# block 1

**Block 1: cells colored by class**

(4 px per um) Fill, decap, tap and diode cells in gray.
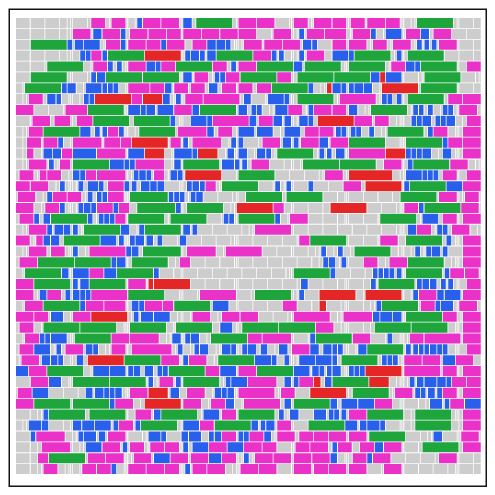

--- src/rtl/mem_pkg.sv ---
// Shared types for the memory stage: FSM states, datapath widths and the
// EX/MEM pipeline register layout.
package mem_pkg;

  localparam int XLEN   = 32;
  localparam int REG_AW = 5;

  typedef enum logic [1:0] {
    RUN    = 2'd0,
    ACCESS = 2'd1,
    ERR    = 2'd2
  } state_e;

  typedef struct packed {
    logic              valid;
    logic [XLEN-1:0]   alu_out;
    logic [XLEN-1:0]   wdata;
    logic [REG_AW-1:0] rd;
    logic              mem_read;
    logic              mem_write;
    logic              reg_write;
    logic              mem_to_reg;
  } exmem_t;

  // Word accesses only: the two low address bits must be clear.
  function automatic logic isAligned(input logic [1:0] lowBits);
    return lowBits == 2'b00;
  endfunction

endpackage

--- src/rtl/ex_mem_reg.sv ---
// EX/MEM pipeline register: loads when enabled, and a bubble (valid=0)
// always enters with every control bit cleared.
module ex_mem_reg
  import mem_pkg::*;
(
  input  logic   clk,
  input  logic   rst_n,
  input  logic   load,
  input  exmem_t d,
  output exmem_t q
);

  exmem_t dIns;

  always_comb begin
    dIns = d;
    if (!d.valid) begin
      dIns.mem_read   = 1'b0;
      dIns.mem_write  = 1'b0;
      dIns.reg_write  = 1'b0;
      dIns.mem_to_reg = 1'b0;
    end
  end

  // NOTE: sequential state uses non-blocking assignments so every flop samples
  // pre-edge values regardless of the order the always blocks are evaluated in.
  // It is also reset in full: the forwarding outputs are read straight from it.
  always_ff @(posedge clk or negedge rst_n) begin
    if (!rst_n) begin
      q <= '0;
    end else if (load) begin
      q <= dIns;
    end
  end

endmodule

--- src/rtl/mem_stage.sv ---
// Memory stage: EX/MEM register, data-memory handshake FSM with timeout,
// MEM/WB register and the forwarding taps used by the execute stage.
module mem_stage
  import mem_pkg::*;
#(
  parameter int TIMEOUT = 16
) (
  input  logic              clk,
  input  logic              rst_n,
  input  logic              ex_valid,
  input  logic [XLEN-1:0]   ex_alu_out,
  input  logic [XLEN-1:0]   ex_mem_wdata,
  input  logic [REG_AW-1:0] ex_reg_dest,
  input  logic              ex_mem_read,
  input  logic              ex_mem_write,
  input  logic              ex_reg_write,
  input  logic              ex_mem_to_reg,
  output logic              stall,
  output logic              dm_req,
  output logic              dm_we,
  output logic [XLEN-1:0]   dm_addr,
  output logic [XLEN-1:0]   dm_wdata,
  input  logic [XLEN-1:0]   dm_rdata,
  input  logic              dm_ack,
  output logic [XLEN-1:0]   mem_fwd_data,
  output logic [REG_AW-1:0] mem_fwd_rd,
  output logic              mem_fwd_we,
  output logic              wb_valid,
  output logic              wb_reg_write,
  output logic [XLEN-1:0]   wb_data,
  output logic [REG_AW-1:0] wb_reg_dest,
  output logic              err
);

  localparam int CW = $clog2(TIMEOUT);
  localparam logic [CW-1:0] CNT_LAST = CW'(TIMEOUT - 1);

  state_e        state;
  state_e        stateNext;
  logic [CW-1:0] waitCnt;
  exmem_t        exIn;
  exmem_t        exMem;
  logic          advance;
  logic          complete;
  logic          newIsMem;
  logic          newAligned;

  assign exIn = '{valid:      ex_valid,
                  alu_out:    ex_alu_out,
                  wdata:      ex_mem_wdata,
                  rd:         ex_reg_dest,
                  mem_read:   ex_mem_read,
                  mem_write:  ex_mem_write,
                  reg_write:  ex_reg_write,
                  mem_to_reg: ex_mem_to_reg};

  ex_mem_reg u_ex_mem_reg (
    .clk   (clk),
    .rst_n (rst_n),
    .load  (advance),
    .d     (exIn),
    .q     (exMem)
  );

  // In RUN the held entry is never a memory op, so it completes immediately.
  always_comb begin
    // NOTE: defaults before the case so no path leaves a variable unassigned,
    // which would otherwise infer a latch.
    stall    = 1'b0;
    complete = 1'b0;
    case (state)
      RUN:     complete = 1'b1;
      ACCESS: begin
        stall    = !dm_ack;
        complete = dm_ack;
      end
      default: stall = 1'b1;
    endcase
  end

  assign advance    = !stall;
  assign newIsMem   = ex_valid && (ex_mem_read || ex_mem_write);
  assign newAligned = isAligned(ex_alu_out[1:0]);

  // An ack on the last allowed cycle advances, so it beats the timeout.
  always_comb begin
    stateNext = state;
    if (advance) begin
      if (newIsMem) stateNext = newAligned ? ACCESS : ERR;
      else          stateNext = RUN;
    end else if (state == ACCESS && waitCnt == CNT_LAST) begin
      stateNext = ERR;
    end
  end

  always_ff @(posedge clk or negedge rst_n) begin
    if (!rst_n) begin
      state   <= RUN;
      waitCnt <= '0;
    end else begin
      state <= stateNext;
      if (advance)               waitCnt <= '0;
      else if (state == ACCESS)  waitCnt <= waitCnt + CW'(1);
    end
  end

  always_ff @(posedge clk or negedge rst_n) begin
    if (!rst_n) begin
      wb_valid     <= 1'b0;
      wb_reg_write <= 1'b0;
      wb_data      <= '0;
      wb_reg_dest  <= '0;
    end else if (complete) begin
      wb_valid     <= exMem.valid;
      wb_reg_write <= exMem.valid && exMem.reg_write && !exMem.mem_write;
      wb_data      <= exMem.mem_to_reg ? dm_rdata : exMem.alu_out;
      wb_reg_dest  <= exMem.rd;
    end else begin
      wb_valid     <= 1'b0;
      wb_reg_write <= 1'b0;
    end
  end

  assign dm_req   = (state == ACCESS);
  assign err      = (state == ERR);
  assign dm_we    = exMem.mem_write;
  assign dm_addr  = exMem.alu_out;
  assign dm_wdata = exMem.wdata;

  assign mem_fwd_data = exMem.alu_out;
  assign mem_fwd_rd   = exMem.rd;
  assign mem_fwd_we   = exMem.valid && exMem.reg_write && !exMem.mem_read;

endmodule

--- config.mk ---
export PLATFORM = sky130hd
export DESIGN_NAME = mem_stage
export DESIGN_NICKNAME = d
export VERILOG_FILES = /design/src/rtl/mem_pkg.sv /design/src/rtl/ex_mem_reg.sv /design/src/rtl/mem_stage.sv
export SDC_FILE = /design/constraint.sdc
export NUM_CORES = 1
export LEC_CHECK = 0
export ABC_AREA = 1
export CAP_MARGIN = 30
export CORE_UTILIZATION = 42
export DETAILED_ROUTE_END_ITERATION = 16
export PLACE_DENSITY_LB_ADDON = 0.2
export SKIP_CTS_REPAIR_TIMING = 1
export SLEW_MARGIN = 20
export SYNTH_ARGS = -nofsm -noshare
export SYNTH_HDL_FRONTEND = slang
export SYNTH_SLANG_ARGS = --single-unit
--- constraint.sdc ---
create_clock -name clk -period 1.3 [get_ports clk]
set_input_delay 0.195 -clock clk [delete_from_list [all_inputs] [get_ports clk]]
set_output_delay 0.195 -clock clk [all_outputs]
set_load 0.01 [all_outputs]
# block 2

--- src/rtl/row_seq_arbiter.sv ---
// Row-cycle controller for one bitline/sense-amp group: a round-robin grant across requesters,
// followed by the equalize-off, wordline, sense and precharge phases, each held for a counted interval.
module row_seq_arbiter #(
   parameter int NREQ  = 2,
   parameter int T_EQ  = 2,
   parameter int T_WL  = 3,
   parameter int T_RAS = 8,
   parameter int T_RP  = 4,
   parameter int CW    = 4
) (
   input  logic            CLK,
   input  logic            RST_N,
   input  logic [NREQ-1:0] REQ,
   output logic [NREQ-1:0] GNT,
   output logic            ROW_OPEN,
   output logic [NREQ-1:0] DONE,
   output logic            BUSY,
   output logic            PEQ,
   output logic            PWL,
   output logic            NSA
);

   localparam int PW = (NREQ > 1) ? $clog2(NREQ) : 1;

   typedef enum logic [2:0] {IDLE, EQ_OFF, WL_ON, SENSE, PRECH} state_t;

   state_t          state, state_nxt;
   logic [CW-1:0]   phase, phase_nxt;
   logic [CW-1:0]   ras, ras_nxt;
   logic [NREQ-1:0] gnt_nxt;
   logic [PW-1:0]   rr_ptr, rr_ptr_nxt;
   logic [NREQ-1:0] pick;
   logic [PW-1:0]   pick_ptr;
   logic [PW-1:0]   idx;
   logic            found;

   // Round-robin search: first set request at or after rr_ptr, wrapping.
   always_comb begin
      pick     = '0;
      pick_ptr = rr_ptr;
      found    = 1'b0;
      idx      = '0;
      for (int i = 0; i < NREQ; i++) begin
         idx = PW'((int'(rr_ptr) + i) % NREQ);
         if (!found && REQ[idx]) begin
            found     = 1'b1;
            pick[idx] = 1'b1;
            pick_ptr  = PW'((int'(idx) + 1) % NREQ);
         end
      end
   end

   always_ff @(posedge CLK or negedge RST_N) begin
      if (!RST_N) begin
         state  <= IDLE;
         phase  <= '0;
         ras    <= '0;
         GNT    <= '0;
         rr_ptr <= '0;
      end else begin
         state  <= state_nxt;
         phase  <= phase_nxt;
         ras    <= ras_nxt;
         GNT    <= gnt_nxt;
         rr_ptr <= rr_ptr_nxt;
      end
   end

   always_comb begin
      state_nxt  = state;
      phase_nxt  = phase;
      ras_nxt    = (ras != '0) ? ras - 1'b1 : ras;
      gnt_nxt    = GNT;
      rr_ptr_nxt = rr_ptr;
      case (state)
         IDLE: begin
            if (found) begin
               state_nxt  = EQ_OFF;
               phase_nxt  = CW'(T_EQ - 1);
               gnt_nxt    = pick;
               rr_ptr_nxt = pick_ptr;
            end
         end
         EQ_OFF: begin
            if (phase == '0) begin
               state_nxt = WL_ON;
               phase_nxt = CW'(T_WL - 1);
               ras_nxt   = CW'(T_RAS - 1);
            end else begin
               phase_nxt = phase - 1'b1;
            end
         end
         WL_ON: begin
            if (phase == '0) state_nxt = SENSE;
            else             phase_nxt = phase - 1'b1;
         end
         SENSE: begin
            // The row stays open while the owner still holds its request.
            if (ras == '0 && (REQ & GNT) == '0) begin
               state_nxt = PRECH;
               phase_nxt = CW'(T_RP - 1);
            end
         end
         PRECH: begin
            if (phase == '0) begin
               state_nxt = IDLE;
               gnt_nxt   = '0;
            end else begin
               phase_nxt = phase - 1'b1;
            end
         end
         default: state_nxt = IDLE;
      endcase
   end

   assign PEQ      = (state == IDLE);
   assign PWL      = (state == WL_ON) || (state == SENSE);
   assign NSA      = (state == SENSE);
   assign ROW_OPEN = (state == SENSE);
   assign BUSY     = (state != IDLE);
   assign DONE     = GNT & {NREQ{(state == PRECH) && (phase == '0)}};

endmodule
--- config.mk ---
export PLATFORM = sky130hd
export DESIGN_NAME = row_seq_arbiter
export DESIGN_NICKNAME = d
export VERILOG_FILES = /design/src/rtl/row_seq_arbiter.sv
export SDC_FILE = /design/constraint.sdc
export NUM_CORES = 1
export LEC_CHECK = 0
export CAP_MARGIN = 30
export CORE_MARGIN = 2
export CORE_UTILIZATION = 35
export DETAILED_ROUTE_END_ITERATION = 8
export GPL_TIMING_DRIVEN = 0
export MAX_ROUTING_LAYER = met4
export PLACE_DENSITY = 0.6
export SLEW_MARGIN = 15
export SYNTH_ARGS = -nofsm -noshare
export SYNTH_HDL_FRONTEND = slang
export SYNTH_SLANG_ARGS = --single-unit
--- constraint.sdc ---
create_clock -name CLK -period 4.5 [get_ports CLK]
set_input_delay 0.675 -clock CLK [delete_from_list [all_inputs] [get_ports CLK]]
set_output_delay 0.675 -clock CLK [all_outputs]
set_load 0.02 [all_outputs]
# block 3

[src/rtl/wishbone_master_pkg.sv]
// Shared definitions for the FIFO-to-Wishbone bridge master: bus widths and
// the controller state encoding.
package wishbone_master_pkg;

  localparam int ADDR_W_DEF = 32;
  localparam int DATA_W_DEF = 32;

  typedef enum logic [2:0] {
    IDLE    = 3'd0,
    RD_BUS  = 3'd1,
    WR_ADDR = 3'd2,
    WR_DATA = 3'd3,
    WR_BUS  = 3'd4,
    DONE    = 3'd5
  } state_e;

endpackage

[src/rtl/wishbone_master.sv]
// Single-transfer Wishbone master fed from a FIFO: the first word is the
// address, a write takes a second word as data. All outputs are registered.
//
//   state   | meaning
//   IDLE    | waiting for a read/write request with a non-empty FIFO
//   RD_BUS  | read cycle on the bus, waiting for ack
//   WR_ADDR | address latched, bus idle for one cycle
//   WR_DATA | latching write data from the FIFO
//   WR_BUS  | write cycle on the bus, waiting for ack
//   DONE    | transfer finished, waiting for both request levels to drop
module wishbone_master
  import wishbone_master_pkg::*;
#(
  parameter int ADDR_W = ADDR_W_DEF,
  parameter int DATA_W = DATA_W_DEF
) (
  input  logic              clk,
  input  logic              rst,
  output logic              wb_cyc_o,
  output logic              wb_stb_o,
  output logic              wb_we_o,
  output logic [ADDR_W-1:0] wb_adr_o,
  output logic [DATA_W-1:0] wb_dat_o,
  input  logic [DATA_W-1:0] wb_dat_i,
  input  logic              wb_ack_i,
  input  logic              fifo_read_en,
  input  logic              fifo_write_en,
  input  logic              fifo_empty,
  input  logic [DATA_W-1:0] fifo_data_in,
  output logic [DATA_W-1:0] fifo_data_out
);

  state_e            state_q, state_d;
  logic              cyc_q, cyc_d;
  logic              stb_q, stb_d;
  logic              we_q, we_d;
  logic [ADDR_W-1:0] adr_q, adr_d;
  logic [DATA_W-1:0] dat_q, dat_d;
  logic [DATA_W-1:0] rdata_q, rdata_d;

  always_ff @(posedge clk or negedge rst) begin
    if (!rst) begin
      state_q <= IDLE;
      cyc_q   <= 1'b0;
      stb_q   <= 1'b0;
      we_q    <= 1'b0;
      adr_q   <= '0;
      dat_q   <= '0;
      rdata_q <= '0;
    end else begin
      state_q <= state_d;
      cyc_q   <= cyc_d;
      stb_q   <= stb_d;
      we_q    <= we_d;
      adr_q   <= adr_d;
      dat_q   <= dat_d;
      rdata_q <= rdata_d;
    end
  end

  // Bus strobes are set on the edge that enters a bus state so they are
  // already valid during the first bus cycle.
  always_comb begin
    state_d = state_q;
    cyc_d   = cyc_q;
    stb_d   = stb_q;
    we_d    = we_q;
    adr_d   = adr_q;
    dat_d   = dat_q;
    rdata_d = rdata_q;
    case (state_q)
      IDLE: begin
        if (!fifo_empty) begin
          if (fifo_read_en) begin
            adr_d   = ADDR_W'(fifo_data_in);
            cyc_d   = 1'b1;
            stb_d   = 1'b1;
            we_d    = 1'b0;
            state_d = RD_BUS;
          end else if (fifo_write_en) begin
            adr_d   = ADDR_W'(fifo_data_in);
            state_d = WR_ADDR;
          end
        end
      end
      RD_BUS: begin
        if (wb_ack_i) begin
          rdata_d = wb_dat_i;
          cyc_d   = 1'b0;
          stb_d   = 1'b0;
          state_d = DONE;
        end
      end
      WR_ADDR: state_d = WR_DATA;
      WR_DATA: begin
        dat_d   = fifo_data_in;
        cyc_d   = 1'b1;
        stb_d   = 1'b1;
        we_d    = 1'b1;
        state_d = WR_BUS;
      end
      WR_BUS: begin
        if (wb_ack_i) begin
          cyc_d   = 1'b0;
          stb_d   = 1'b0;
          we_d    = 1'b0;
          state_d = DONE;
        end
      end
      DONE: begin
        if (!fifo_read_en && !fifo_write_en) state_d = IDLE;
      end
      default: begin
        cyc_d   = 1'b0;
        stb_d   = 1'b0;
        we_d    = 1'b0;
        state_d = IDLE;
      end
    endcase
  end

  assign wb_cyc_o      = cyc_q;
  assign wb_stb_o      = stb_q;
  assign wb_we_o       = we_q;
  assign wb_adr_o      = adr_q;
  assign wb_dat_o      = dat_q;
  assign fifo_data_out = rdata_q;

endmodule

[config.mk]
export PLATFORM = sky130hd
export DESIGN_NAME = wishbone_master
export DESIGN_NICKNAME = d
export VERILOG_FILES = /design/src/rtl/wishbone_master_pkg.sv /design/src/rtl/wishbone_master.sv
export SDC_FILE = /design/constraint.sdc
export NUM_CORES = 1
export LEC_CHECK = 0
export CELL_PAD_IN_SITES_DETAIL_PLACEMENT = 0
export CELL_PAD_IN_SITES_GLOBAL_PLACEMENT = 2
export CORE_MARGIN = 2
export CORE_UTILIZATION = 29
export DETAILED_ROUTE_END_ITERATION = 8
export PLACE_DENSITY = 0.84
export SLEW_MARGIN = 20
export SYNTH_ARGS = -nofsm -noshare
export SYNTH_HDL_FRONTEND = slang
export SYNTH_SLANG_ARGS = --single-unit
[constraint.sdc]
create_clock -name clk -period 3.2 [get_ports clk]
set_clock_uncertainty 0.15 [all_clocks]
set_input_delay 0.32 -clock clk [delete_from_list [all_inputs] [get_ports clk]]
set_output_delay 0.32 -clock clk [all_outputs]
set_load 0.01 [all_outputs]
# block 4

===== config.mk =====
export PLATFORM = sky130hd
export DESIGN_NAME = song_recorder_flat
export DESIGN_NICKNAME = d
export VERILOG_FILES = /design/src/rtl/song_recorder_if.sv /design/src/rtl/song_recorder.sv /design/src/flat_wrapper.sv
export SDC_FILE = /design/constraint.sdc
export NUM_CORES = 1
export LEC_CHECK = 0
export ABC_AREA = 1
export CAP_MARGIN = 40
export CORE_MARGIN = 4
export CORE_UTILIZATION = 56
export CTS_CLUSTER_DIAMETER = 150
export DETAILED_ROUTE_END_ITERATION = 16
export GPL_TIMING_DRIVEN = 0
export MAX_ROUTING_LAYER = met4
export PLACE_DENSITY = 0.7
export SLEW_MARGIN = 0
export SYNTH_ARGS = -nofsm -noshare
export SYNTH_HDL_FRONTEND = slang
export SYNTH_SLANG_ARGS = --single-unit

===== constraint.sdc =====
create_clock -name clk -period 5 [get_ports clk]
set_input_delay 1 -clock clk [delete_from_list [all_inputs] [get_ports clk]]
set_output_delay 1 -clock clk [all_outputs]
set_load 0.1 [all_outputs]

===== src/rtl/song_recorder_if.sv =====
// song_recorder_if: groups the note-capture inputs and the status / read-port
// outputs of song_recorder.
//   master (stimulus side): drives key_on, key, start, stop, rd_en, rd_addr;
//                           observes recording, full, note_count, rd_valid,
//                           rd_key, rd_dur
//   slave  (recorder side): the opposite directions
interface song_recorder_if #(
  parameter int DUR_W = 8
);
  logic             key_on;
  logic [3:0]       key;
  logic             start;
  logic             stop;
  logic             rd_en;
  logic [5:0]       rd_addr;
  logic             recording;
  logic             full;
  logic [5:0]       note_count;
  logic             rd_valid;
  logic [3:0]       rd_key;
  logic [DUR_W-1:0] rd_dur;

  modport master (
    output key_on, key, start, stop, rd_en, rd_addr,
    input  recording, full, note_count, rd_valid, rd_key, rd_dur
  );

  modport slave (
    input  key_on, key, start, stop, rd_en, rd_addr,
    output recording, full, note_count, rd_valid, rd_key, rd_dur
  );
endinterface


===== src/rtl/song_recorder.sv =====
// song_recorder: captures a live key_on/key note stream into an indexed song
// memory. Each slot holds {key, duration}, with the duration measured from
// one note onset to the next onset (or to stop) in prescaled tick units.
//   clk, rst       : system clock, synchronous active-high reset
//   bus.key_on/key : live note stream (level + 4-bit note index)
//   bus.start/stop : one-cycle pulses arming / finalizing a recording
//   bus.rd_en/addr : read strobe and slot index (1-cycle registered read)
//   bus.recording  : high while armed or capturing
//   bus.full       : all DEPTH slots written
//   bus.note_count : number of stored notes
//   bus.rd_valid/rd_key/rd_dur : registered read result
module song_recorder #(
  parameter int DEPTH       = 32,
  parameter int TICK_CYCLES = 1000000,
  parameter int DUR_W       = 8
) (
  input  logic            clk,
  input  logic            rst,
  song_recorder_if.slave  bus
);
  localparam int AW = (DEPTH > 1) ? $clog2(DEPTH) : 1;
  localparam int PW = (TICK_CYCLES > 1) ? $clog2(TICK_CYCLES) : 1;
  localparam int CW = $clog2(DEPTH + 1);
  localparam logic [DUR_W-1:0] DUR_MAX    = '1;
  localparam logic [PW-1:0]    PRESC_LAST = PW'(TICK_CYCLES - 1);
  localparam logic [CW-1:0]    COUNT_LAST = CW'(DEPTH - 1);

  typedef enum logic [1:0] {
    IDLE    = 2'd0,
    ARMED   = 2'd1,
    CAPTURE = 2'd2
  } state_t;

  state_t           state;
  logic             key_on_p1;
  logic [3:0]       key_p1;
  logic [PW-1:0]    presc;
  logic [DUR_W-1:0] ticks;
  logic [3:0]       pend_key;
  logic [CW-1:0]    count;
  logic             rec_r;
  logic             full_r;
  logic             rd_valid_r;
  logic [3:0]       rd_key_r;
  logic [DUR_W-1:0] rd_dur_r;
  logic [4+DUR_W-1:0] mem [DEPTH];

  logic             tick_wrap;
  logic             onset;
  logic             wr_en;
  logic             fill;
  logic [DUR_W-1:0] dur_now;
  logic             unused_rd_addr;

  function automatic logic [DUR_W-1:0] sat_inc(input logic [DUR_W-1:0] t,
                                               input logic inc);
    if (inc && (t != DUR_MAX)) return t + DUR_W'(1);
    return t;
  endfunction

  function automatic logic [DUR_W-1:0] floor_one(input logic [DUR_W-1:0] t);
    return (t == '0) ? DUR_W'(1) : t;
  endfunction

  // Stage p0: onset detection against the previous-cycle key registers and
  // the duration as it will stand once this edge's tick has been counted.
  always_comb begin
    tick_wrap = (presc == PRESC_LAST);
    dur_now   = floor_one(sat_inc(ticks, tick_wrap));
    onset     = bus.key_on && (!key_on_p1 || (bus.key != key_p1));
    wr_en     = (state == CAPTURE) && (bus.stop || onset);
    fill      = wr_en && (count == COUNT_LAST);
  end

  assign unused_rd_addr = ^(bus.rd_addr >> AW);

  // Stage p1: capture FSM, timers and previous-key registers.
  always_ff @(posedge clk) begin
    if (rst) begin
      state     <= IDLE;
      rec_r     <= 1'b0;
      full_r    <= 1'b0;
      count     <= '0;
      pend_key  <= '0;
      presc     <= '0;
      ticks     <= '0;
      key_on_p1 <= 1'b0;
      key_p1    <= '0;
    end else begin
      key_on_p1 <= bus.key_on;
      key_p1    <= bus.key;
      if (tick_wrap) begin
        presc <= '0;
        ticks <= sat_inc(ticks, 1'b1);
      end else begin
        presc <= presc + PW'(1);
      end

      case (state)
        IDLE: begin
          if (bus.start) begin
            state  <= ARMED;
            rec_r  <= 1'b1;
            count  <= '0;
            full_r <= 1'b0;
          end
        end
        ARMED: begin
          if (bus.stop) begin
            state <= IDLE;
            rec_r <= 1'b0;
          end else if (onset) begin
            state    <= CAPTURE;
            pend_key <= bus.key;
            presc    <= '0;
            ticks    <= '0;
          end
        end
        CAPTURE: begin
          if (wr_en) begin
            count <= count + CW'(1);
            if (fill) full_r <= 1'b1;
            // stop outranks the onset; a filling write drops the new onset.
            if (bus.stop || fill) begin
              state <= IDLE;
              rec_r <= 1'b0;
            end else begin
              pend_key <= bus.key;
              presc    <= '0;
              ticks    <= '0;
            end
          end
        end
        default: begin
          state <= IDLE;
          rec_r <= 1'b0;
        end
      endcase
    end
  end

  // Stage p1: song memory write (contents are not reset).
  always_ff @(posedge clk) begin
    if (wr_en) mem[count[AW-1:0]] <= {pend_key, dur_now};
  end

  // Stage p1: registered read port; a same-edge write is not visible here.
  always_ff @(posedge clk) begin
    if (rst) begin
      rd_valid_r <= 1'b0;
      rd_key_r   <= '0;
      rd_dur_r   <= '0;
    end else begin
      rd_valid_r <= bus.rd_en;
      if (bus.rd_en) {rd_key_r, rd_dur_r} <= mem[bus.rd_addr[AW-1:0]];
    end
  end

  assign bus.recording  = rec_r;
  assign bus.full       = full_r;
  // At DEPTH=64 the 64-note count wraps to 0 here; full distinguishes it.
  assign bus.note_count = 6'(count);
  assign bus.rd_valid   = rd_valid_r;
  assign bus.rd_key     = rd_key_r;
  assign bus.rd_dur     = rd_dur_r;
endmodule


===== src/flat_wrapper.sv =====
// flat-port wrapper written by rule: the top's interface ports become plain ports
module song_recorder_flat 
#(
  parameter int DEPTH       = 32,
  parameter int TICK_CYCLES = 1000000,
  parameter int DUR_W       = 8
)
  (clk, rst, bus_key_on, bus_key, bus_start, bus_stop, bus_rd_en, bus_rd_addr, bus_recording, bus_full, bus_note_count, bus_rd_valid, bus_rd_key, bus_rd_dur);
  song_recorder_if #(.DUR_W(DUR_W)) bus_i ();
  input  logic clk;
  input  logic rst;
  input wire logic [$bits(bus_i.key_on)-1:0] bus_key_on;
  input wire logic [$bits(bus_i.key)-1:0] bus_key;
  input wire logic [$bits(bus_i.start)-1:0] bus_start;
  input wire logic [$bits(bus_i.stop)-1:0] bus_stop;
  input wire logic [$bits(bus_i.rd_en)-1:0] bus_rd_en;
  input wire logic [$bits(bus_i.rd_addr)-1:0] bus_rd_addr;
  output wire logic [$bits(bus_i.recording)-1:0] bus_recording;
  output wire logic [$bits(bus_i.full)-1:0] bus_full;
  output wire logic [$bits(bus_i.note_count)-1:0] bus_note_count;
  output wire logic [$bits(bus_i.rd_valid)-1:0] bus_rd_valid;
  output wire logic [$bits(bus_i.rd_key)-1:0] bus_rd_key;
  output wire logic [$bits(bus_i.rd_dur)-1:0] bus_rd_dur;
  assign bus_i.key_on = bus_key_on;
  assign bus_i.key = bus_key;
  assign bus_i.start = bus_start;
  assign bus_i.stop = bus_stop;
  assign bus_i.rd_en = bus_rd_en;
  assign bus_i.rd_addr = bus_rd_addr;
  assign bus_recording = bus_i.recording;
  assign bus_full = bus_i.full;
  assign bus_note_count = bus_i.note_count;
  assign bus_rd_valid = bus_i.rd_valid;
  assign bus_rd_key = bus_i.rd_key;
  assign bus_rd_dur = bus_i.rd_dur;
  song_recorder #(.DEPTH(DEPTH), .TICK_CYCLES(TICK_CYCLES), .DUR_W(DUR_W)) u_core (.clk(clk), .rst(rst), .bus(bus_i));
endmodule

**Block 1: where the registers sit**

(4 px per um) Other sequential cells in the stronger gray, the rest of the logic in the fainter gray.
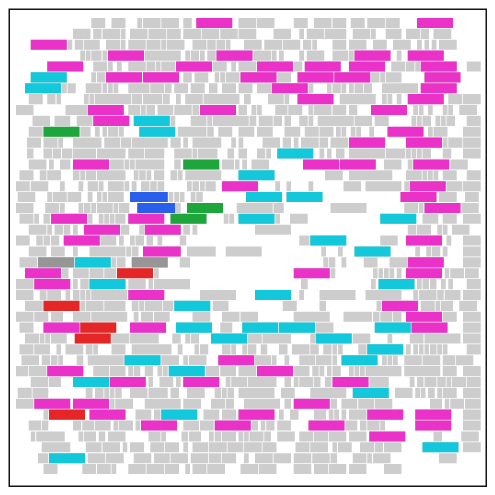
legend:
  red:
    signal: wb_reg_dest
    flops: 5
  green:
    signal: waitCnt
    flops: 4
  magenta:
    signal: u_ex_mem_reg.q
    flops: 74
    where: all over the die
  cyan:
    signal: wb_data
    flops: 32
  blue:
    signal: state
    flops: 2
not colored: 2

Notes on 'cells colored by class' of block 1 above:
legend:
  green:
    class: registers
    cells: 119
    share_of_their_area: 31%
  magenta:
    class: remaining buffers and delay cells
    cells: 308
    share_of_their_area: 39%
  red:
    class: clock drivers and dummy loads
    cells: 29
    share_of_their_area: 5.8%
  blue:
    class: remaining logic cells
    cells: 440
    share_of_their_area: 24%

==> flow_summary.yaml, block 1 <==
# generated from flow reports
detailed_routing:
  met1Wirelength_um: 7270
  ant_nets: 0
  drt-pass1-iter-count: 4
  vias: 5026
  dr.max_layer_used: "met4"
  wl_met2_um: 8930
power:
  power_uw: 9390
  p_seq_uw: 3900
  maxPowerGroup: "clock"
  p_comb_uw: 1100
  switchingPower_uw: 2050
  switching_share_pct: 21.8
clock_tree:
  cts_tree: "yes"
  numClockSinks: 119
  clkTransAtPathRegs_ns: 0.05
timing:
  layout_setup_ws_ns: -0.249
  setup_viol: 106
floorplanning:
  core_area_um2: 13300
  fp_util_pct: 43.1
  dieWidth_um: 119
  die-area_um2: 14100
  dieHeight_um: 119
logic_synthesis:
  area_leaders: "dfrtp_1 (52%), nand2_1 (20%), buf_4 (14%)"
  edf_count: 0
  ys.flops: 119
  synth_top_cell_by_area: "dfrtp_1"
  yosysCellCount: 692
layout:
  buffers: 308
  final_cell_area_um2: 9880
  combGateArea_um2: 2190
  seq_area_share_pct: 30.2
  sh_comb_area_pct: 22.2
status:
  violations: "setup timing"
  status: "complete, but fails checks"
global_routing:
  grt_pass1_vias: 4626
setup_path:
  max_stage_delay_ns: 0.43
  r2r-end: "u_ex_mem_reg.q[57]$_DFFE_PN0P_"
  critPathMaxFanout: 8
  worst-setup-path-type: "reg2reg"
  critPathTopFamily: "buffers and inverters"
  cp-end-kind: "flop"
  cp.depth: 8
placed_design:
  portBuffers: 253
run:
  warning_count: 27
[block 1: flip-flops by register name (all words and copies together), names as in the netlist]
register / cells
u_ex_mem_reg.q: 74
wb_data: 32
wb_reg_dest: 5
waitCnt: 4
state: 2
wb_reg_write: 1
wb_valid: 1
[block 1: kinds of logic (layout without fill, tap and decap cells)]
family | Yosys count | in the layout | share of synthesized area, %
buffers and inverters | 176 | 380 | 19.8
AND/OR/NAND/NOR | 317 | 317 | 21.0
adder cells (fa/ha/maj) | 1 | 1 | 0.218
AND-OR/OR-AND | 79 | 79 | 7.00
flip-flops | 119 | 119 | 51.9
**Block 4: PDN straps and rails**

(2 px per um) Pins as bars on the die edge.
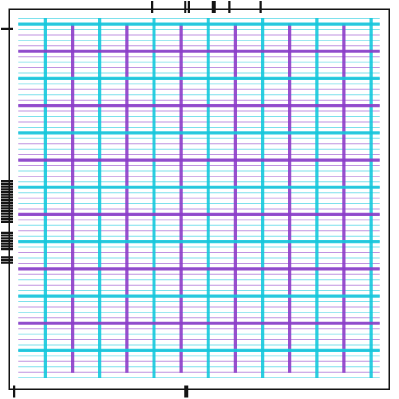
legend:
  cyan:
    net: VSS
  purple:
    net: VDD
met5 straps: 13
signal pins: 37

**Block 4: routing congestion map**

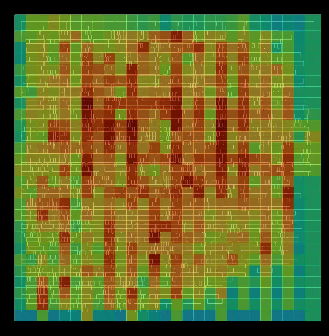
post-layout util: 66.6%
GRT Util Overall: 28.5%
met3 Use GR: 4.04%

==> flow_summary.yaml, block 4 <==
# generated from flow reports
status:
  status: "completed"
logic_synthesis:
  netlist_area_um2: 18400
  ys_sh_xor_pct: 1.00
  logic_family: "simple AND/OR/NAND/NOR gates"
  synth_top_cell_by_area: "edfxtp_1"
  yosys_warnings: 0
  muxShareOfSynthArea_pct: 0
  synthFlopType: "edfxtp_1"
worst_hold_path:
  holdPathStages: 1
  hold_class: "reg2reg"
clock_tree:
  cts_tree: "yes"
  clkTransAtPathRegs_ns: 0.06
  numClockSinks: 444
  post_cts_resize_count: 0
power:
  irDropWorstVdd_mv: 0.374
timing:
  layout_setup_ws_ns: 1.49
  rsz0062_at_grt: "no"
  tightest_slew_ns: 0.961
floorplanning:
  die-area_um2: 35800
  fp_util_pct: 56.7
  dieHeight_um: 189
setup_path:
  cp.required_ns: 5.29
  cp-end-kind: "flop"
  worst-setup-path-type: "reg2reg"
  critPathTopFamily: "simple AND/OR/NAND/NOR gates"
  crit_end: "u_core.mem[16][0]$_DFFE_PP_"
  arrival_ns: 3.80
  start_kind: "flop"
layout:
  finalNetCount: 1813
  antennaDiodeCount: 1
  layout.nonclk_buf_share_pct: 8.05
  comb_cells: 1042
  area_dominant_class: "flip-flops and latches"
detailed_routing:
  finalWirelength_um: 50000
  met1Wirelength_um: 20200
  wl_met3_um: 4900
global_routing:
  use_met1_pct: 40.1
  grt_use_met2_pct: 44.2
placed_design:
  place_ws_ns: 1.04
## block 4: through the flow
step | power [uW] | hold WS [ns] | std cells | area (um^2)
finish | 8460 | 0.440 | 2267 | 21600
detailed placement | 5250 | 0.431 | 2183 | 20200
global route | 8740 | 0.460 | 2267 | 21600
global placement | 5130 | 0.424 | 2118 | 19300
CTS | 8460 | 0.440 | 2266 | 21600
floorplan | 4840 | 0.413 | 1643 | 18400
## block 4: where the power goes
group	total, uW	internal, uW	switching, uW	leakage [uW]
Combinational	950	304	646	0.00307
Sequential	4240	4150	90.6	0.00402
Clock	3270	1890	1390	0.000710
Total	8460	6340	2120	0.00780
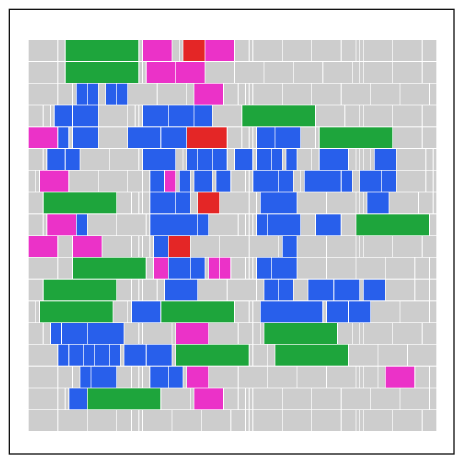
**Above:** block 2 (cells colored by class).
(8 px per um) Fill, decap, tap and diode cells in gray.
legend:
  green:
    class: registers
    cells: 14
    share_of_their_area: 32%
  blue:
    class: remaining logic cells
    cells: 78
    share_of_their_area: 50%
  red:
    class: clock drivers and dummy loads
    cells: 4
    share_of_their_area: 3.4%
  magenta:
    class: remaining buffers and delay cells
    cells: 18
    share_of_their_area: 14%

**Block 2: clock distribution**

(10 px per um)
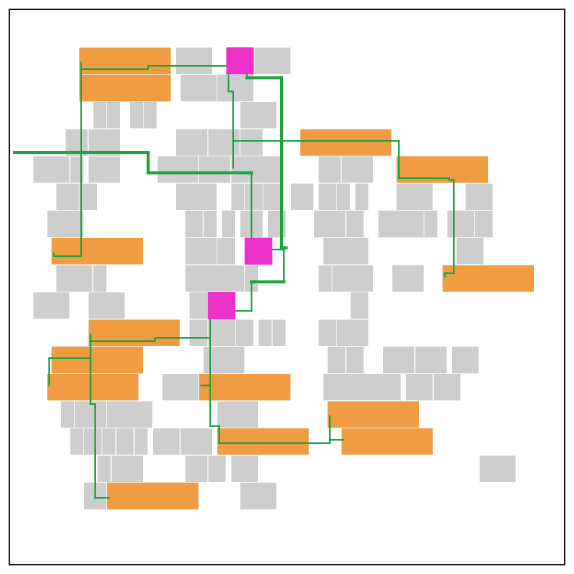
legend:
  magenta:
    item: clock-net drivers
    count: 3
  orange:
    item: flip-flops
    count: 14
  green:
    item: clock wires
    length: 228 um
routed clock nets: 4

==> flow_summary.yaml, block 2 <==
# generated from flow reports
layout:
  clkCellAreaFrac_pct: 3.24
  combGateArea_um2: 513
  num-fill-cells: 247
global_routing:
  grt_max_degree: 15
  antenna_found_initial: 0
logic_synthesis:
  area_leaders: "dfrtp_1 (38%), nand2_1 (3.2%), ha_1 (2.7%)"
  yosys_warnings: 0
  yosysCellCount: 98
  edf_count: 0
  ys_sh_adder_pct: 2.71
  synth_top_cell_by_area: "dfrtp_1"
floorplanning:
  num_rows: 18
  dieWidth_um: 55.4
  die-area_um2: 3070
  dieHeight_um: 55.4
placed_design:
  place_hpwl_um: 1490
  gp_congestion: 0.789
  portBuffers: 12
timing:
  max-slew-margin-rel_pct: 57.2
  timing.setup.tns_ns: 0
  slew_violations: 0
  clock_skew_ns: 0.00584
clock_tree:
  post_cts_resize_count: 0
setup_path:
  critPathMaxFanout: 6
  max_stage_delay_ns: 0.60
  cp-end-kind: "output port"
power:
  power_uw: 765
  power_frac_comb_pct: 56.8
detailed_routing:
  vias: 785
  post_drt_wl_per_cell_um: 13.7
  dr.max_layer_used: "met4"
status:
  status: "completed"
## block 2: stage by stage
stage | hold slack, ns | utilization [%] | std cells | setup slack [ns]
finish | 0.516 | 44.7 | 144 | 1.32
global route | 0.551 | 44.7 | 144 | 1.20
CTS | 0.522 | 44.7 | 144 | 1.31
detailed placement | 0.506 | 43.3 | 140 | 1.65
global placement | 0.496 | 43.3 | 140 | 1.64
floorplan | 0.379 | - | 98 | 2.41
## block 2: per-layer routing
layer,track usage (%),up-vias
met5,-,-
met4,5.23,0
met3,3.04,2
met2,24.1,13
met1,17.3,378
li1,-,392
**Block 3: cells colored by class**

(4 px per um) Fill, decap, tap and diode cells in gray.
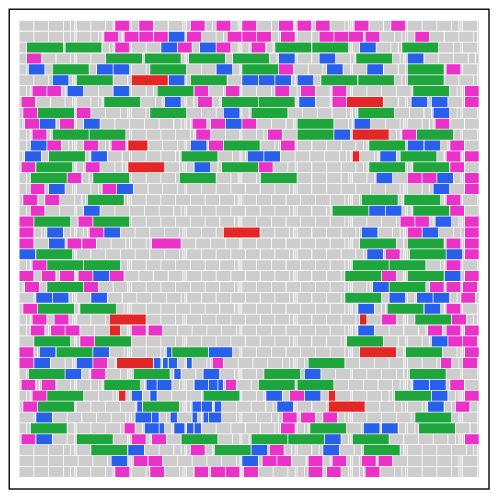
legend:
  magenta:
    class: remaining buffers and delay cells
    cells: 173
    share_of_their_area: 30%
  blue:
    class: remaining logic cells
    cells: 125
    share_of_their_area: 22%
  red:
    class: clock drivers and dummy loads
    cells: 15
    share_of_their_area: 4.6%
  green:
    class: registers
    cells: 101
    share_of_their_area: 44%

==> flow_summary.yaml, block 3 <==
# generated from flow reports
timing:
  max-slew-margin-rel_pct: 53.8
  slew_violations: 0
  timing.final.crit_share_pct: 68.9
  hold_violations: 0
logic_synthesis:
  ys_sh_xor_pct: 0
  synth_top_area_share_pct: 65.3
  ys_sh_adder_pct: 0
power:
  switching_share_pct: 29.1
  irDropWorstVdd_mv: 0.386
placed_design:
  gp_congestion: 0.685
detailed_routing:
  viasPerCell: 4.33
  drt-pass1-iter-count: 4
clock_tree:
  cts_tree: "yes"
  clock_latency_ns: 0.34
  root_buffer: "clkbuf_16"
  cts_buffers: 9
setup_path:
  cp-end-kind: "flop"
  crit_buf_inv: 1
  cp.depth: 4
  cp.required_ns: 3.27
  crit_chain: "or3_4 -> nor3_4 -> buf_4 -> mux2_2"
status:
  status: "completed"
layout:
  lay_top_cells: "clkdlybuf4s50_1 (167), dfrtp_1 (101), mux2_2 (94), clkbuf_16 (9), a21oi_1 (5)"
  area_dominant_class: "flip-flops and latches"
  comb_cells: 123
  lay_top_count: "clkdlybuf4s50_1"
[block 3: kinds of logic (layout without fill, tap and decap cells)]
| family | Yosys count | count (layout) |
|---|---|---|
| AND-OR/OR-AND | 14 | 14 |
| buffers and inverters | 15 | 190 |
| flip-flops | 101 | 101 |
| multiplexers | 96 | 96 |
| AND/OR/NAND/NOR | 13 | 13 |
[block 3: routing by layer]
| layer | part of all wire (%) | wire [um] | track usage (%) |
|---|---|---|---|
| met1 | 43 | 3730 | 16.3 |
| met3 | 10 | 864 | 5.23 |
| met2 | 45 | 3920 | 18.9 |
| met4 | 1.9 | 165 | 5.74 |
| met5 | 0 | 0 | 0 |

# block 5

**Block 5: routing congestion map**

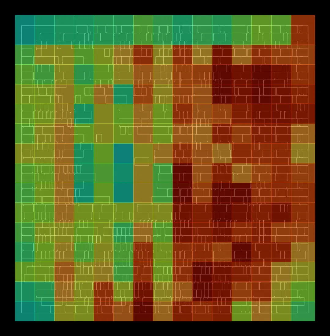

--- src/rtl/mem_arbiter.sv ---
// Two-port (instruction fetch / data) arbiter in front of a single-port block RAM.
// Optional macro MEM_ARB_ROUND_ROBIN_EN selects round-robin; default is fixed data priority.
module mem_arbiter #(
    parameter int ADDR_W = 32,
    parameter int DATA_W = 32
) (
    input  logic              clk_i,
    input  logic              rst_i,
    input  logic              if_req_i,
    input  logic [ADDR_W-1:0] if_addr_i,
    output logic              if_gnt_o,
    output logic              if_rvalid_o,
    output logic [DATA_W-1:0] if_rdata_o,
    input  logic              d_req_i,
    input  logic              d_we_i,
    input  logic [ADDR_W-1:0] d_addr_i,
    input  logic [DATA_W-1:0] d_wdata_i,
    output logic              d_gnt_o,
    output logic              d_rvalid_o,
    output logic [DATA_W-1:0] d_rdata_o,
    output logic              mem_we_o,
    output logic [ADDR_W-1:0] mem_addr_o,
    output logic [DATA_W-1:0] mem_data_o,
    input  logic [DATA_W-1:0] mem_data_i,
    output logic              busy_o
);

    // state | meaning
    // ARB   | idle, choose a winner from pending requests
    // ISSUE | address presented to RAM, winner's gnt asserted
    // RESP  | RAM data valid, winner's rvalid asserted
    typedef enum logic [1:0] {ARB, ISSUE, RESP} state_t;

    state_t            state_q, state_d;
    logic              win_d_q, win_d_d;      // 1 = data port owns the transfer
    logic              we_q, we_d;
    logic [ADDR_W-1:0] addr_q, addr_d;
    logic [DATA_W-1:0] wdata_q, wdata_d;
    logic              pick_d;

`ifdef MEM_ARB_ROUND_ROBIN_EN
    logic              last_d_q, last_d_d;    // 1 = data won the previous grant

    assign pick_d = d_req_i & (~if_req_i | ~last_d_q);
`else
    assign pick_d = d_req_i;
`endif

    always_comb begin
        state_d  = state_q;
        win_d_d  = win_d_q;
        we_d     = we_q;
        addr_d   = addr_q;
        wdata_d  = wdata_q;
`ifdef MEM_ARB_ROUND_ROBIN_EN
        last_d_d = last_d_q;
`endif
        case (state_q)
            ARB: begin
                if (if_req_i || d_req_i) begin
                    state_d = ISSUE;
                    win_d_d = pick_d;
                    we_d    = pick_d & d_we_i;
                    addr_d  = pick_d ? d_addr_i : if_addr_i;
                    wdata_d = pick_d ? d_wdata_i : '0;
                end
            end
            ISSUE: begin
                state_d  = RESP;
                we_d     = 1'b0;
`ifdef MEM_ARB_ROUND_ROBIN_EN
                last_d_d = win_d_q;
`endif
            end
            RESP: begin
                // Address/data held through RESP, cleared so idle ARB shows all-zero outputs
                state_d = ARB;
                win_d_d = 1'b0;
                addr_d  = '0;
                wdata_d = '0;
            end
            default: begin
                state_d = ARB;
                win_d_d = 1'b0;
                we_d    = 1'b0;
                addr_d  = '0;
                wdata_d = '0;
            end
        endcase
    end

    always_ff @(posedge clk_i) begin
        if (rst_i) begin
            state_q  <= ARB;
            win_d_q  <= 1'b0;
            we_q     <= 1'b0;
            addr_q   <= '0;
            wdata_q  <= '0;
`ifdef MEM_ARB_ROUND_ROBIN_EN
            last_d_q <= 1'b0;
`endif
        end else begin
            state_q  <= state_d;
            win_d_q  <= win_d_d;
            we_q     <= we_d;
            addr_q   <= addr_d;
            wdata_q  <= wdata_d;
`ifdef MEM_ARB_ROUND_ROBIN_EN
            last_d_q <= last_d_d;
`endif
        end
    end

    assign if_gnt_o    = (state_q == ISSUE) & ~win_d_q;
    assign d_gnt_o     = (state_q == ISSUE) &  win_d_q;
    assign if_rvalid_o = (state_q == RESP)  & ~win_d_q;
    assign d_rvalid_o  = (state_q == RESP)  &  win_d_q;
    assign if_rdata_o  = if_rvalid_o ? mem_data_i : '0;
    assign d_rdata_o   = d_rvalid_o  ? mem_data_i : '0;
    assign mem_we_o    = we_q;
    assign mem_addr_o  = addr_q;
    assign mem_data_o  = wdata_q;
    assign busy_o      = (state_q != ARB);

endmodule

--- config.mk ---
export PLATFORM = sky130hd
export DESIGN_NAME = mem_arbiter
export DESIGN_NICKNAME = d
export VERILOG_FILES = /design/src/rtl/mem_arbiter.sv
export SDC_FILE = /design/constraint.sdc
export NUM_CORES = 1
export LEC_CHECK = 0
export ABC_AREA = 1
export CAP_MARGIN = 40
export CORE_AREA = 2 2 103 105
export CTS_CLUSTER_DIAMETER = 30
export DETAILED_ROUTE_END_ITERATION = 10
export DIE_AREA = 0 0 105 107
export HOLD_SLACK_MARGIN = 0.08
export PLACE_DENSITY = 0.85
export REMOVE_ABC_BUFFERS = 1
export SYNTH_ARGS = -nofsm -noshare
export SYNTH_HDL_FRONTEND = slang
export SYNTH_SLANG_ARGS = --single-unit
--- constraint.sdc ---
create_clock -name clk_i -period 1.9 [get_ports clk_i]
set_input_delay 0.38 -clock clk_i [delete_from_list [all_inputs] [get_ports clk_i]]
set_output_delay 0.38 -clock clk_i [all_outputs]
set_load 0.1 [all_outputs]
# block 6

===== config.mk =====
export PLATFORM = sky130hd
export DESIGN_NAME = ddr_cmd_sched
export DESIGN_NICKNAME = d
export VERILOG_FILES = /design/src/rtl/ddr_cmd_sched.sv
export SDC_FILE = /design/constraint.sdc
export NUM_CORES = 1
export LEC_CHECK = 0
export CORE_AREA = 2 2 305 217
export CTS_CLUSTER_SIZE = 25
export DETAILED_ROUTE_END_ITERATION = 7
export DIE_AREA = 0 0 307 219
export GPL_ROUTABILITY_DRIVEN = 0
export PLACE_DENSITY = 0.53
export SYNTH_ARGS = -nofsm -noshare
export SYNTH_HDL_FRONTEND = slang
export SYNTH_SLANG_ARGS = --single-unit

===== constraint.sdc =====
create_clock -name clk -period 4.7 [get_ports clk]
set_input_delay 0.705 -clock clk [delete_from_list [all_inputs] [get_ports clk]]
set_output_delay 0.705 -clock clk [all_outputs]
set_load 0.03 [all_outputs]

===== src/rtl/ddr_cmd_sched.sv =====
// ddr_cmd_sched: four-requester DDR command scheduler.
// Arbitrates round-robin among the requesters and tracks the open row of each of
// the 16 banks. It issues PRE/ACT/RD/WR with fixed tRP/tRCD spacing and inserts
// PREA/REF every TREFI clocks.
// Ports:
//   clk, rst                         clock, synchronous active-high reset
//   req_valid/addr/write/wdata (in)  per-requester request, 32-bit lanes
//   req_ready (out)                  one-hot grant, combinational, IDLE only
//   cmd_* (out)                      registered command bus; cmd_type 000 = NOP
//
// State      | meaning
// IDLE       | waiting for a request or a due refresh
// PRE        | PRE to the latched bank (row conflict)
// PRE_WAIT   | tRP spacing before ACT
// ACT        | ACT with the latched row
// ACT_WAIT   | tRCD spacing before RD/WR
// RW         | RD or WR to the latched column
// PREA       | close all banks ahead of refresh
// PREA_WAIT  | tRP spacing before REF
// REF        | refresh command
// REF_WAIT   | tRFC spacing before returning to IDLE
module ddr_cmd_sched #(
  parameter int TRCD  = 3,
  parameter int TRP   = 3,
  parameter int TREFI = 200,
  parameter int TRFC  = 8
) (
  input  logic         clk,
  input  logic         rst,
  input  logic [3:0]   req_valid,
  input  logic [127:0] req_addr,
  input  logic [3:0]   req_write,
  input  logic [127:0] req_wdata,
  output logic [3:0]   req_ready,
  output logic         cmd_valid,
  output logic [2:0]   cmd_type,
  output logic [1:0]   cmd_bg,
  output logic [1:0]   cmd_ba,
  output logic [14:0]  cmd_row,
  output logic [9:0]   cmd_col,
  output logic [31:0]  cmd_wdata,
  output logic [1:0]   cmd_id
);

  localparam logic [2:0] C_NOP = 3'b000, C_ACT = 3'b001, C_RD = 3'b010, C_WR = 3'b011,
                         C_PRE = 3'b100, C_PREA = 3'b101, C_REF = 3'b110;

  typedef enum logic [3:0] {
    S_IDLE, S_PRE, S_PRE_WAIT, S_ACT, S_ACT_WAIT, S_RW,
    S_PREA, S_PREA_WAIT, S_REF, S_REF_WAIT
  } state_t;

  state_t      state_q, state_d;
  logic [7:0]  wait_q, wait_d;
  logic [15:0] ref_cnt_q, ref_cnt_d;
  logic        pend_q, pend_d;
  logic [1:0]  last_q, last_d;
  logic [15:0] open_q, open_d;
  logic [14:0] row_q [16];
  logic [14:0] row_d [16];
  logic [28:0] addr_q, addr_d;
  logic        wr_q, wr_d;
  logic [31:0] wdata_q, wdata_d;
  logic [1:0]  id_q, id_d;

  logic        cv_q, cv_d;
  logic [2:0]  ct_q, ct_d;
  logic [1:0]  cbg_q, cbg_d, cba_q, cba_d, cid_q, cid_d;
  logic [14:0] crow_q, crow_d;
  logic [9:0]  ccol_q, ccol_d;
  logic [31:0] cwd_q, cwd_d;

  logic        win_found, grant, ref_hit, refresh_req, cur_wr, unused_addr_bits;
  logic [1:0]  win_idx, cand, cur_id;
  logic [31:0] win_addr, win_wdata, cur_wdata;
  logic [28:0] cur_addr;
  logic [3:0]  cur_bank;

  always_comb begin
    win_found = 1'b0;
    win_idx   = 2'd0;
    cand      = 2'd0;
    for (int k = 1; k <= 4; k++) begin
      cand = last_q + 2'(k);
      if (!win_found && req_valid[cand]) begin
        win_found = 1'b1;
        win_idx   = cand;
      end
    end
  end

  assign win_addr         = req_addr[{win_idx, 5'd0} +: 32];
  assign win_wdata        = req_wdata[{win_idx, 5'd0} +: 32];
  assign unused_addr_bits = ^win_addr[31:29];

  // A refresh falling due this very cycle already blocks the grant.
  assign ref_hit     = (ref_cnt_q == 16'(TREFI - 1));
  assign refresh_req = pend_q | ref_hit;
  assign grant       = !rst && (state_q == S_IDLE) && !refresh_req && win_found;
  assign req_ready   = grant ? (4'b0001 << win_idx) : 4'b0000;

  // On the accept edge the decision must see the winner, not the stale latch.
  assign cur_addr  = grant ? win_addr[28:0] : addr_q;
  assign cur_wr    = grant ? req_write[win_idx] : wr_q;
  assign cur_wdata = grant ? win_wdata : wdata_q;
  assign cur_id    = grant ? win_idx : id_q;
  assign cur_bank  = cur_addr[28:25];

  always_comb begin
    state_d = state_q;
    wait_d  = wait_q;
    case (state_q)
      S_IDLE:
        if (refresh_req)       state_d = (|open_q) ? S_PREA : S_REF;
        else if (grant) begin
          if (!open_q[cur_bank])                       state_d = S_ACT;
          else if (row_q[cur_bank] == cur_addr[24:10]) state_d = S_RW;
          else                                         state_d = S_PRE;
        end
      S_PRE:       if (TRP > 1) begin state_d = S_PRE_WAIT; wait_d = 8'(TRP - 2); end
                   else state_d = S_ACT;
      S_PRE_WAIT:  if (wait_q == 8'd0) state_d = S_ACT; else wait_d = wait_q - 8'd1;
      S_ACT:       if (TRCD > 1) begin state_d = S_ACT_WAIT; wait_d = 8'(TRCD - 2); end
                   else state_d = S_RW;
      S_ACT_WAIT:  if (wait_q == 8'd0) state_d = S_RW; else wait_d = wait_q - 8'd1;
      S_RW:        state_d = S_IDLE;
      S_PREA:      if (TRP > 1) begin state_d = S_PREA_WAIT; wait_d = 8'(TRP - 2); end
                   else state_d = S_REF;
      S_PREA_WAIT: if (wait_q == 8'd0) state_d = S_REF; else wait_d = wait_q - 8'd1;
      S_REF:       if (TRFC > 1) begin state_d = S_REF_WAIT; wait_d = 8'(TRFC - 2); end
                   else state_d = S_IDLE;
      S_REF_WAIT:  if (wait_q == 8'd0) state_d = S_IDLE; else wait_d = wait_q - 8'd1;
      default:     state_d = S_IDLE;
    endcase
  end

  // Command and bank-table updates follow the state being entered, so each
  // command appears in the same cycle as its state.
  always_comb begin
    cv_d = 1'b0; ct_d = C_NOP; cbg_d = 2'd0; cba_d = 2'd0; crow_d = 15'd0;
    ccol_d = 10'd0; cwd_d = 32'd0; cid_d = 2'd0;
    open_d = open_q;
    row_d  = row_q;
    case (state_d)
      S_PRE: begin
        cv_d = 1'b1; ct_d = C_PRE; {cbg_d, cba_d} = cur_bank;
        open_d[cur_bank] = 1'b0;
      end
      S_ACT: begin
        cv_d = 1'b1; ct_d = C_ACT; {cbg_d, cba_d} = cur_bank; crow_d = cur_addr[24:10];
        open_d[cur_bank] = 1'b1;
        row_d[cur_bank]  = cur_addr[24:10];
      end
      S_RW: begin
        cv_d = 1'b1; ct_d = cur_wr ? C_WR : C_RD; {cbg_d, cba_d} = cur_bank;
        ccol_d = cur_addr[9:0]; cid_d = cur_id;
        cwd_d  = cur_wr ? cur_wdata : 32'd0;
      end
      S_PREA: begin cv_d = 1'b1; ct_d = C_PREA; open_d = 16'd0; end
      S_REF:  begin cv_d = 1'b1; ct_d = C_REF; end
      default: ;
    endcase
  end

  always_comb begin
    ref_cnt_d = ref_hit ? 16'd0 : ref_cnt_q + 16'd1;
    pend_d    = (state_d == S_REF) ? 1'b0 : (ref_hit ? 1'b1 : pend_q);
    last_d    = grant ? win_idx : last_q;
    addr_d    = grant ? win_addr[28:0] : addr_q;
    wr_d      = cur_wr;
    wdata_d   = cur_wdata;
    id_d      = cur_id;
  end

  always_ff @(posedge clk) begin
    if (rst) begin
      state_q <= S_IDLE;  wait_q <= 8'd0;  ref_cnt_q <= 16'd0; pend_q <= 1'b0;
      last_q  <= 2'd3;    open_q <= 16'd0; row_q <= '{default: 15'd0};
      addr_q  <= 29'd0;   wr_q <= 1'b0;    wdata_q <= 32'd0;   id_q <= 2'd0;
      cv_q <= 1'b0; ct_q <= C_NOP; cbg_q <= 2'd0; cba_q <= 2'd0; crow_q <= 15'd0;
      ccol_q <= 10'd0; cwd_q <= 32'd0; cid_q <= 2'd0;
    end else begin
      state_q <= state_d; wait_q <= wait_d; ref_cnt_q <= ref_cnt_d; pend_q <= pend_d;
      last_q  <= last_d;  open_q <= open_d; row_q <= row_d;
      addr_q  <= addr_d;  wr_q <= wr_d;     wdata_q <= wdata_d;   id_q <= id_d;
      cv_q <= cv_d; ct_q <= ct_d; cbg_q <= cbg_d; cba_q <= cba_d; crow_q <= crow_d;
      ccol_q <= ccol_d; cwd_q <= cwd_d; cid_q <= cid_d;
    end
  end

  assign cmd_valid = cv_q;
  assign cmd_type  = ct_q;
  assign cmd_bg    = cbg_q;
  assign cmd_ba    = cba_q;
  assign cmd_row   = crow_q;
  assign cmd_col   = ccol_q;
  assign cmd_wdata = cwd_q;
  assign cmd_id    = cid_q;

endmodule


# block 7

File: config.mk
export PLATFORM = sky130hd
export DESIGN_NAME = lpddr5_bank_fsm_flat
export DESIGN_NICKNAME = d
export VERILOG_FILES = /design/src/rtl/lpddr5_controller_enum.sv /design/src/rtl/lpddr5_bank_fsm_if.sv /design/src/rtl/lpddr5_timer.sv /design/src/rtl/lpddr5_bank_fsm.sv /design/src/flat_wrapper.sv
export SDC_FILE = /design/constraint.sdc
export NUM_CORES = 1
export LEC_CHECK = 0
export CORE_MARGIN = 1.5
export CORE_UTILIZATION = 27
export CTS_BUF_LIST = sky130_fd_sc_hd__clkbuf_4 sky130_fd_sc_hd__clkbuf_8
export CTS_CLUSTER_DIAMETER = 120
export DETAILED_ROUTE_END_ITERATION = 7
export RECOVER_POWER = 50
export SLEW_MARGIN = 20
export SYNTH_ARGS = -nofsm -noshare
export SYNTH_HDL_FRONTEND = slang
export SYNTH_SLANG_ARGS = --single-unit
export TNS_END_PERCENT = 50
File: constraint.sdc
create_clock -name clk -period 2.1 [get_ports clk]
set_clock_uncertainty 0.05 [all_clocks]
set_input_delay 0.42 -clock clk [delete_from_list [all_inputs] [get_ports clk]]
set_output_delay 0.42 -clock clk [all_outputs]
set_load 0.03 [all_outputs]
File: src/rtl/lpddr5_controller_enum.sv
// Shared LPDDR5 controller types: command encoding, bank states and default bank timings.
// Also holds the command legality rule used by every bank tracker.
package lpddr5_controller_enum;

  localparam int CMD_BITS = 3;

  // 3'b110 is deliberately left unassigned and is treated as illegal.
  typedef enum logic [CMD_BITS-1:0] {
    CMD_NOP = 3'b000,
    CMD_ACT = 3'b001,
    CMD_RD  = 3'b010,
    CMD_WR  = 3'b011,
    CMD_PRE = 3'b100,
    CMD_REF = 3'b101,
    CMD_ERR = 3'b111
  } dram_cmd_t;

  typedef enum logic [2:0] {
    BANK_IDLE        = 3'd0,
    BANK_ACTIVATING  = 3'd1,
    BANK_ACTIVE      = 3'd2,
    BANK_READING     = 3'd3,
    BANK_WRITING     = 3'd4,
    BANK_PRECHARGING = 3'd5,
    BANK_REFRESHING  = 3'd6
  } bank_state_t;

  localparam int T_RCD_DEF   = 4;
  localparam int T_RAS_DEF   = 8;
  localparam int T_RP_DEF    = 4;
  localparam int T_RFC_DEF   = 16;
  localparam int T_BURST_DEF = 4;

  // Only meaningful for the accepting states (IDLE, ACTIVE).
  function automatic logic cmd_is_legal(input bank_state_t st, input logic [CMD_BITS-1:0] c);
    logic ok;
    ok = 1'b0;
    case (c)
      CMD_NOP:                 ok = 1'b1;
      CMD_ACT, CMD_REF:        ok = (st == BANK_IDLE);
      CMD_RD, CMD_WR, CMD_PRE: ok = (st == BANK_ACTIVE);
      default:                 ok = 1'b0;
    endcase
    return ok;
  endfunction

endpackage

File: src/rtl/lpddr5_bank_fsm_if.sv
// Scheduler-to-bank command channel plus the bank status returned to the scheduler.
interface lpddr5_bank_fsm_if #(
  parameter int ROW_W = 16
);
  logic                                           cmd_valid;
  logic                                           cmd_ready;
  logic [lpddr5_controller_enum::CMD_BITS-1:0]    cmd;
  logic [ROW_W-1:0]                               cmd_row;
  lpddr5_controller_enum::bank_state_t            bank_state;
  logic                                           row_open;
  logic [ROW_W-1:0]                               open_row;
  logic                                           cmd_err;

  modport master (
    output cmd_valid, cmd, cmd_row,
    input  cmd_ready, bank_state, row_open, open_row, cmd_err
  );

  modport slave (
    input  cmd_valid, cmd, cmd_row,
    output cmd_ready, bank_state, row_open, open_row, cmd_err
  );
endinterface

File: src/rtl/lpddr5_timer.sv
// Loadable down-counter that parks at zero; used to time the bank's transient states.
module lpddr5_timer #(
  parameter int CNT_W = 8
) (
  input  logic             clk,
  input  logic             rst_n,
  input  logic             load,
  input  logic [CNT_W-1:0] load_val,
  output logic [CNT_W-1:0] value,
  output logic             zero
);
  logic [CNT_W-1:0] cnt_q, cnt_d;

  always_comb begin
    cnt_d = cnt_q;
    if (load) begin
      cnt_d = load_val;
    end else if (cnt_q != '0) begin
      cnt_d = cnt_q - CNT_W'(1);
    end
  end

  always_ff @(posedge clk or negedge rst_n) begin
    if (!rst_n) begin
      cnt_q <= '0;
    end else begin
      cnt_q <= cnt_d;
    end
  end

  assign value = cnt_q;
  assign zero  = (cnt_q == '0);
endmodule

File: src/rtl/lpddr5_bank_fsm.sv
// Per-bank LPDDR5 state tracker: accepts scheduler commands, enforces tRCD/tRAS/tRP/tRFC/burst
// timing and reports bank state and open row.
module lpddr5_bank_fsm
  import lpddr5_controller_enum::*;
#(
  parameter int ROW_W   = 16,
  parameter int CNT_W   = 8,
  parameter int T_RCD   = T_RCD_DEF,
  parameter int T_RAS   = T_RAS_DEF,
  parameter int T_RP    = T_RP_DEF,
  parameter int T_RFC   = T_RFC_DEF,
  parameter int T_BURST = T_BURST_DEF
) (
  input  logic              clk,
  input  logic              rst_n,
  lpddr5_bank_fsm_if.slave  bus
);
  // T_RAS may equal 2^CNT_W, so the tRAS count needs one extra bit.
  localparam int RAS_W = CNT_W + 1;
  localparam logic [RAS_W-1:0] RAS_MAX   = RAS_W'(T_RAS);
  localparam logic [CNT_W-1:0] LD_RCD    = CNT_W'(T_RCD - 1);
  localparam logic [CNT_W-1:0] LD_RP     = CNT_W'(T_RP - 1);
  localparam logic [CNT_W-1:0] LD_RFC    = CNT_W'(T_RFC - 1);
  localparam logic [CNT_W-1:0] LD_BURST  = CNT_W'(T_BURST - 1);

  bank_state_t      state_q, state_d;
  logic             row_open_q, row_open_d;
  logic [ROW_W-1:0] open_row_q, open_row_d;
  logic [RAS_W-1:0] ras_q, ras_d;
  logic             cmd_err_q, cmd_err_d;
  logic             cmd_ready;
  logic             accept;
  logic             tmr_load;
  logic [CNT_W-1:0] tmr_load_val;
  logic [CNT_W-1:0] tmr_value_unused;
  logic             tmr_zero;

  lpddr5_timer #(.CNT_W(CNT_W)) u_state_timer (
    .clk      (clk),
    .rst_n    (rst_n),
    .load     (tmr_load),
    .load_val (tmr_load_val),
    .value    (tmr_value_unused),
    .zero     (tmr_zero)
  );

  always_comb begin
    state_d      = state_q;
    row_open_d   = row_open_q;
    open_row_d   = open_row_q;
    ras_d        = ras_q;
    cmd_err_d    = 1'b0;
    cmd_ready    = 1'b0;
    tmr_load     = 1'b0;
    tmr_load_val = '0;

    if ((state_q inside {BANK_ACTIVATING, BANK_ACTIVE, BANK_READING, BANK_WRITING})
        && (ras_q != RAS_MAX)) begin
      ras_d = ras_q + RAS_W'(1);
    end

    case (state_q)
      BANK_IDLE:        cmd_ready = 1'b1;
      BANK_ACTIVE:      cmd_ready = !((bus.cmd == CMD_PRE) && (ras_q != RAS_MAX));
      BANK_ACTIVATING,
      BANK_READING,
      BANK_WRITING:     if (tmr_zero) state_d = BANK_ACTIVE;
      BANK_PRECHARGING,
      BANK_REFRESHING:  if (tmr_zero) state_d = BANK_IDLE;
      default:          state_d = BANK_IDLE;
    endcase

    accept = bus.cmd_valid && cmd_ready;
    if (accept) begin
      if (!cmd_is_legal(state_q, bus.cmd)) begin
        cmd_err_d = 1'b1;
      end else begin
        case (bus.cmd)
          CMD_ACT: begin
            state_d      = BANK_ACTIVATING;
            tmr_load     = 1'b1;
            tmr_load_val = LD_RCD;
            row_open_d   = 1'b1;
            open_row_d   = bus.cmd_row;
            // The acceptance edge itself is the first elapsed tRAS cycle.
            ras_d        = RAS_W'(1);
          end
          CMD_REF: begin
            state_d      = BANK_REFRESHING;
            tmr_load     = 1'b1;
            tmr_load_val = LD_RFC;
          end
          CMD_RD: begin
            state_d      = BANK_READING;
            tmr_load     = 1'b1;
            tmr_load_val = LD_BURST;
          end
          CMD_WR: begin
            state_d      = BANK_WRITING;
            tmr_load     = 1'b1;
            tmr_load_val = LD_BURST;
          end
          CMD_PRE: begin
            state_d      = BANK_PRECHARGING;
            tmr_load     = 1'b1;
            tmr_load_val = LD_RP;
            row_open_d   = 1'b0;
            ras_d        = '0;
          end
          default: ;
        endcase
      end
    end
  end

  always_ff @(posedge clk or negedge rst_n) begin
    if (!rst_n) begin
      state_q    <= BANK_IDLE;
      row_open_q <= 1'b0;
      open_row_q <= '0;
      ras_q      <= '0;
      cmd_err_q  <= 1'b0;
    end else begin
      state_q    <= state_d;
      row_open_q <= row_open_d;
      open_row_q <= open_row_d;
      ras_q      <= ras_d;
      cmd_err_q  <= cmd_err_d;
    end
  end

  assign bus.cmd_ready  = cmd_ready;
  assign bus.bank_state = state_q;
  assign bus.row_open   = row_open_q;
  assign bus.open_row   = open_row_q;
  assign bus.cmd_err    = cmd_err_q;
endmodule

File: src/flat_wrapper.sv
// flat-port wrapper written by rule: the top's interface ports become plain ports
module lpddr5_bank_fsm_flat import lpddr5_controller_enum::*;
#(
  parameter int ROW_W   = 16,
  parameter int CNT_W   = 8,
  parameter int T_RCD   = T_RCD_DEF,
  parameter int T_RAS   = T_RAS_DEF,
  parameter int T_RP    = T_RP_DEF,
  parameter int T_RFC   = T_RFC_DEF,
  parameter int T_BURST = T_BURST_DEF
)
  (clk, rst_n, bus_cmd_valid, bus_cmd, bus_cmd_row, bus_cmd_ready, bus_bank_state, bus_row_open, bus_open_row, bus_cmd_err);
  lpddr5_bank_fsm_if #(.ROW_W(ROW_W)) bus_i ();
  input  logic clk;
  input  logic rst_n;
  input wire logic [$bits(bus_i.cmd_valid)-1:0] bus_cmd_valid;
  input wire logic [$bits(bus_i.cmd)-1:0] bus_cmd;
  input wire logic [$bits(bus_i.cmd_row)-1:0] bus_cmd_row;
  output wire logic [$bits(bus_i.cmd_ready)-1:0] bus_cmd_ready;
  output wire logic [$bits(bus_i.bank_state)-1:0] bus_bank_state;
  output wire logic [$bits(bus_i.row_open)-1:0] bus_row_open;
  output wire logic [$bits(bus_i.open_row)-1:0] bus_open_row;
  output wire logic [$bits(bus_i.cmd_err)-1:0] bus_cmd_err;
  assign bus_i.cmd_valid = bus_cmd_valid;
  assign bus_i.cmd = bus_cmd;
  assign bus_i.cmd_row = bus_cmd_row;
  assign bus_cmd_ready = bus_i.cmd_ready;
  assign bus_bank_state = bus_i.bank_state;
  assign bus_row_open = bus_i.row_open;
  assign bus_open_row = bus_i.open_row;
  assign bus_cmd_err = bus_i.cmd_err;
  lpddr5_bank_fsm #(.ROW_W(ROW_W), .CNT_W(CNT_W), .T_RCD(T_RCD), .T_RAS(T_RAS), .T_RP(T_RP), .T_RFC(T_RFC), .T_BURST(T_BURST)) u_core (.clk(clk), .rst_n(rst_n), .bus(bus_i));
endmodule

==> gallery <==
PDN straps and rails.
picture 1
(1 px per um) Pins as bars on the die edge.
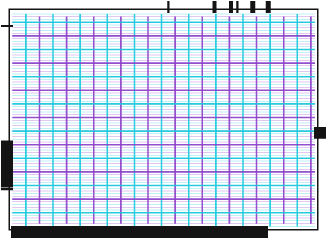
picture 2
(4 px per um) Pins as bars on the die edge.
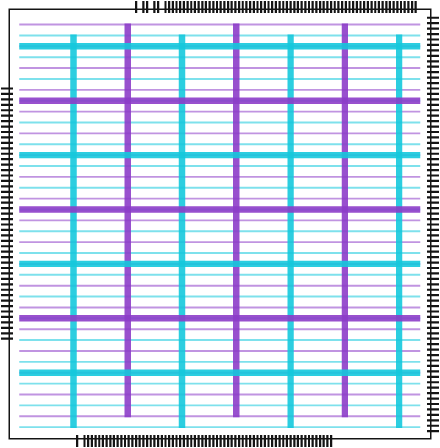
picture 3
(4 px per um) Pins as bars on the die edge.
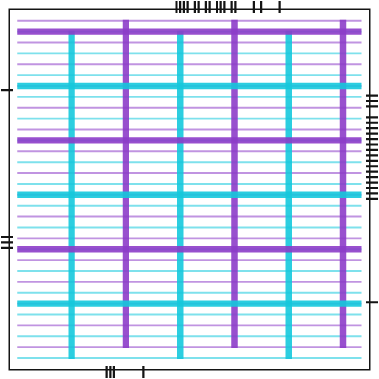
picture 2 -> block 5
picture 1 -> block 6
picture 3 -> block 7
The one with the largest die is picture 1.
The one with the smallest die is picture 3.

**Block 5: where the registers sit**

(4 px per um) Other sequential cells in the stronger gray, the rest of the logic in the fainter gray.
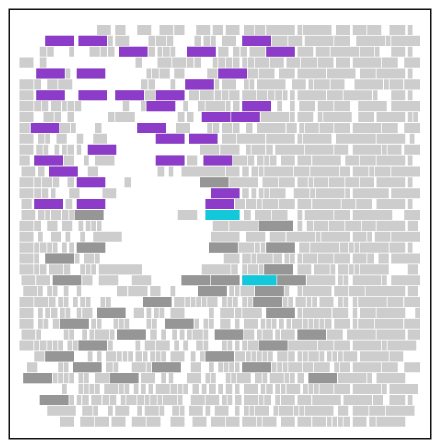
legend:
  purple:
    signal: mem_data_o
    flops: 32
  cyan:
    signal: state_q
    flops: 2
not colored: 34

**Block 5: cells colored by class**

(4 px per um) Fill, decap, tap and diode cells in gray.
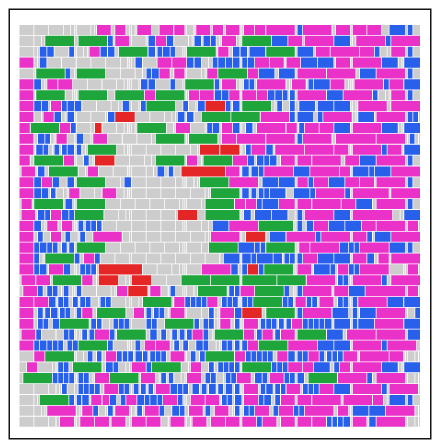
legend:
  red:
    class: clock drivers and dummy loads
    cells: 15
    share_of_their_area: 3.0%
  magenta:
    class: remaining buffers and delay cells
    cells: 289
    share_of_their_area: 47%
  green:
    class: registers
    cells: 68
    share_of_their_area: 18%
  blue:
    class: remaining logic cells
    cells: 475
    share_of_their_area: 32%

Notes on 'routing congestion map' of block 5 above:
grt met1 use: 32.3%
met2 Resource Use GR: 54.4%
post-layout util: 76.8%
met3 Use GR: 10.1%
most used routing layer: met2

==> flow_summary.yaml, block 5 <==
# generated from flow reports
clock_tree:
  cts_tree: "yes"
  numClockSinks: 68
status:
  status: "complete, but fails checks"
  violations: "setup timing"
logic_synthesis:
  ys.flops: 68
  ys_sh_adder_pct: 0
timing:
  hold_violations: 0
  setup_viol: 40
  fmax_ghz: 0.502
  layout_setup_ws_ns: -0.0905
  slew_violations: 0
setup_path:
  arrival_ns: 1.61
  worst_r2r_path_depth: 9
  max_stage_delay_ns: 0.34
detailed_routing:
  remaining_drc_errors: 0
  vias: 4958
  dr.max_layer_used: "met4"
  wl_met2_um: 9620
floorplanning:
  dieWidth_um: 105
run:
  cap_violations: 0
placed_design:
  gp_congestion: 0.844
layout:
  clock_buffers: 11
  combGateArea_um2: 2160
  sh_comb_area_pct: 27.9
worst_hold_path:
  worstHoldStart: "mem_data_o[12]$_SDFFE_PP0P_"
[block 5: report_power, final]
group	internal [uW]	leakage (uW)	switching (uW)	total [uW]
Combinational	754	0.00266	1810	2560
Sequential	1550	0.000562	77.3	1630
Clock	802	0.000111	544	1350
[block 5: synthesized netlist by cell type]
cell        n  area (um^2)
buf_2      15         75.1
nor2_1    134          503
a21oi_1    66          330
inv_1      71          267
nor3_1      1         5.00
nand2_1   166          623
nand2_2     2         12.5
buf_6       4         45.0
clkbuf_1   18         67.6
buf_1       2         7.51
inv_2       1         3.75
nand3_1    33          165
nor2_4      1         11.3
dfxtp_1    68         1360
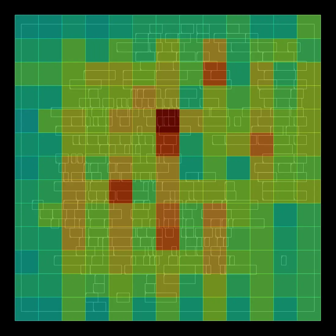
**Above:** block 7 (routing congestion map).
GRT Util Overall: 12.1%
met3 Use GR: 3.55%

**Block 7: where the registers sit**

(6 px per um) Other sequential cells in the stronger gray, the rest of the logic in the fainter gray.
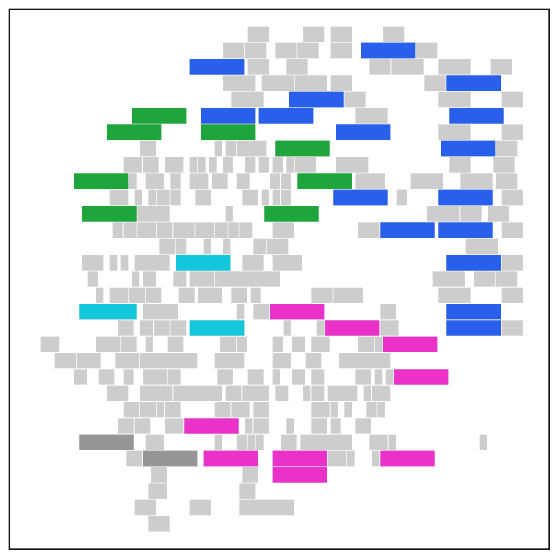
legend:
  blue:
    signal: u_core.bus.open_row
    flops: 16
  green:
    signal: u_core.u_state_timer.value
    flops: 8
  magenta:
    signal: u_core.ras_q
    flops: 9
    where: bottom middle
  cyan:
    signal: u_core.bus.bank_state
    flops: 3
not colored: 2

==> flow_summary.yaml, block 7 <==
# generated from flow reports
clock_tree:
  clock_latency_ns: 0.29
  hold_buffers: 0
  clk_path_buf_depth: 2
layout:
  comb_cells: 130
  combGateArea_um2: 1060
  drive_gt1_share_pct: 30.7
  clkCellAreaFrac_pct: 3.77
timing:
  slew_violations: 32
  fin_crit_ns: 2.27
  max-slew-margin-rel_pct: -15.6
  setup_viol: 27
  layout_setup_ws_ns: -0.174
  tightest_slew_ns: 1.73
status:
  status: "complete, but fails checks"
  violations: "capacitance limit, slew limit, setup timing"
setup_path:
  critical_path.startpoint: "u_core.ras_q[0]$_DFF_PN0_"
  start_kind: "flop"
logic_synthesis:
  edf_count: 0
  synthCells: 184
  common_cells: "dfrtp_1 (38), nor2_1 (22), nand2_1 (12), mux2_4 (11)"
  muxShareOfSynthArea_pct: 13.6
  synthFlopType: "dfrtp_1"
  synth_top_area_share_pct: 46.8
  syn-num-nets: 209
floorplanning:
  dieHeight_um: 89.7
  nWellTaps: 99
  die-area_um2: 8050
  core_area_um2: 7250
detailed_routing:
  vias: 1639
  wl_met3_um: 223
  wl_met2_um: 2170
power:
  power_uw: 4160
  power_leakage_uw: 0.00129
run:
  cap_violations: 1
global_routing:
  antenna_found_initial: 0
placed_design:
  place_area_um2: 2760
  place_ws_ns: -0.494
worst_hold_path:
  hold_path_end: "u_core.bus.open_row[15]$_DFFE_PN0P_"
==> block 7: critical path: stages, from the launching register on <==
cell      delay [ns]
dfrtp_1         0.37
inv_2           0.06
ha_4            0.15
nor4b_4         0.13
a2111o_1        0.40
buf_6           0.13
and2_4          0.15
buf_6           0.13
==> block 7: power breakdown <==
part	leakage, uW	switching, uW	internal [uW]	total [uW]
combinational	0.000750	1090	1160	2250
sequential	0.000484	231	1050	1280
clock	0.0000573	254	380	634
**Block 6: cells colored by class**

(1.5 px per um) Fill, decap, tap and diode cells in gray.
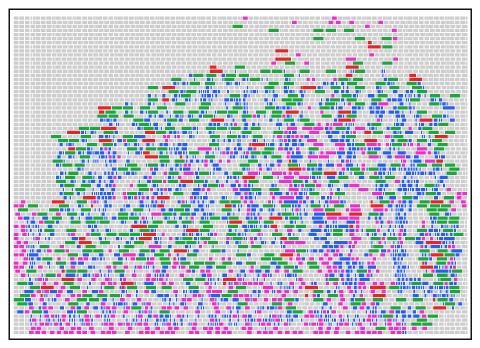
legend:
  red:
    class: clock drivers and dummy loads
    cells: 85
    share_of_their_area: 6.2%
  magenta:
    class: remaining buffers and delay cells
    cells: 593
    share_of_their_area: 22%
  blue:
    class: remaining logic cells
    cells: 1,716
    share_of_their_area: 40%
  green:
    class: registers
    cells: 418
    share_of_their_area: 32%

==> flow_summary.yaml, block 6 <==
# generated from flow reports
timing:
  layout_setup_ws_ns: -0.0384
  setup_viol: 1
  rsz0062_at_grt: "yes"
  tightest_slew_ns: 1.32
  slew_violations: 0
layout:
  regArea_um2: 8370
  final_core_util_pct: 43.0
  area_growth_pct: 44.6
setup_path:
  critPathTopFamily: "simple AND/OR/NAND/NOR gates"
  arrival_ns: 5.22
  cp-end-kind: "flop"
worst_hold_path:
  worstHoldStart: "id_q[1]$_SDFF_PP0_"
detailed_routing:
  wl_met2_um: 33800
  post_drt_wl_per_cell_um: 21.1
  remaining_drc_errors: 0
status:
  violations: "setup timing"
  status: "complete, but fails checks"
placed_design:
  place_area_um2: 25100
power:
  power_leakage_uw: 0.00986
  irDropWorstVdd_mv: 0.354
clock_tree:
  cts_tree: "yes"
  post_cts_buffers: 10
  post_cts_resize_count: 69
global_routing:
  met3_usage_pct: 2.95
-- block 6: path summary, 6_finish.rpt --
kind,depth (start not counted),end
hold reg to reg,2,id_q[1]$_SDFF_PP0_
hold / removal,2,id_q[1]$_SDFF_PP0_
setup reg to reg,20,cmd_wdata[26]$_SDFF_PP0_
setup / recovery,20,cmd_wdata[26]$_SDFF_PP0_
-- block 6: report_power, final --
group	switching, uW	total [uW]	internal (uW)	leakage (uW)
Combinational	4540	7620	3080	0.00567
Sequential	200	4160	3960	0.00338
Clock	1570	3950	2380	0.000813

# block 8

**Block 8: cells colored by class**

(4 px per um) Fill, decap, tap and diode cells in gray.
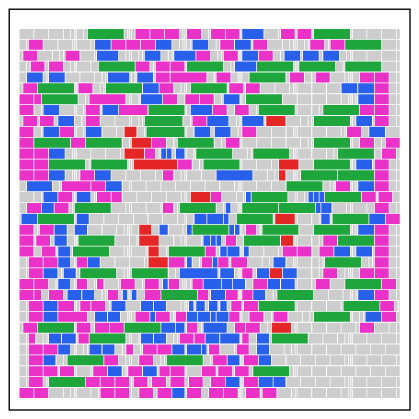

==> src/rtl/vdc_vram_arbiter.sv <==
// HuC6270 VDC VRAM arbiter: shares one 16-bit VRAM port among BG, SPR, CPU and DMA
// requesters, registers the VRAM command and steers tagged read data back to its owner.
//
// CPU/DMA round-robin pointer:
//   state  | meaning
//   RR_CPU | CPU wins when CPU and DMA both request
//   RR_DMA | DMA wins when CPU and DMA both request
module vdc_vram_arbiter #(
   parameter int AW         = 16,
   parameter int DW         = 16,
   parameter int RD_LAT     = 2,
   parameter int STARVE_MAX = 8
) (
   input  logic          clock,
   input  logic          reset_N,
   input  logic          display_active,
   input  logic          bg_req,
   input  logic [AW-1:0] bg_addr,
   output logic          bg_gnt,
   output logic          bg_rvalid,
   input  logic          spr_req,
   input  logic [AW-1:0] spr_addr,
   output logic          spr_gnt,
   output logic          spr_rvalid,
   input  logic          cpu_req,
   input  logic          cpu_we,
   input  logic [AW-1:0] cpu_addr,
   input  logic [DW-1:0] cpu_wdata,
   output logic          cpu_gnt,
   output logic          cpu_rvalid,
   input  logic          dma_req,
   input  logic          dma_we,
   input  logic [AW-1:0] dma_addr,
   input  logic [DW-1:0] dma_wdata,
   output logic          dma_gnt,
   output logic          dma_rvalid,
   output logic [DW-1:0] rdata,
   output logic          busy_n,
   output logic [AW-1:0] mem_addr,
   output logic [DW-1:0] mem_wdata,
   output logic          mem_rd_n,
   output logic          mem_wr_n,
   input  logic [DW-1:0] mem_rdata
);

   localparam int WW = $clog2(STARVE_MAX + 1);
   localparam logic [1:0] ID_BG  = 2'd0;
   localparam logic [1:0] ID_SPR = 2'd1;
   localparam logic [1:0] ID_CPU = 2'd2;
   localparam logic [1:0] ID_DMA = 2'd3;

   typedef enum logic {RR_CPU = 1'b0, RR_DMA = 1'b1} rr_e;

   rr_e                   rr_q, rr_d;
   logic [WW-1:0]         cpu_wait_q, cpu_wait_d;
   logic [AW-1:0]         mem_addr_q, mem_addr_d;
   logic [DW-1:0]         mem_wdata_q, mem_wdata_d;
   logic                  mem_rd_n_q, mem_rd_n_d;
   logic                  mem_wr_n_q, mem_wr_n_d;
   logic [DW-1:0]         rdata_q, rdata_d;
   logic [3:0]            rvalid_q, rvalid_d;
   logic [RD_LAT:0]       tag_vld_q, tag_vld_d;
   logic [RD_LAT:0][1:0]  tag_id_q, tag_id_d;

   logic [3:0]            gnt;
   logic                  starved, pair_cpu, pair_dma;
   logic                  cmd_vld, cmd_we;
   logic [1:0]            cmd_id;
   logic [AW-1:0]         cmd_addr;
   logic [DW-1:0]         cmd_wdata;

   always_comb begin
      gnt      = 4'b0000;
      starved  = (cpu_wait_q == WW'(STARVE_MAX));
      pair_cpu = cpu_req & (~dma_req | (rr_q == RR_CPU));
      pair_dma = dma_req & ~pair_cpu;
      if (display_active) begin
         // A starved CPU jumps ahead of sprites but never ahead of BG tile fetch.
         if (bg_req)                 gnt[ID_BG]  = 1'b1;
         else if (cpu_req & starved) gnt[ID_CPU] = 1'b1;
         else if (spr_req)           gnt[ID_SPR] = 1'b1;
         else if (pair_cpu)          gnt[ID_CPU] = 1'b1;
         else if (pair_dma)          gnt[ID_DMA] = 1'b1;
      end else begin
         if (pair_cpu)               gnt[ID_CPU] = 1'b1;
         else if (pair_dma)          gnt[ID_DMA] = 1'b1;
         else if (spr_req)           gnt[ID_SPR] = 1'b1;
         else if (bg_req)            gnt[ID_BG]  = 1'b1;
      end
   end

   always_comb begin
      cmd_vld   = |gnt;
      cmd_we    = 1'b0;
      cmd_id    = ID_BG;
      cmd_addr  = bg_addr;
      cmd_wdata = cpu_wdata;
      if (gnt[ID_SPR]) begin
         cmd_id   = ID_SPR;
         cmd_addr = spr_addr;
      end else if (gnt[ID_CPU]) begin
         cmd_id    = ID_CPU;
         cmd_addr  = cpu_addr;
         cmd_we    = cpu_we;
         cmd_wdata = cpu_wdata;
      end else if (gnt[ID_DMA]) begin
         cmd_id    = ID_DMA;
         cmd_addr  = dma_addr;
         cmd_we    = dma_we;
         cmd_wdata = dma_wdata;
      end
   end

   always_comb begin
      rr_d = rr_q;
      if (gnt[ID_CPU])      rr_d = RR_DMA;
      else if (gnt[ID_DMA]) rr_d = RR_CPU;

      cpu_wait_d = '0;
      if (cpu_req & ~gnt[ID_CPU])
         cpu_wait_d = starved ? cpu_wait_q : cpu_wait_q + WW'(1);

      mem_addr_d  = cmd_vld ? cmd_addr : mem_addr_q;
      mem_wdata_d = (cmd_vld & cmd_we) ? cmd_wdata : mem_wdata_q;
      mem_rd_n_d  = ~(cmd_vld & ~cmd_we);
      mem_wr_n_d  = ~(cmd_vld & cmd_we);

      // Index 0 tracks the command on the bus; index RD_LAT lines up with valid mem_rdata.
      tag_vld_d = {tag_vld_q[RD_LAT-1:0], cmd_vld & ~cmd_we};
      tag_id_d  = {tag_id_q[RD_LAT-1:0], cmd_id};
      rvalid_d  = tag_vld_q[RD_LAT] ? (4'b0001 << tag_id_q[RD_LAT]) : 4'b0000;
      rdata_d   = tag_vld_q[RD_LAT] ? mem_rdata : rdata_q;
   end

   always_ff @(posedge clock or negedge reset_N) begin
      if (!reset_N) begin
         rr_q        <= RR_CPU;
         cpu_wait_q  <= '0;
         mem_addr_q  <= '0;
         mem_wdata_q <= '0;
         mem_rd_n_q  <= 1'b1;
         mem_wr_n_q  <= 1'b1;
         rdata_q     <= '0;
         rvalid_q    <= '0;
         tag_vld_q   <= '0;
         tag_id_q    <= '0;
      end else begin
         rr_q        <= rr_d;
         cpu_wait_q  <= cpu_wait_d;
         mem_addr_q  <= mem_addr_d;
         mem_wdata_q <= mem_wdata_d;
         mem_rd_n_q  <= mem_rd_n_d;
         mem_wr_n_q  <= mem_wr_n_d;
         rdata_q     <= rdata_d;
         rvalid_q    <= rvalid_d;
         tag_vld_q   <= tag_vld_d;
         tag_id_q    <= tag_id_d;
      end
   end

   assign bg_gnt     = gnt[ID_BG];
   assign spr_gnt    = gnt[ID_SPR];
   assign cpu_gnt    = gnt[ID_CPU];
   assign dma_gnt    = gnt[ID_DMA];
   assign bg_rvalid  = rvalid_q[ID_BG];
   assign spr_rvalid = rvalid_q[ID_SPR];
   assign cpu_rvalid = rvalid_q[ID_CPU];
   assign dma_rvalid = rvalid_q[ID_DMA];
   assign rdata      = rdata_q;
   assign busy_n     = ~(cpu_req & ~gnt[ID_CPU]);
   assign mem_addr   = mem_addr_q;
   assign mem_wdata  = mem_wdata_q;
   assign mem_rd_n   = mem_rd_n_q;
   assign mem_wr_n   = mem_wr_n_q;

endmodule

==> config.mk <==
export PLATFORM = sky130hd
export DESIGN_NAME = vdc_vram_arbiter
export DESIGN_NICKNAME = d
export VERILOG_FILES = /design/src/rtl/vdc_vram_arbiter.sv
export SDC_FILE = /design/constraint.sdc
export NUM_CORES = 1
export LEC_CHECK = 0
export CAP_MARGIN = 20
export CORE_MARGIN = 2
export CORE_UTILIZATION = 34
export CTS_CLUSTER_DIAMETER = 200
export DETAILED_ROUTE_END_ITERATION = 16
export PLACE_DENSITY = 0.84
export SYNTH_ARGS = -nofsm -noshare
export SYNTH_HDL_FRONTEND = slang
export SYNTH_SLANG_ARGS = --single-unit
==> constraint.sdc <==
create_clock -name clock -period 2.2 [get_ports clock]
set_input_delay 0.44 -clock clock [delete_from_list [all_inputs] [get_ports clock]]
set_output_delay 0.44 -clock clock [all_outputs]
set_load 0.01 [all_outputs]
# block 9

$ cat config.mk
export PLATFORM = sky130hd
export DESIGN_NAME = scene_loader_flat
export DESIGN_NICKNAME = d
export VERILOG_FILES = /design/src/rtl/scene_loader_if.sv /design/src/rtl/scene_loader.sv /design/src/flat_wrapper.sv
export SDC_FILE = /design/constraint.sdc
export NUM_CORES = 2
export LEC_CHECK = 0
export ABC_AREA = 1
export CORE_AREA = 2 2 531 533
export DETAILED_ROUTE_END_ITERATION = 8
export DIE_AREA = 0 0 533 535
export GPL_TIMING_DRIVEN = 0
export PLACE_DENSITY = 0.66
export SLEW_MARGIN = 0
export SYNTH_ARGS = -nofsm -noshare
export SYNTH_HDL_FRONTEND = slang
export SYNTH_SLANG_ARGS = --single-unit
$ cat constraint.sdc
create_clock -name clk_162 -period 3.4 [get_ports clk_162]
set_clock_uncertainty 0.2 [all_clocks]
set_input_delay 0.85 -clock clk_162 [delete_from_list [all_inputs] [get_ports clk_162]]
set_output_delay 0.85 -clock clk_162 [all_outputs]
set_load 0.02 [all_outputs]
$ cat src/rtl/scene_loader_if.sv
// Byte-stream handshake between the host link and the scene loader.
// A byte moves on any rising edge where byte_valid and byte_ready are both high.
interface scene_loader_if;
  logic [7:0] byte_in;
  logic       byte_valid;
  logic       byte_ready;

  modport master (output byte_in, output byte_valid, input byte_ready);
  modport slave  (input byte_in, input byte_valid, output byte_ready);
endinterface

$ cat src/rtl/scene_loader.sv
// Assembles a sync/payload/checksum scene packet into shadow registers and
// publishes it to the physics engine only after the checksum verifies.
module scene_loader #(
  parameter int SPRITES    = 9,
  parameter int WIDTH      = 32,
  parameter int DIMENSIONS = 2,
  parameter int TIMEOUT    = 65535
) (
  input  logic                                          clk_162,
  input  logic                                          rst_l,
  scene_loader_if.slave                                 bus,
  output logic [SPRITES-1:0][DIMENSIONS-1:0][WIDTH-1:0] init_locations,
  output logic [SPRITES-1:0][DIMENSIONS-1:0][WIDTH-1:0] init_velos,
  output logic [SPRITES-1:0][WIDTH/2-1:0]               masses,
  output logic [SPRITES-1:0][6:0]                       radii,
  output logic                                          data_ready,
  output logic                                          load_error
);

  localparam int LOC_B    = WIDTH / 8;
  localparam int MASS_B   = WIDTH / 16;
  localparam int VEL_OFS  = DIMENSIONS * LOC_B;
  localparam int MASS_OFS = 2 * DIMENSIONS * LOC_B;
  localparam int REC      = MASS_OFS + MASS_B + 1;
  localparam int SW       = $clog2(SPRITES + 1);
  localparam int BW       = $clog2(REC + 1);
  localparam int IW       = $clog2(TIMEOUT + 1);

  localparam logic [SW-1:0] SPR_LAST  = SW'(SPRITES - 1);
  localparam logic [BW-1:0] BYTE_LAST = BW'(REC - 1);
  localparam logic [IW-1:0] IDLE_LAST = IW'(TIMEOUT - 1);
  localparam logic [7:0]    SYNC      = 8'hA5;

  typedef enum logic [1:0] {
    IDLE    = 2'd0,
    PAYLOAD = 2'd1,
    CHECK   = 2'd2,
    COMMIT  = 2'd3
  } state_t;

  state_t        state_r;
  logic [SW-1:0] spr_cnt_r;
  logic [BW-1:0] byte_cnt_r;
  logic [7:0]    xor_r;
  logic [IW-1:0] idle_cnt_r;
  logic          byte_ready_r;
  logic [7:0]    shadow_r [SPRITES][REC];

  logic          accept_s;
  logic          timeout_s;
  logic [SPRITES-1:0][DIMENSIONS-1:0][WIDTH-1:0] scene_loc_s;
  logic [SPRITES-1:0][DIMENSIONS-1:0][WIDTH-1:0] scene_velo_s;
  logic [SPRITES-1:0][WIDTH/2-1:0]               scene_mass_s;
  logic [SPRITES-1:0][6:0]                       scene_rad_s;

  assign bus.byte_ready = byte_ready_r;
  assign accept_s       = bus.byte_valid & byte_ready_r;
  assign timeout_s      = (idle_cnt_r == IDLE_LAST);

  // Shadow store: one byte slot per (sprite, byte-in-record), overwritten in place.
  always_ff @(posedge clk_162 or negedge rst_l) begin
    if (!rst_l) begin
      for (int s = 0; s < SPRITES; s++) begin
        for (int j = 0; j < REC; j++) begin
          shadow_r[s][j] <= 8'h00;
        end
      end
    end else if ((state_r == PAYLOAD) && accept_s) begin
      shadow_r[spr_cnt_r][byte_cnt_r] <= bus.byte_in;
    end
  end

  // Record layout decode: byte slots to fields, multi-byte fields LSB first.
  always_comb begin
    scene_loc_s  = '0;
    scene_velo_s = '0;
    scene_mass_s = '0;
    scene_rad_s  = '0;
    for (int s = 0; s < SPRITES; s++) begin
      for (int d = 0; d < DIMENSIONS; d++) begin
        for (int k = 0; k < LOC_B; k++) begin
          scene_loc_s[s][d][8*k +: 8]  = shadow_r[s][d*LOC_B + k];
          scene_velo_s[s][d][8*k +: 8] = shadow_r[s][VEL_OFS + d*LOC_B + k];
        end
      end
      for (int k = 0; k < MASS_B; k++) begin
        scene_mass_s[s][8*k +: 8] = shadow_r[s][MASS_OFS + k];
      end
      scene_rad_s[s] = shadow_r[s][REC-1][6:0];
    end
  end

  // Packet FSM with checksum, idle timer and the committed engine-facing outputs.
  always_ff @(posedge clk_162 or negedge rst_l) begin
    if (!rst_l) begin
      state_r        <= IDLE;
      spr_cnt_r      <= '0;
      byte_cnt_r     <= '0;
      xor_r          <= 8'h00;
      idle_cnt_r     <= '0;
      byte_ready_r   <= 1'b1;
      data_ready     <= 1'b0;
      load_error     <= 1'b0;
      init_locations <= '0;
      init_velos     <= '0;
      masses         <= '0;
      radii          <= '0;
    end else begin
      data_ready <= 1'b0;
      load_error <= 1'b0;
      case (state_r)
        IDLE: begin
          byte_ready_r <= 1'b1;
          if (accept_s && (bus.byte_in == SYNC)) begin
            spr_cnt_r  <= '0;
            byte_cnt_r <= '0;
            xor_r      <= 8'h00;
            idle_cnt_r <= '0;
            state_r    <= PAYLOAD;
          end
        end
        PAYLOAD: begin
          if (accept_s) begin
            xor_r      <= xor_r ^ bus.byte_in;
            idle_cnt_r <= '0;
            if (byte_cnt_r == BYTE_LAST) begin
              byte_cnt_r <= '0;
              if (spr_cnt_r == SPR_LAST) begin
                state_r <= CHECK;
              end else begin
                spr_cnt_r <= spr_cnt_r + SW'(1);
              end
            end else begin
              byte_cnt_r <= byte_cnt_r + BW'(1);
            end
          end else if (timeout_s) begin
            load_error <= 1'b1;
            state_r    <= IDLE;
          end else begin
            idle_cnt_r <= idle_cnt_r + IW'(1);
          end
        end
        CHECK: begin
          if (accept_s) begin
            idle_cnt_r <= '0;
            if (bus.byte_in == xor_r) begin
              // Publish on the checksum edge so the scene and strobe appear together.
              init_locations <= scene_loc_s;
              init_velos     <= scene_velo_s;
              masses         <= scene_mass_s;
              radii          <= scene_rad_s;
              data_ready     <= 1'b1;
              byte_ready_r   <= 1'b0;
              state_r        <= COMMIT;
            end else begin
              load_error <= 1'b1;
              state_r    <= IDLE;
            end
          end else if (timeout_s) begin
            load_error <= 1'b1;
            state_r    <= IDLE;
          end else begin
            idle_cnt_r <= idle_cnt_r + IW'(1);
          end
        end
        COMMIT: begin
          byte_ready_r <= 1'b1;
          state_r      <= IDLE;
        end
        default: begin
          byte_ready_r <= 1'b1;
          state_r      <= IDLE;
        end
      endcase
    end
  end

endmodule

$ cat src/flat_wrapper.sv
// flat-port wrapper written by rule: the top's interface ports become plain ports
module scene_loader_flat 
#(
  parameter int SPRITES    = 9,
  parameter int WIDTH      = 32,
  parameter int DIMENSIONS = 2,
  parameter int TIMEOUT    = 65535
)
  (clk_162, rst_l, init_locations, init_velos, masses, radii, data_ready, load_error, bus_byte_in, bus_byte_valid, bus_byte_ready);
  scene_loader_if bus_i ();
  input  logic clk_162;
  input  logic rst_l;
  output logic [SPRITES-1:0][DIMENSIONS-1:0][WIDTH-1:0] init_locations;
  output logic [SPRITES-1:0][DIMENSIONS-1:0][WIDTH-1:0] init_velos;
  output logic [SPRITES-1:0][WIDTH/2-1:0] masses;
  output logic [SPRITES-1:0][6:0] radii;
  output logic data_ready;
  output logic load_error;
  input wire logic [$bits(bus_i.byte_in)-1:0] bus_byte_in;
  input wire logic [$bits(bus_i.byte_valid)-1:0] bus_byte_valid;
  output wire logic [$bits(bus_i.byte_ready)-1:0] bus_byte_ready;
  assign bus_i.byte_in = bus_byte_in;
  assign bus_i.byte_valid = bus_byte_valid;
  assign bus_byte_ready = bus_i.byte_ready;
  scene_loader #(.SPRITES(SPRITES), .WIDTH(WIDTH), .DIMENSIONS(DIMENSIONS), .TIMEOUT(TIMEOUT)) u_core (.clk_162(clk_162), .rst_l(rst_l), .bus(bus_i), .init_locations(init_locations), .init_velos(init_velos), .masses(masses), .radii(radii), .data_ready(data_ready), .load_error(load_error));
endmodule
**Block 9: routing congestion map**

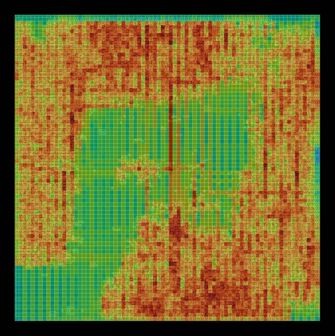
met3 Use GR: 8.30%
GRT Util Overall: 29.1%

==> flow_summary.yaml, block 9 <==
# generated from flow reports
power:
  irDropWorstVdd_mv: 0.420
  switchingPower_uw: 15500
  switching_share_pct: 22.7
  pwr_density_cell_nw_per_um2: 516
  power_frac_seq_pct: 48.2
  p_int_uw: 52600
logic_synthesis:
  most_common_cell: "nand2_1"
  synthAoiAreaFrac_pct: 6.99
  ys_sh_xor_pct: 0.0346
  async_flop_share_pct: 100
  area_leaders: "dfrtp_1 (68%), nand2_1 (21%), o21ai_0 (6.9%)"
setup_path:
  worst_r2r_path_depth: 11
  cpMostUsedCell: "clkbuf_1"
  critical_path.startpoint: "bus_byte_in[0]"
  critPathMaxFanout: 10
  start_kind: "input pin"
  worstReg2RegStart: "u_core.bus.byte_ready$_DFFE_PN1P_"
placed_design:
  place_hpwl_um: 309000
clock_tree:
  clk_path_buf_depth: 4
  clkTransAtPathRegs_ns: 0.06
  cts_buffers: 297
detailed_routing:
  vias: 83500
  viasPerCell: 5.08
  remaining_drc_errors: 0
  drtIter0Drc: 8524
global_routing:
  grt_pass1_wl_um: 594000
  busiest_layer: "met2"
timing:
  timing.hold.ws_ns: -0.147
  hold_violations: 209
layout:
  final_core_util_pct: 47.2
  antennaDiodeCount: 22
floorplanning:
  pin_count: 1373
  nWellTaps: 3724
run:
  cap_violations: 0
  warning_count: 87
status:
  status: "complete, but fails checks"
  violations: "hold timing"
==> block 9: state kept, by name, indices dropped and copies added (netlist names), 8 cells and up <==
register,flops
u_core.idle_cnt_r,16
u_core.xor_r,8
u_core.init_locations,576
u_core.scene_mass_s,144
u_core.init_velos,576
u_core.masses,144
u_core.scene_rad_s,63
u_core.scene_loc_s,576
u_core.radii,63
u_core.scene_velo_s,576
==> block 9: worst max-delay path: cells and delay by family <==
kind	cells	cell delay, ns
buffers and inverters	5	2.76
AND-OR/OR-AND	1	0.26
**Block 8: clock distribution**

(6 px per um)
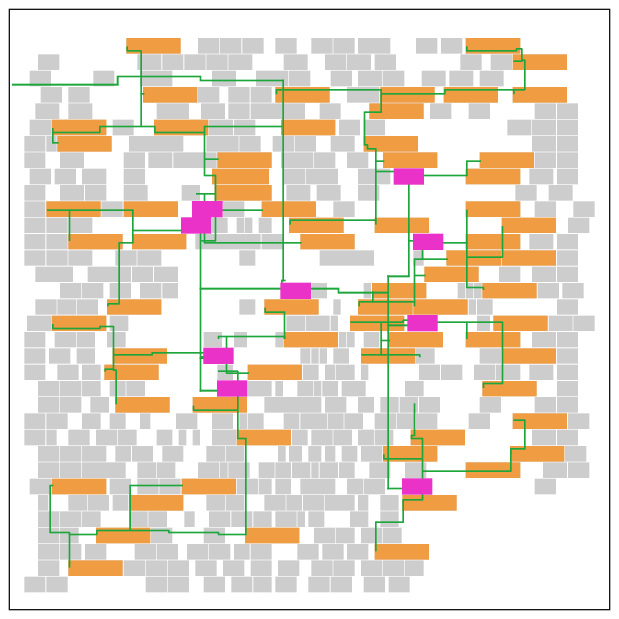
legend:
  orange:
    item: flip-flops
    count: 68
  green:
    item: clock wires
    length: 889 um
  magenta:
    item: clock-net drivers
    count: 9
routed clock nets: 10
flops lie: all over the die

Notes on 'cells colored by class' of block 8 above:
legend:
  magenta:
    class: remaining buffers and delay cells
    cells: 217
    share_of_their_area: 39%
  red:
    class: clock drivers and dummy loads
    cells: 16
    share_of_their_area: 3.7%
  green:
    class: registers
    cells: 68
    share_of_their_area: 31%
  blue:
    class: remaining logic cells
    cells: 148
    share_of_their_area: 26%

==> flow_summary.yaml, block 8 <==
# generated from flow reports
status:
  status: "completed"
layout:
  antennaDiodeCount: 0
  lay_top_count: "clkdlybuf4s50_1"
global_routing:
  antenna_found_initial: 0
  met3_usage_pct: 4.94
timing:
  timing.setup.tns_ns: 0
  hold_violations: 0
  timing.hold.ws_ns: 0.346
clock_tree:
  root_buffer: "clkbuf_8"
  numClockSinks: 68
  post_cts_buffers: 1
logic_synthesis:
  synth_top_area_share_pct: 52.9
  yosysCellCount: 231
power:
  pwr_density_cell_nw_per_um2: 760
setup_path:
  cp.required_ns: 2.42
-- block 8: worst max-delay path: cells and delay by family (launching register included) --
kind / cells / cell delay [ns]
buffers and inverters: 5 / 0.54
AOI/OAI and AO/OA: 2 / 0.48
DFF: 1 / 0.37
muxes: 1 / 0.29
and+or+nand+nor: 1 / 0.23
adders and majority gates: 1 / 0.16
-- block 8: power breakdown --
group	total [uW]	switching, uW	internal, uW
Sequential	1670	160	1510
Combinational	1520	535	984
Clock	1030	506	529
-- block 8: per-layer routing --
metal	wire, um	vias to the layer above
met5	0	-
met4	244	0
met3	863	22
met2	5290	167
met1	3830	1418
li1	-	1338

# block 10

===== config.mk =====
export PLATFORM = sky130hd
export DESIGN_NAME = fetch_sequencer
export DESIGN_NICKNAME = d
export VERILOG_FILES = /design/src/rtl/crforth_pkg.sv /design/src/rtl/fetch_sequencer.sv
export SDC_FILE = /design/constraint.sdc
export NUM_CORES = 1
export LEC_CHECK = 0
export CORE_UTILIZATION = 46
export CTS_BUF_LIST = sky130_fd_sc_hd__clkbuf_4 sky130_fd_sc_hd__clkbuf_8
export CTS_CLUSTER_DIAMETER = 100
export DETAILED_ROUTE_END_ITERATION = 6
export GPL_TIMING_DRIVEN = 0
export PLACE_DENSITY_LB_ADDON = 0.05
export SKIP_LAST_GASP = 1
export SYNTH_ARGS = -nofsm -noshare
export SYNTH_HDL_FRONTEND = slang
export SYNTH_SLANG_ARGS = --single-unit

===== constraint.sdc =====
create_clock -name i_CLK -period 3.2 [get_ports i_CLK]
set_clock_uncertainty 0.1 [all_clocks]
set_input_delay 0.8 -clock i_CLK [delete_from_list [all_inputs] [get_ports i_CLK]]
set_output_delay 0.8 -clock i_CLK [all_outputs]
set_load 0.005 [all_outputs]

===== src/rtl/crforth_pkg.sv =====
// rtl/crforth_pkg.sv - shared fetch/issue state encoding and next-PC select constants
package crforth_pkg;

    typedef enum logic [1:0] {
        ST_IDLE  = 2'b00,
        ST_FETCH = 2'b01,
        ST_ISSUE = 2'b10,
        ST_HALT  = 2'b11
    } fetch_state_e;

    localparam logic [1:0] SEL_PC   = 2'b00;
    localparam logic [1:0] SEL_OP1  = 2'b01;
    localparam logic [1:0] SEL_OP2  = 2'b10;
    localparam logic [1:0] SEL_HALT = 2'b11;

    function automatic logic [15:0] pc_inc(input logic [15:0] pc);
        return pc + 16'd1;
    endfunction

endpackage


===== src/rtl/fetch_sequencer.sv =====
// rtl/fetch_sequencer.sv - instruction fetch/issue sequencer with PC, SSR and fetch timeout
module fetch_sequencer
    import crforth_pkg::*;
#(
    parameter logic [15:0] RESET_PC   = 16'h0000,
    parameter int          WAIT_LIMIT = 8
) (
    input  logic        i_CLK,
    input  logic        i_RSTN,
    output logic [15:0] o_IMEM_ADDR,
    output logic        o_IMEM_REQ,
    input  logic        i_IMEM_ACK,
    input  logic [15:0] i_IMEM_DATA,
    output logic [15:0] o_INSTRUCTION,
    output logic        o_INSTR_VALID,
    input  logic        i_EXEC_DONE,
    input  logic [1:0]  i_MUXJUMPADDR,
    input  logic [1:0]  i_SETSSR,
    input  logic [15:0] i_OP1,
    input  logic [15:0] i_OP2,
    input  logic        i_RESUME,
    output logic [15:0] o_PC,
    output logic        o_SSR,
    output logic        o_HALTED,
    output logic        o_FAULT
);

    localparam logic [7:0] WAIT_LAST = 8'(WAIT_LIMIT - 1);

    fetch_state_e state_q, state_d;
    logic [15:0]  pc_q, pc_d;
    logic [15:0]  instr_q, instr_d;
    logic         ssr_q, ssr_d;
    logic [7:0]   wait_q, wait_d;
    logic         fault_q, fault_d;
    logic [15:0]  next_pc;

    always_ff @(posedge i_CLK or negedge i_RSTN) begin
        if (!i_RSTN) begin
            state_q <= ST_IDLE;
            pc_q    <= RESET_PC;
            instr_q <= 16'h0000;
            ssr_q   <= 1'b0;
            wait_q  <= 8'd0;
            fault_q <= 1'b0;
        end else begin
            state_q <= state_d;
            pc_q    <= pc_d;
            instr_q <= instr_d;
            ssr_q   <= ssr_d;
            wait_q  <= wait_d;
            fault_q <= fault_d;
        end
    end

    // Conditional branch takes OP2 only when the top of stack is zero.
    always_comb begin
        next_pc = pc_inc(pc_q);
        case (i_MUXJUMPADDR)
            SEL_PC:  next_pc = pc_inc(pc_q);
            SEL_OP1: next_pc = i_OP1;
            SEL_OP2: next_pc = (i_OP1 == 16'h0000) ? i_OP2 : pc_inc(pc_q);
            default: next_pc = pc_q;
        endcase
    end

    always_comb begin
        state_d = state_q;
        pc_d    = pc_q;
        instr_d = instr_q;
        ssr_d   = ssr_q;
        wait_d  = wait_q;
        fault_d = fault_q;
        case (state_q)
            ST_IDLE: begin
                wait_d  = 8'd0;
                state_d = ST_FETCH;
            end
            ST_FETCH: begin
                // Ack wins over a coinciding timeout.
                if (i_IMEM_ACK) begin
                    instr_d = i_IMEM_DATA;
                    wait_d  = 8'd0;
                    state_d = ST_ISSUE;
                end else if (wait_q == WAIT_LAST) begin
                    fault_d = 1'b1;
                    wait_d  = 8'd0;
                    state_d = ST_HALT;
                end else begin
                    wait_d = wait_q + 8'd1;
                end
            end
            ST_ISSUE: begin
                if (i_EXEC_DONE) begin
                    pc_d = next_pc;
                    if (!i_SETSSR[1]) begin
                        ssr_d = i_SETSSR[0];
                    end
                    state_d = (i_MUXJUMPADDR == SEL_HALT) ? ST_HALT : ST_FETCH;
                end
            end
            ST_HALT: begin
                if (i_RESUME) begin
                    pc_d    = pc_inc(pc_q);
                    fault_d = 1'b0;
                    state_d = ST_FETCH;
                end
            end
            default: state_d = ST_IDLE;
        endcase
    end

    assign o_IMEM_ADDR   = pc_q;
    assign o_PC          = pc_q;
    assign o_IMEM_REQ    = (state_q == ST_FETCH);
    assign o_INSTR_VALID = (state_q == ST_ISSUE);
    assign o_HALTED      = (state_q == ST_HALT);
    assign o_INSTRUCTION = instr_q;
    assign o_SSR         = ssr_q;
    assign o_FAULT       = fault_q;

endmodule


# block 11

[src/rtl/jpeb_io_pkg.sv]
// Shared I/O definitions: transmit scheduler FSM encoding and ASCII control bytes.
package jpeb_io_pkg;

  localparam int unsigned BYTE_W = 8;

  typedef enum logic [1:0] {
    ST_IDLE      = 2'd0,
    ST_ISSUE     = 2'd1,
    ST_WAIT_BUSY = 2'd2,
    ST_WAIT_DONE = 2'd3
  } tx_state_e;

  localparam logic [BYTE_W-1:0] ASCII_LF = 8'h0A;
  localparam logic [BYTE_W-1:0] ASCII_CR = 8'h0D;

endpackage

[src/rtl/sync_fifo.sv]
// Synchronous circular-buffer FIFO with registered occupancy count.
// DEPTH must be a power of two so the pointers wrap by natural overflow.
module sync_fifo #(
  parameter int unsigned WIDTH = 8,
  parameter int unsigned DEPTH = 16
) (
  input  logic                     clk,
  input  logic                     reset,
  input  logic                     push,
  input  logic [WIDTH-1:0]         push_data,
  input  logic                     pop,
  output logic [WIDTH-1:0]         head,
  output logic [$clog2(DEPTH):0]   count,
  output logic                     full
);

  localparam int unsigned PW = $clog2(DEPTH);
  localparam int unsigned CW = PW + 1;

  logic [WIDTH-1:0] mem [DEPTH];
  logic [PW-1:0]    wr_ptr;
  logic [PW-1:0]    rd_ptr;
  logic             push_ok_c;
  logic             pop_ok_c;

  // Guard against misuse so pointers and count can never desynchronise.
  assign push_ok_c = push & ~full;
  assign pop_ok_c  = pop & (count != '0);

  always_ff @(posedge clk) begin
    if (reset) begin
      wr_ptr <= '0;
      rd_ptr <= '0;
      count  <= '0;
    end else begin
      if (push_ok_c) wr_ptr <= wr_ptr + PW'(1);
      if (pop_ok_c)  rd_ptr <= rd_ptr + PW'(1);
      count <= count + CW'(push_ok_c) - CW'(pop_ok_c);
    end
  end

  // Storage carries no reset; only entries behind the write pointer are ever read.
  always_ff @(posedge clk) begin
    if (push_ok_c) mem[wr_ptr] <= push_data;
  end

  assign head = mem[rd_ptr];
  assign full = (count == CW'(DEPTH));

endmodule

[src/rtl/uart_tx_sched.sv]
// Queues MMIO byte writes and issues them one at a time to the UART serializer.
// Optional build macro UART_TX_CRLF_EN expands each LF into a CR, LF pair on the line.
module uart_tx_sched
  import jpeb_io_pkg::*;
#(
  parameter int unsigned DEPTH       = 16,
  parameter int unsigned ACK_TIMEOUT = 15
) (
  input  logic                     clk,
  input  logic                     reset,
  input  logic                     wr_en,
  input  logic [BYTE_W-1:0]        wr_data,
  input  logic                     ovf_clr,
  input  logic                     tx_busy,
  output logic                     tx_en,
  output logic [BYTE_W-1:0]        tx_data,
  output logic                     full,
  output logic [$clog2(DEPTH):0]   count,
  output logic                     overflow,
  output logic                     idle
);

  localparam int unsigned TW = $clog2(ACK_TIMEOUT + 1);

  tx_state_e         state;
  tx_state_e         state_nxt;
  logic [TW-1:0]     timer;
  logic [TW-1:0]     timer_inc_c;
  logic              timeout_c;
  logic [BYTE_W-1:0] head;
  logic              push_c;
  logic              pop_c;
  logic              insert_cr_c;

  sync_fifo #(
    .WIDTH (BYTE_W),
    .DEPTH (DEPTH)
  ) u_fifo (
    .clk       (clk),
    .reset     (reset),
    .push      (push_c),
    .push_data (wr_data),
    .pop       (pop_c),
    .head      (head),
    .count     (count),
    .full      (full)
  );

  // Full is taken from the registered count, so a same-cycle pop cannot rescue a write.
  assign push_c = wr_en & ~full;

`ifdef UART_TX_CRLF_EN
  logic cr_sent;

  // First ISSUE of an LF head sends CR without popping; the second sends the LF itself.
  assign insert_cr_c = (head == ASCII_LF) & ~cr_sent;

  always_ff @(posedge clk) begin
    if (reset)                  cr_sent <= 1'b0;
    else if (state == ST_ISSUE) cr_sent <= insert_cr_c;
  end
`else
  assign insert_cr_c = 1'b0;
`endif

  assign timer_inc_c = timer + TW'(1);
  assign timeout_c   = (timer_inc_c == TW'(ACK_TIMEOUT));

  // State register.
  always_ff @(posedge clk) begin
    if (reset) state <= ST_IDLE;
    else       state <= state_nxt;
  end

  // Next-state logic.
  always_comb begin
    state_nxt = state;
    case (state)
      ST_IDLE:      if (count != '0) state_nxt = ST_ISSUE;
      ST_ISSUE:     state_nxt = ST_WAIT_BUSY;
      ST_WAIT_BUSY: begin
        if (tx_busy)        state_nxt = ST_WAIT_DONE;
        else if (timeout_c) state_nxt = ST_IDLE;
      end
      ST_WAIT_DONE: if (!tx_busy) state_nxt = ST_IDLE;
      default:      state_nxt = ST_IDLE;
    endcase
  end

  // Outputs decoded from the state register.
  always_comb begin
    tx_en = 1'b0;
    pop_c = 1'b0;
    idle  = 1'b0;
    case (state)
      ST_IDLE:  idle = (count == '0);
      ST_ISSUE: begin
        tx_en = 1'b1;
        pop_c = ~insert_cr_c;
      end
      default: ;
    endcase
  end

  // Ack timer counts WAIT_BUSY cycles since the last issue.
  always_ff @(posedge clk) begin
    if (reset)                      timer <= '0;
    else if (state == ST_ISSUE)     timer <= '0;
    else if (state == ST_WAIT_BUSY) timer <= timer_inc_c;
  end

  // Byte is latched on entry to ISSUE and held afterwards.
  always_ff @(posedge clk) begin
    if (reset)
      tx_data <= '0;
    else if (state == ST_IDLE && state_nxt == ST_ISSUE)
      tx_data <= insert_cr_c ? ASCII_CR : head;
  end

  // Sticky drop flag; a drop in the same cycle as a clear keeps it set.
  always_ff @(posedge clk) begin
    if (reset)              overflow <= 1'b0;
    else if (wr_en && full) overflow <= 1'b1;
    else if (ovf_clr)       overflow <= 1'b0;
  end

endmodule

[config.mk]
export PLATFORM = sky130hd
export DESIGN_NAME = uart_tx_sched
export DESIGN_NICKNAME = d
export VERILOG_FILES = /design/src/rtl/jpeb_io_pkg.sv /design/src/rtl/sync_fifo.sv /design/src/rtl/uart_tx_sched.sv
export SDC_FILE = /design/constraint.sdc
export NUM_CORES = 1
export LEC_CHECK = 0
export CAP_MARGIN = 20
export CORE_MARGIN = 2
export CORE_UTILIZATION = 23
export DETAILED_ROUTE_END_ITERATION = 16
export HOLD_SLACK_MARGIN = 0.15
export MAX_ROUTING_LAYER = met4
export PLACE_DENSITY = 0.47
export SLEW_MARGIN = 0
export SYNTH_ARGS = -nofsm -noshare
export SYNTH_HDL_FRONTEND = slang
export SYNTH_SLANG_ARGS = --single-unit
[constraint.sdc]
create_clock -name clk -period 2.79 [get_ports clk]
set_input_delay 0.837 -clock clk [delete_from_list [all_inputs] [get_ports clk]]
set_output_delay 0.837 -clock clk [all_outputs]
set_load 0.05 [all_outputs]

==> gallery <==
Where the registers sit.
(a)
(3 px per um) Other sequential cells in the stronger gray, the rest of the logic in the fainter gray.
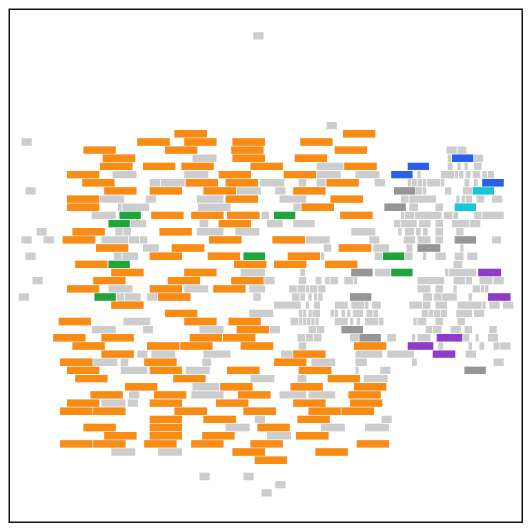
(b)
(6 px per um) Other sequential cells in the stronger gray, the rest of the logic in the fainter gray.
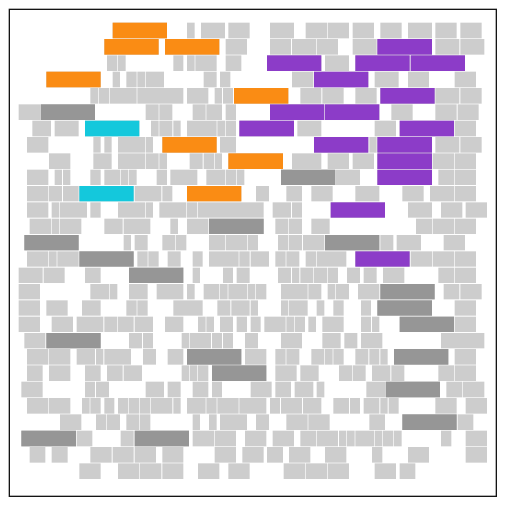
For block 11, see (a).
For block 10, see (b).
Of these, most cells: (a)

**Block 11: clock distribution**

(3 px per um)
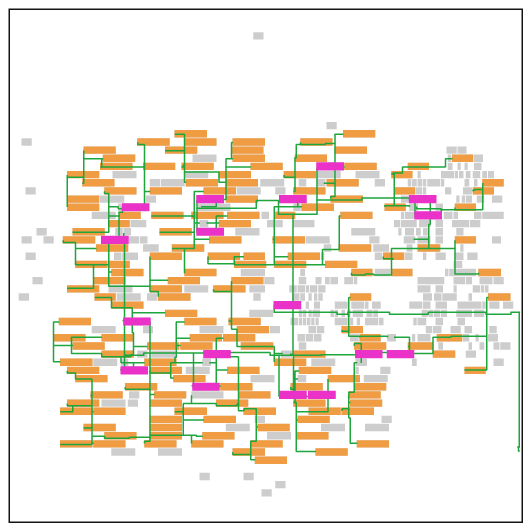
legend:
  magenta:
    item: clock-net drivers
    count: 17
  green:
    item: clock wires
    length: 1,950 um
  orange:
    item: flip-flops
    count: 156
routed clock nets: 18

==> flow_summary.yaml, block 11 <==
# generated from flow reports
setup_path:
  cp.required_ns: 1.95
  crit_end: "idle"
  worstReg2RegStart: "u_fifo.count[2]$_SDFF_PP0_"
  critPathTopFamily: "simple AND/OR/NAND/NOR gates"
  crit_chain: "inv_4 -> ha_4 -> or4b_4 -> buf_6 -> nor3_4 -> buf_12"
run:
  warning_count: 32
layout:
  seq_area_share_pct: 55.6
  area_growth_pct: 24.7
  area_dominant_class: "flip-flops and latches"
  lay_top_count: "edfxtp_1"
  combGateArea_um2: 1870
  antennaDiodeCount: 0
logic_synthesis:
  avgSynthCellArea_um2: 17.4
  synth_top_area_share_pct: 60.3
  ys.flops: 156
  ys_sh_adder_pct: 2.87
  ys_sh_simple_pct: 6.73
  synth_top_cell_by_area: "edfxtp_1"
  syn-num-nets: 393
  yosysSeqAreaShare_pct: 69.1
  async_flop_share_pct: 0
  synthAoiAreaFrac_pct: 3.20
timing:
  fmax_ghz: 0.364
  setup_viol: 0
  tightest_slew_ns: 0.602
  timing.final.crit_share_pct: 98.4
power:
  p_clk_uw: 2350
  maxPowerGroup: "sequential cells"
  pwr_density_cell_nw_per_um2: 902
  power_leakage_uw: 0.00255
  switching_share_pct: 31.9
global_routing:
  grt_pass1_wl_um: 21000
  grt_use_met2_pct: 16.0
  use_met1_pct: 13.5
status:
  status: "completed"
clock_tree:
  cts_buffers: 17
  cts_tree: "yes"
detailed_routing:
  vias: 3328
placed_design:
  gp_congestion: 0.741
floorplanning:
  fp_util_pct: 23.5
==> block 11: through the flow <==
step	hold slack (ns)	setup slack [ns]	total power, uW	instance area, um^2	instances
final	0.539	0.0446	7170	7950	810
after global routing	0.580	-0.0340	7510	7950	810
after CTS	0.551	0.00274	7150	7870	803
after detailed placement	0.524	0.0826	4770	7270	771
after global placement	0.526	0.186	4730	7270	771
after floorplan	0.506	0.00653	4190	6420	366
==> block 11: timing repair <==
item,CTS,global route
cloned,0,0
gates resized,3,5
endpoints found under the setup margin,2,2
buffers inserted,0,7
pin swaps,0,2
**Block 10: PDN straps and rails**

(4 px per um) Pins as bars on the die edge.
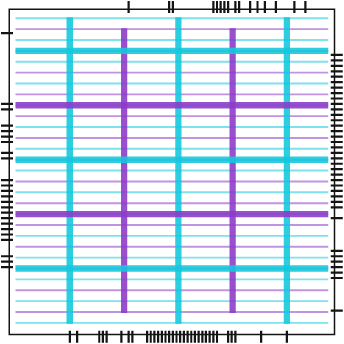
legend:
  cyan:
    net: VSS
  purple:
    net: VDD
met4 straps: 5
met1 rails: 29
met5 straps: 5
signal pins: 110
rows: 28

**Block 10: routing congestion map**

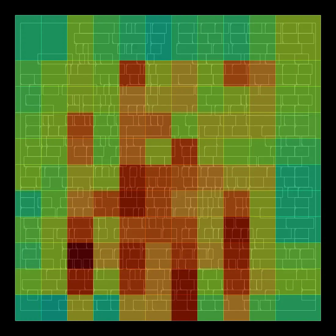
Avg WL per Cell: 16.5 um
met3 Use GR: 4.83%
post-layout util: 70.2%

==> flow_summary.yaml, block 10 <==
# generated from flow reports
status:
  status: "completed"
timing:
  hold_violations: 0
  layout_setup_ws_ns: 0.244
setup_path:
  arrival_ns: 3.05
  cp.required_ns: 3.29
  worstReg2RegStart: "state_q[0]$_DFFE_PN0P_"
global_routing:
  grt_pass1_wl_um: 13000
  grt.overflow.total: 0
  grt_pass1_vias: 2660
logic_synthesis:
  edf_count: 0
  muxShareOfSynthArea_pct: 7.77
detailed_routing:
  viasPerCell: 5.80
  wl_met3_um: 616
clock_tree:
  cts_buffers: 5
layout:
  final_cell_area_um2: 4180
  lay_top_count: "clkdlybuf4s50_1"
block 10: cells by family (layout without fill, tap and decap cells):
kind of cell             after synthesis  count (layout)
flip-flops                            44              44
AND/OR/NAND/NOR                      123             123
adder cells (fa/ha/maj)               10              10
AND-OR/OR-AND                         68              68
XOR/XNOR                               3               3
buffers and inverters                 38             156
multiplexers                          20              20
block 10: power breakdown:
| part | switching, uW | leakage (uW) | internal (uW) |
|---|---|---|---|
| logic | 600 | 0.00112 | 936 |
| registers | 229 | 0.000543 | 772 |
| clock network | 206 | 0.0000583 | 235 |
| total | 1030 | 0.00173 | 1940 |


==> screenshots <==
Cells colored by class.
panel A
(1 px per um) Fill, decap, tap and diode cells in gray.
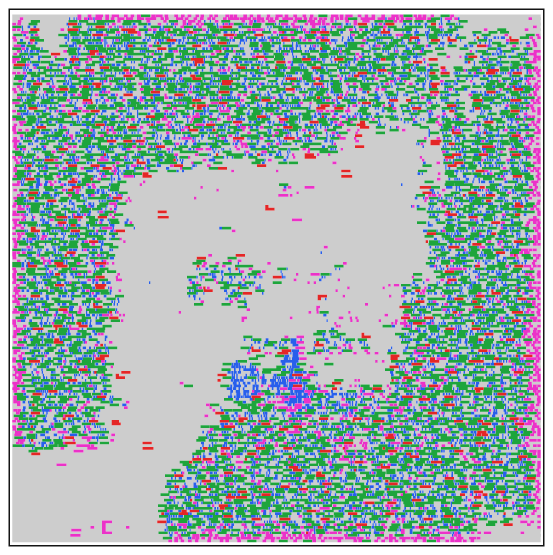
panel B
(3 px per um) Fill, decap, tap and diode cells in gray.
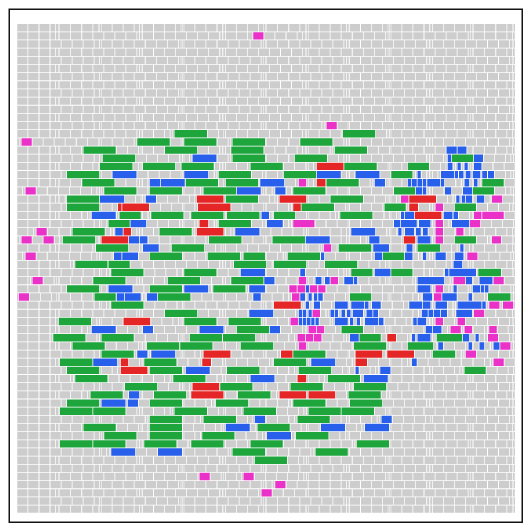
panel C
(2 px per um) Fill, decap, tap and diode cells in gray.
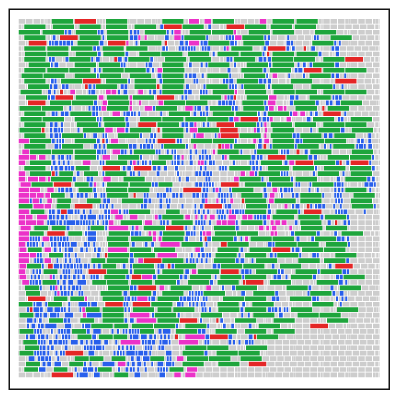
panel D
(6 px per um) Fill, decap, tap and diode cells in gray.
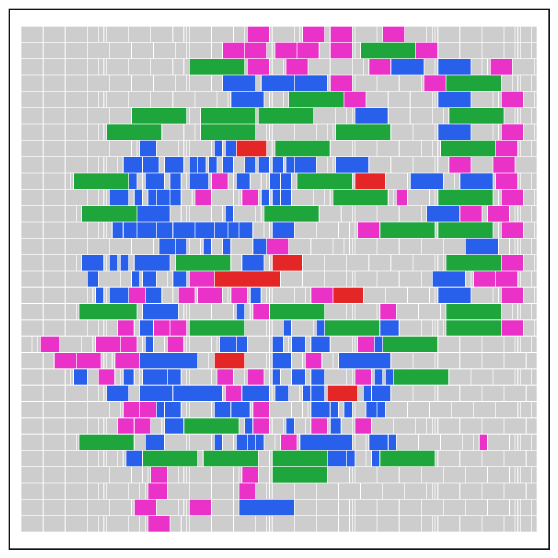
panel E
(6 px per um) Fill, decap, tap and diode cells in gray.
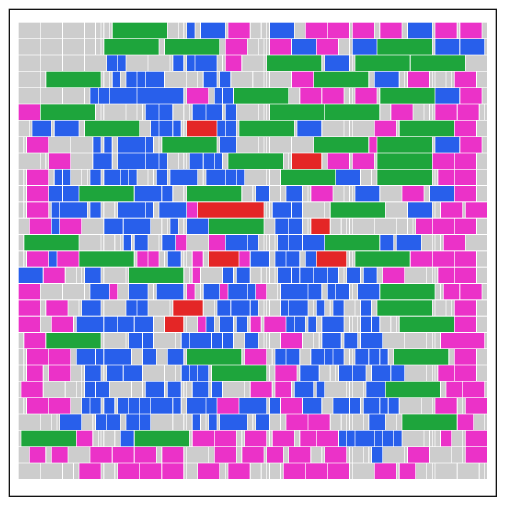
block 9: panel A
block 10: panel E
block 4: panel C
block 7: panel D
block 11: panel B
The one with the lowest utilization is panel B.
The one with the smallest die is panel E.


==> notes/layouts.md <==
Pictures saved along the way, in no particular order.

Where the registers sit.
Plate I
(1 px per um) Other sequential cells in the stronger gray, the rest of the logic in the fainter gray.
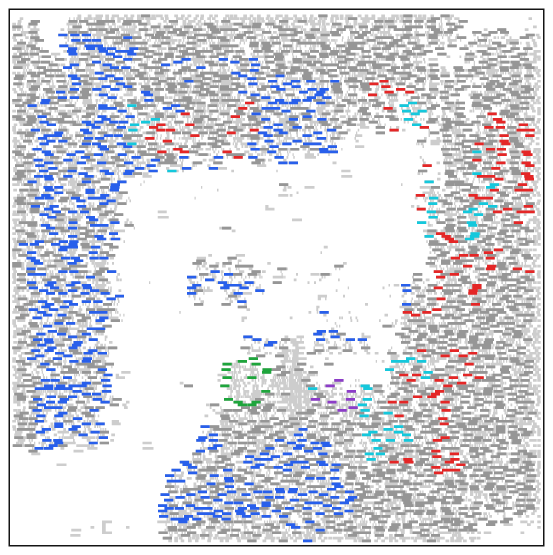
Plate II
(2 px per um) Other sequential cells in the stronger gray, the rest of the logic in the fainter gray.
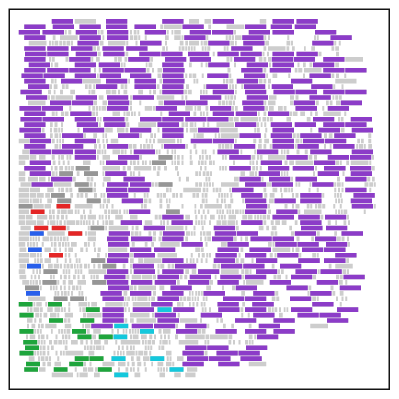
Plate III
(4 px per um) Other sequential cells in the stronger gray, the rest of the logic in the fainter gray.
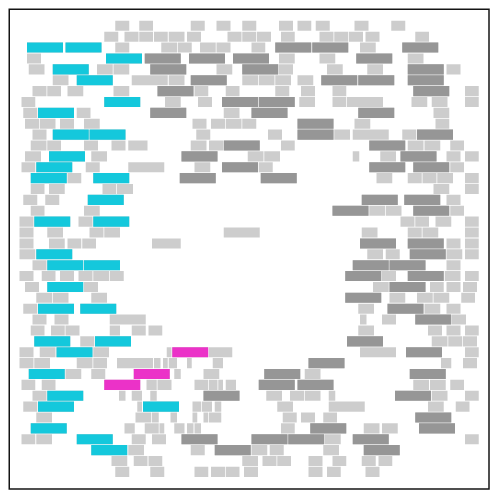
Plate IV
(4 px per um) Other sequential cells in the stronger gray, the rest of the logic in the fainter gray.
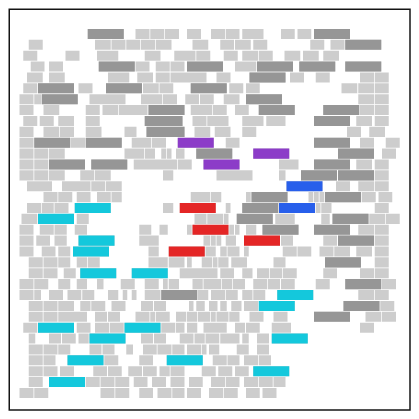
Plate V
(1.5 px per um) Other sequential cells in the stronger gray, the rest of the logic in the fainter gray.
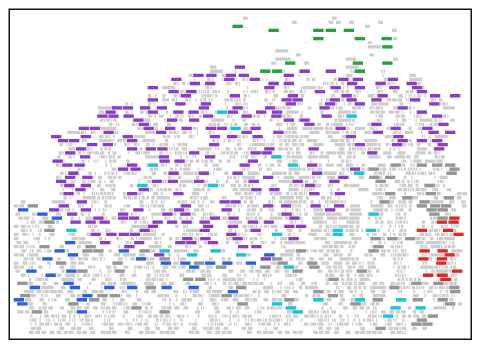
Plate VI
(8 px per um) Other sequential cells in the stronger gray, the rest of the logic in the fainter gray.
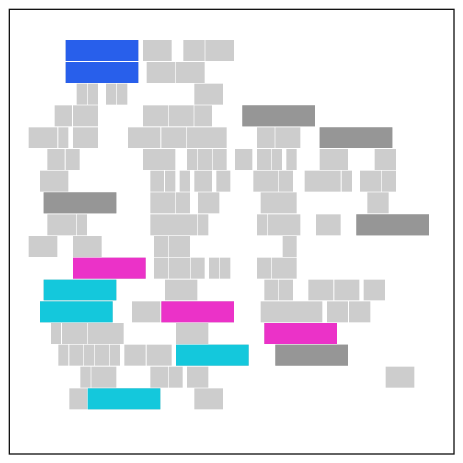
- Plate III = block 3
- Plate VI = block 2
- Plate IV = block 8
- Plate II = block 4
- Plate V = block 6
- Plate I = block 9
The one with the most cells is Plate I.
The one with the fewest sequential cells is Plate VI.

Power figures rest on the tool's default switching activity, not on a simulated workload.
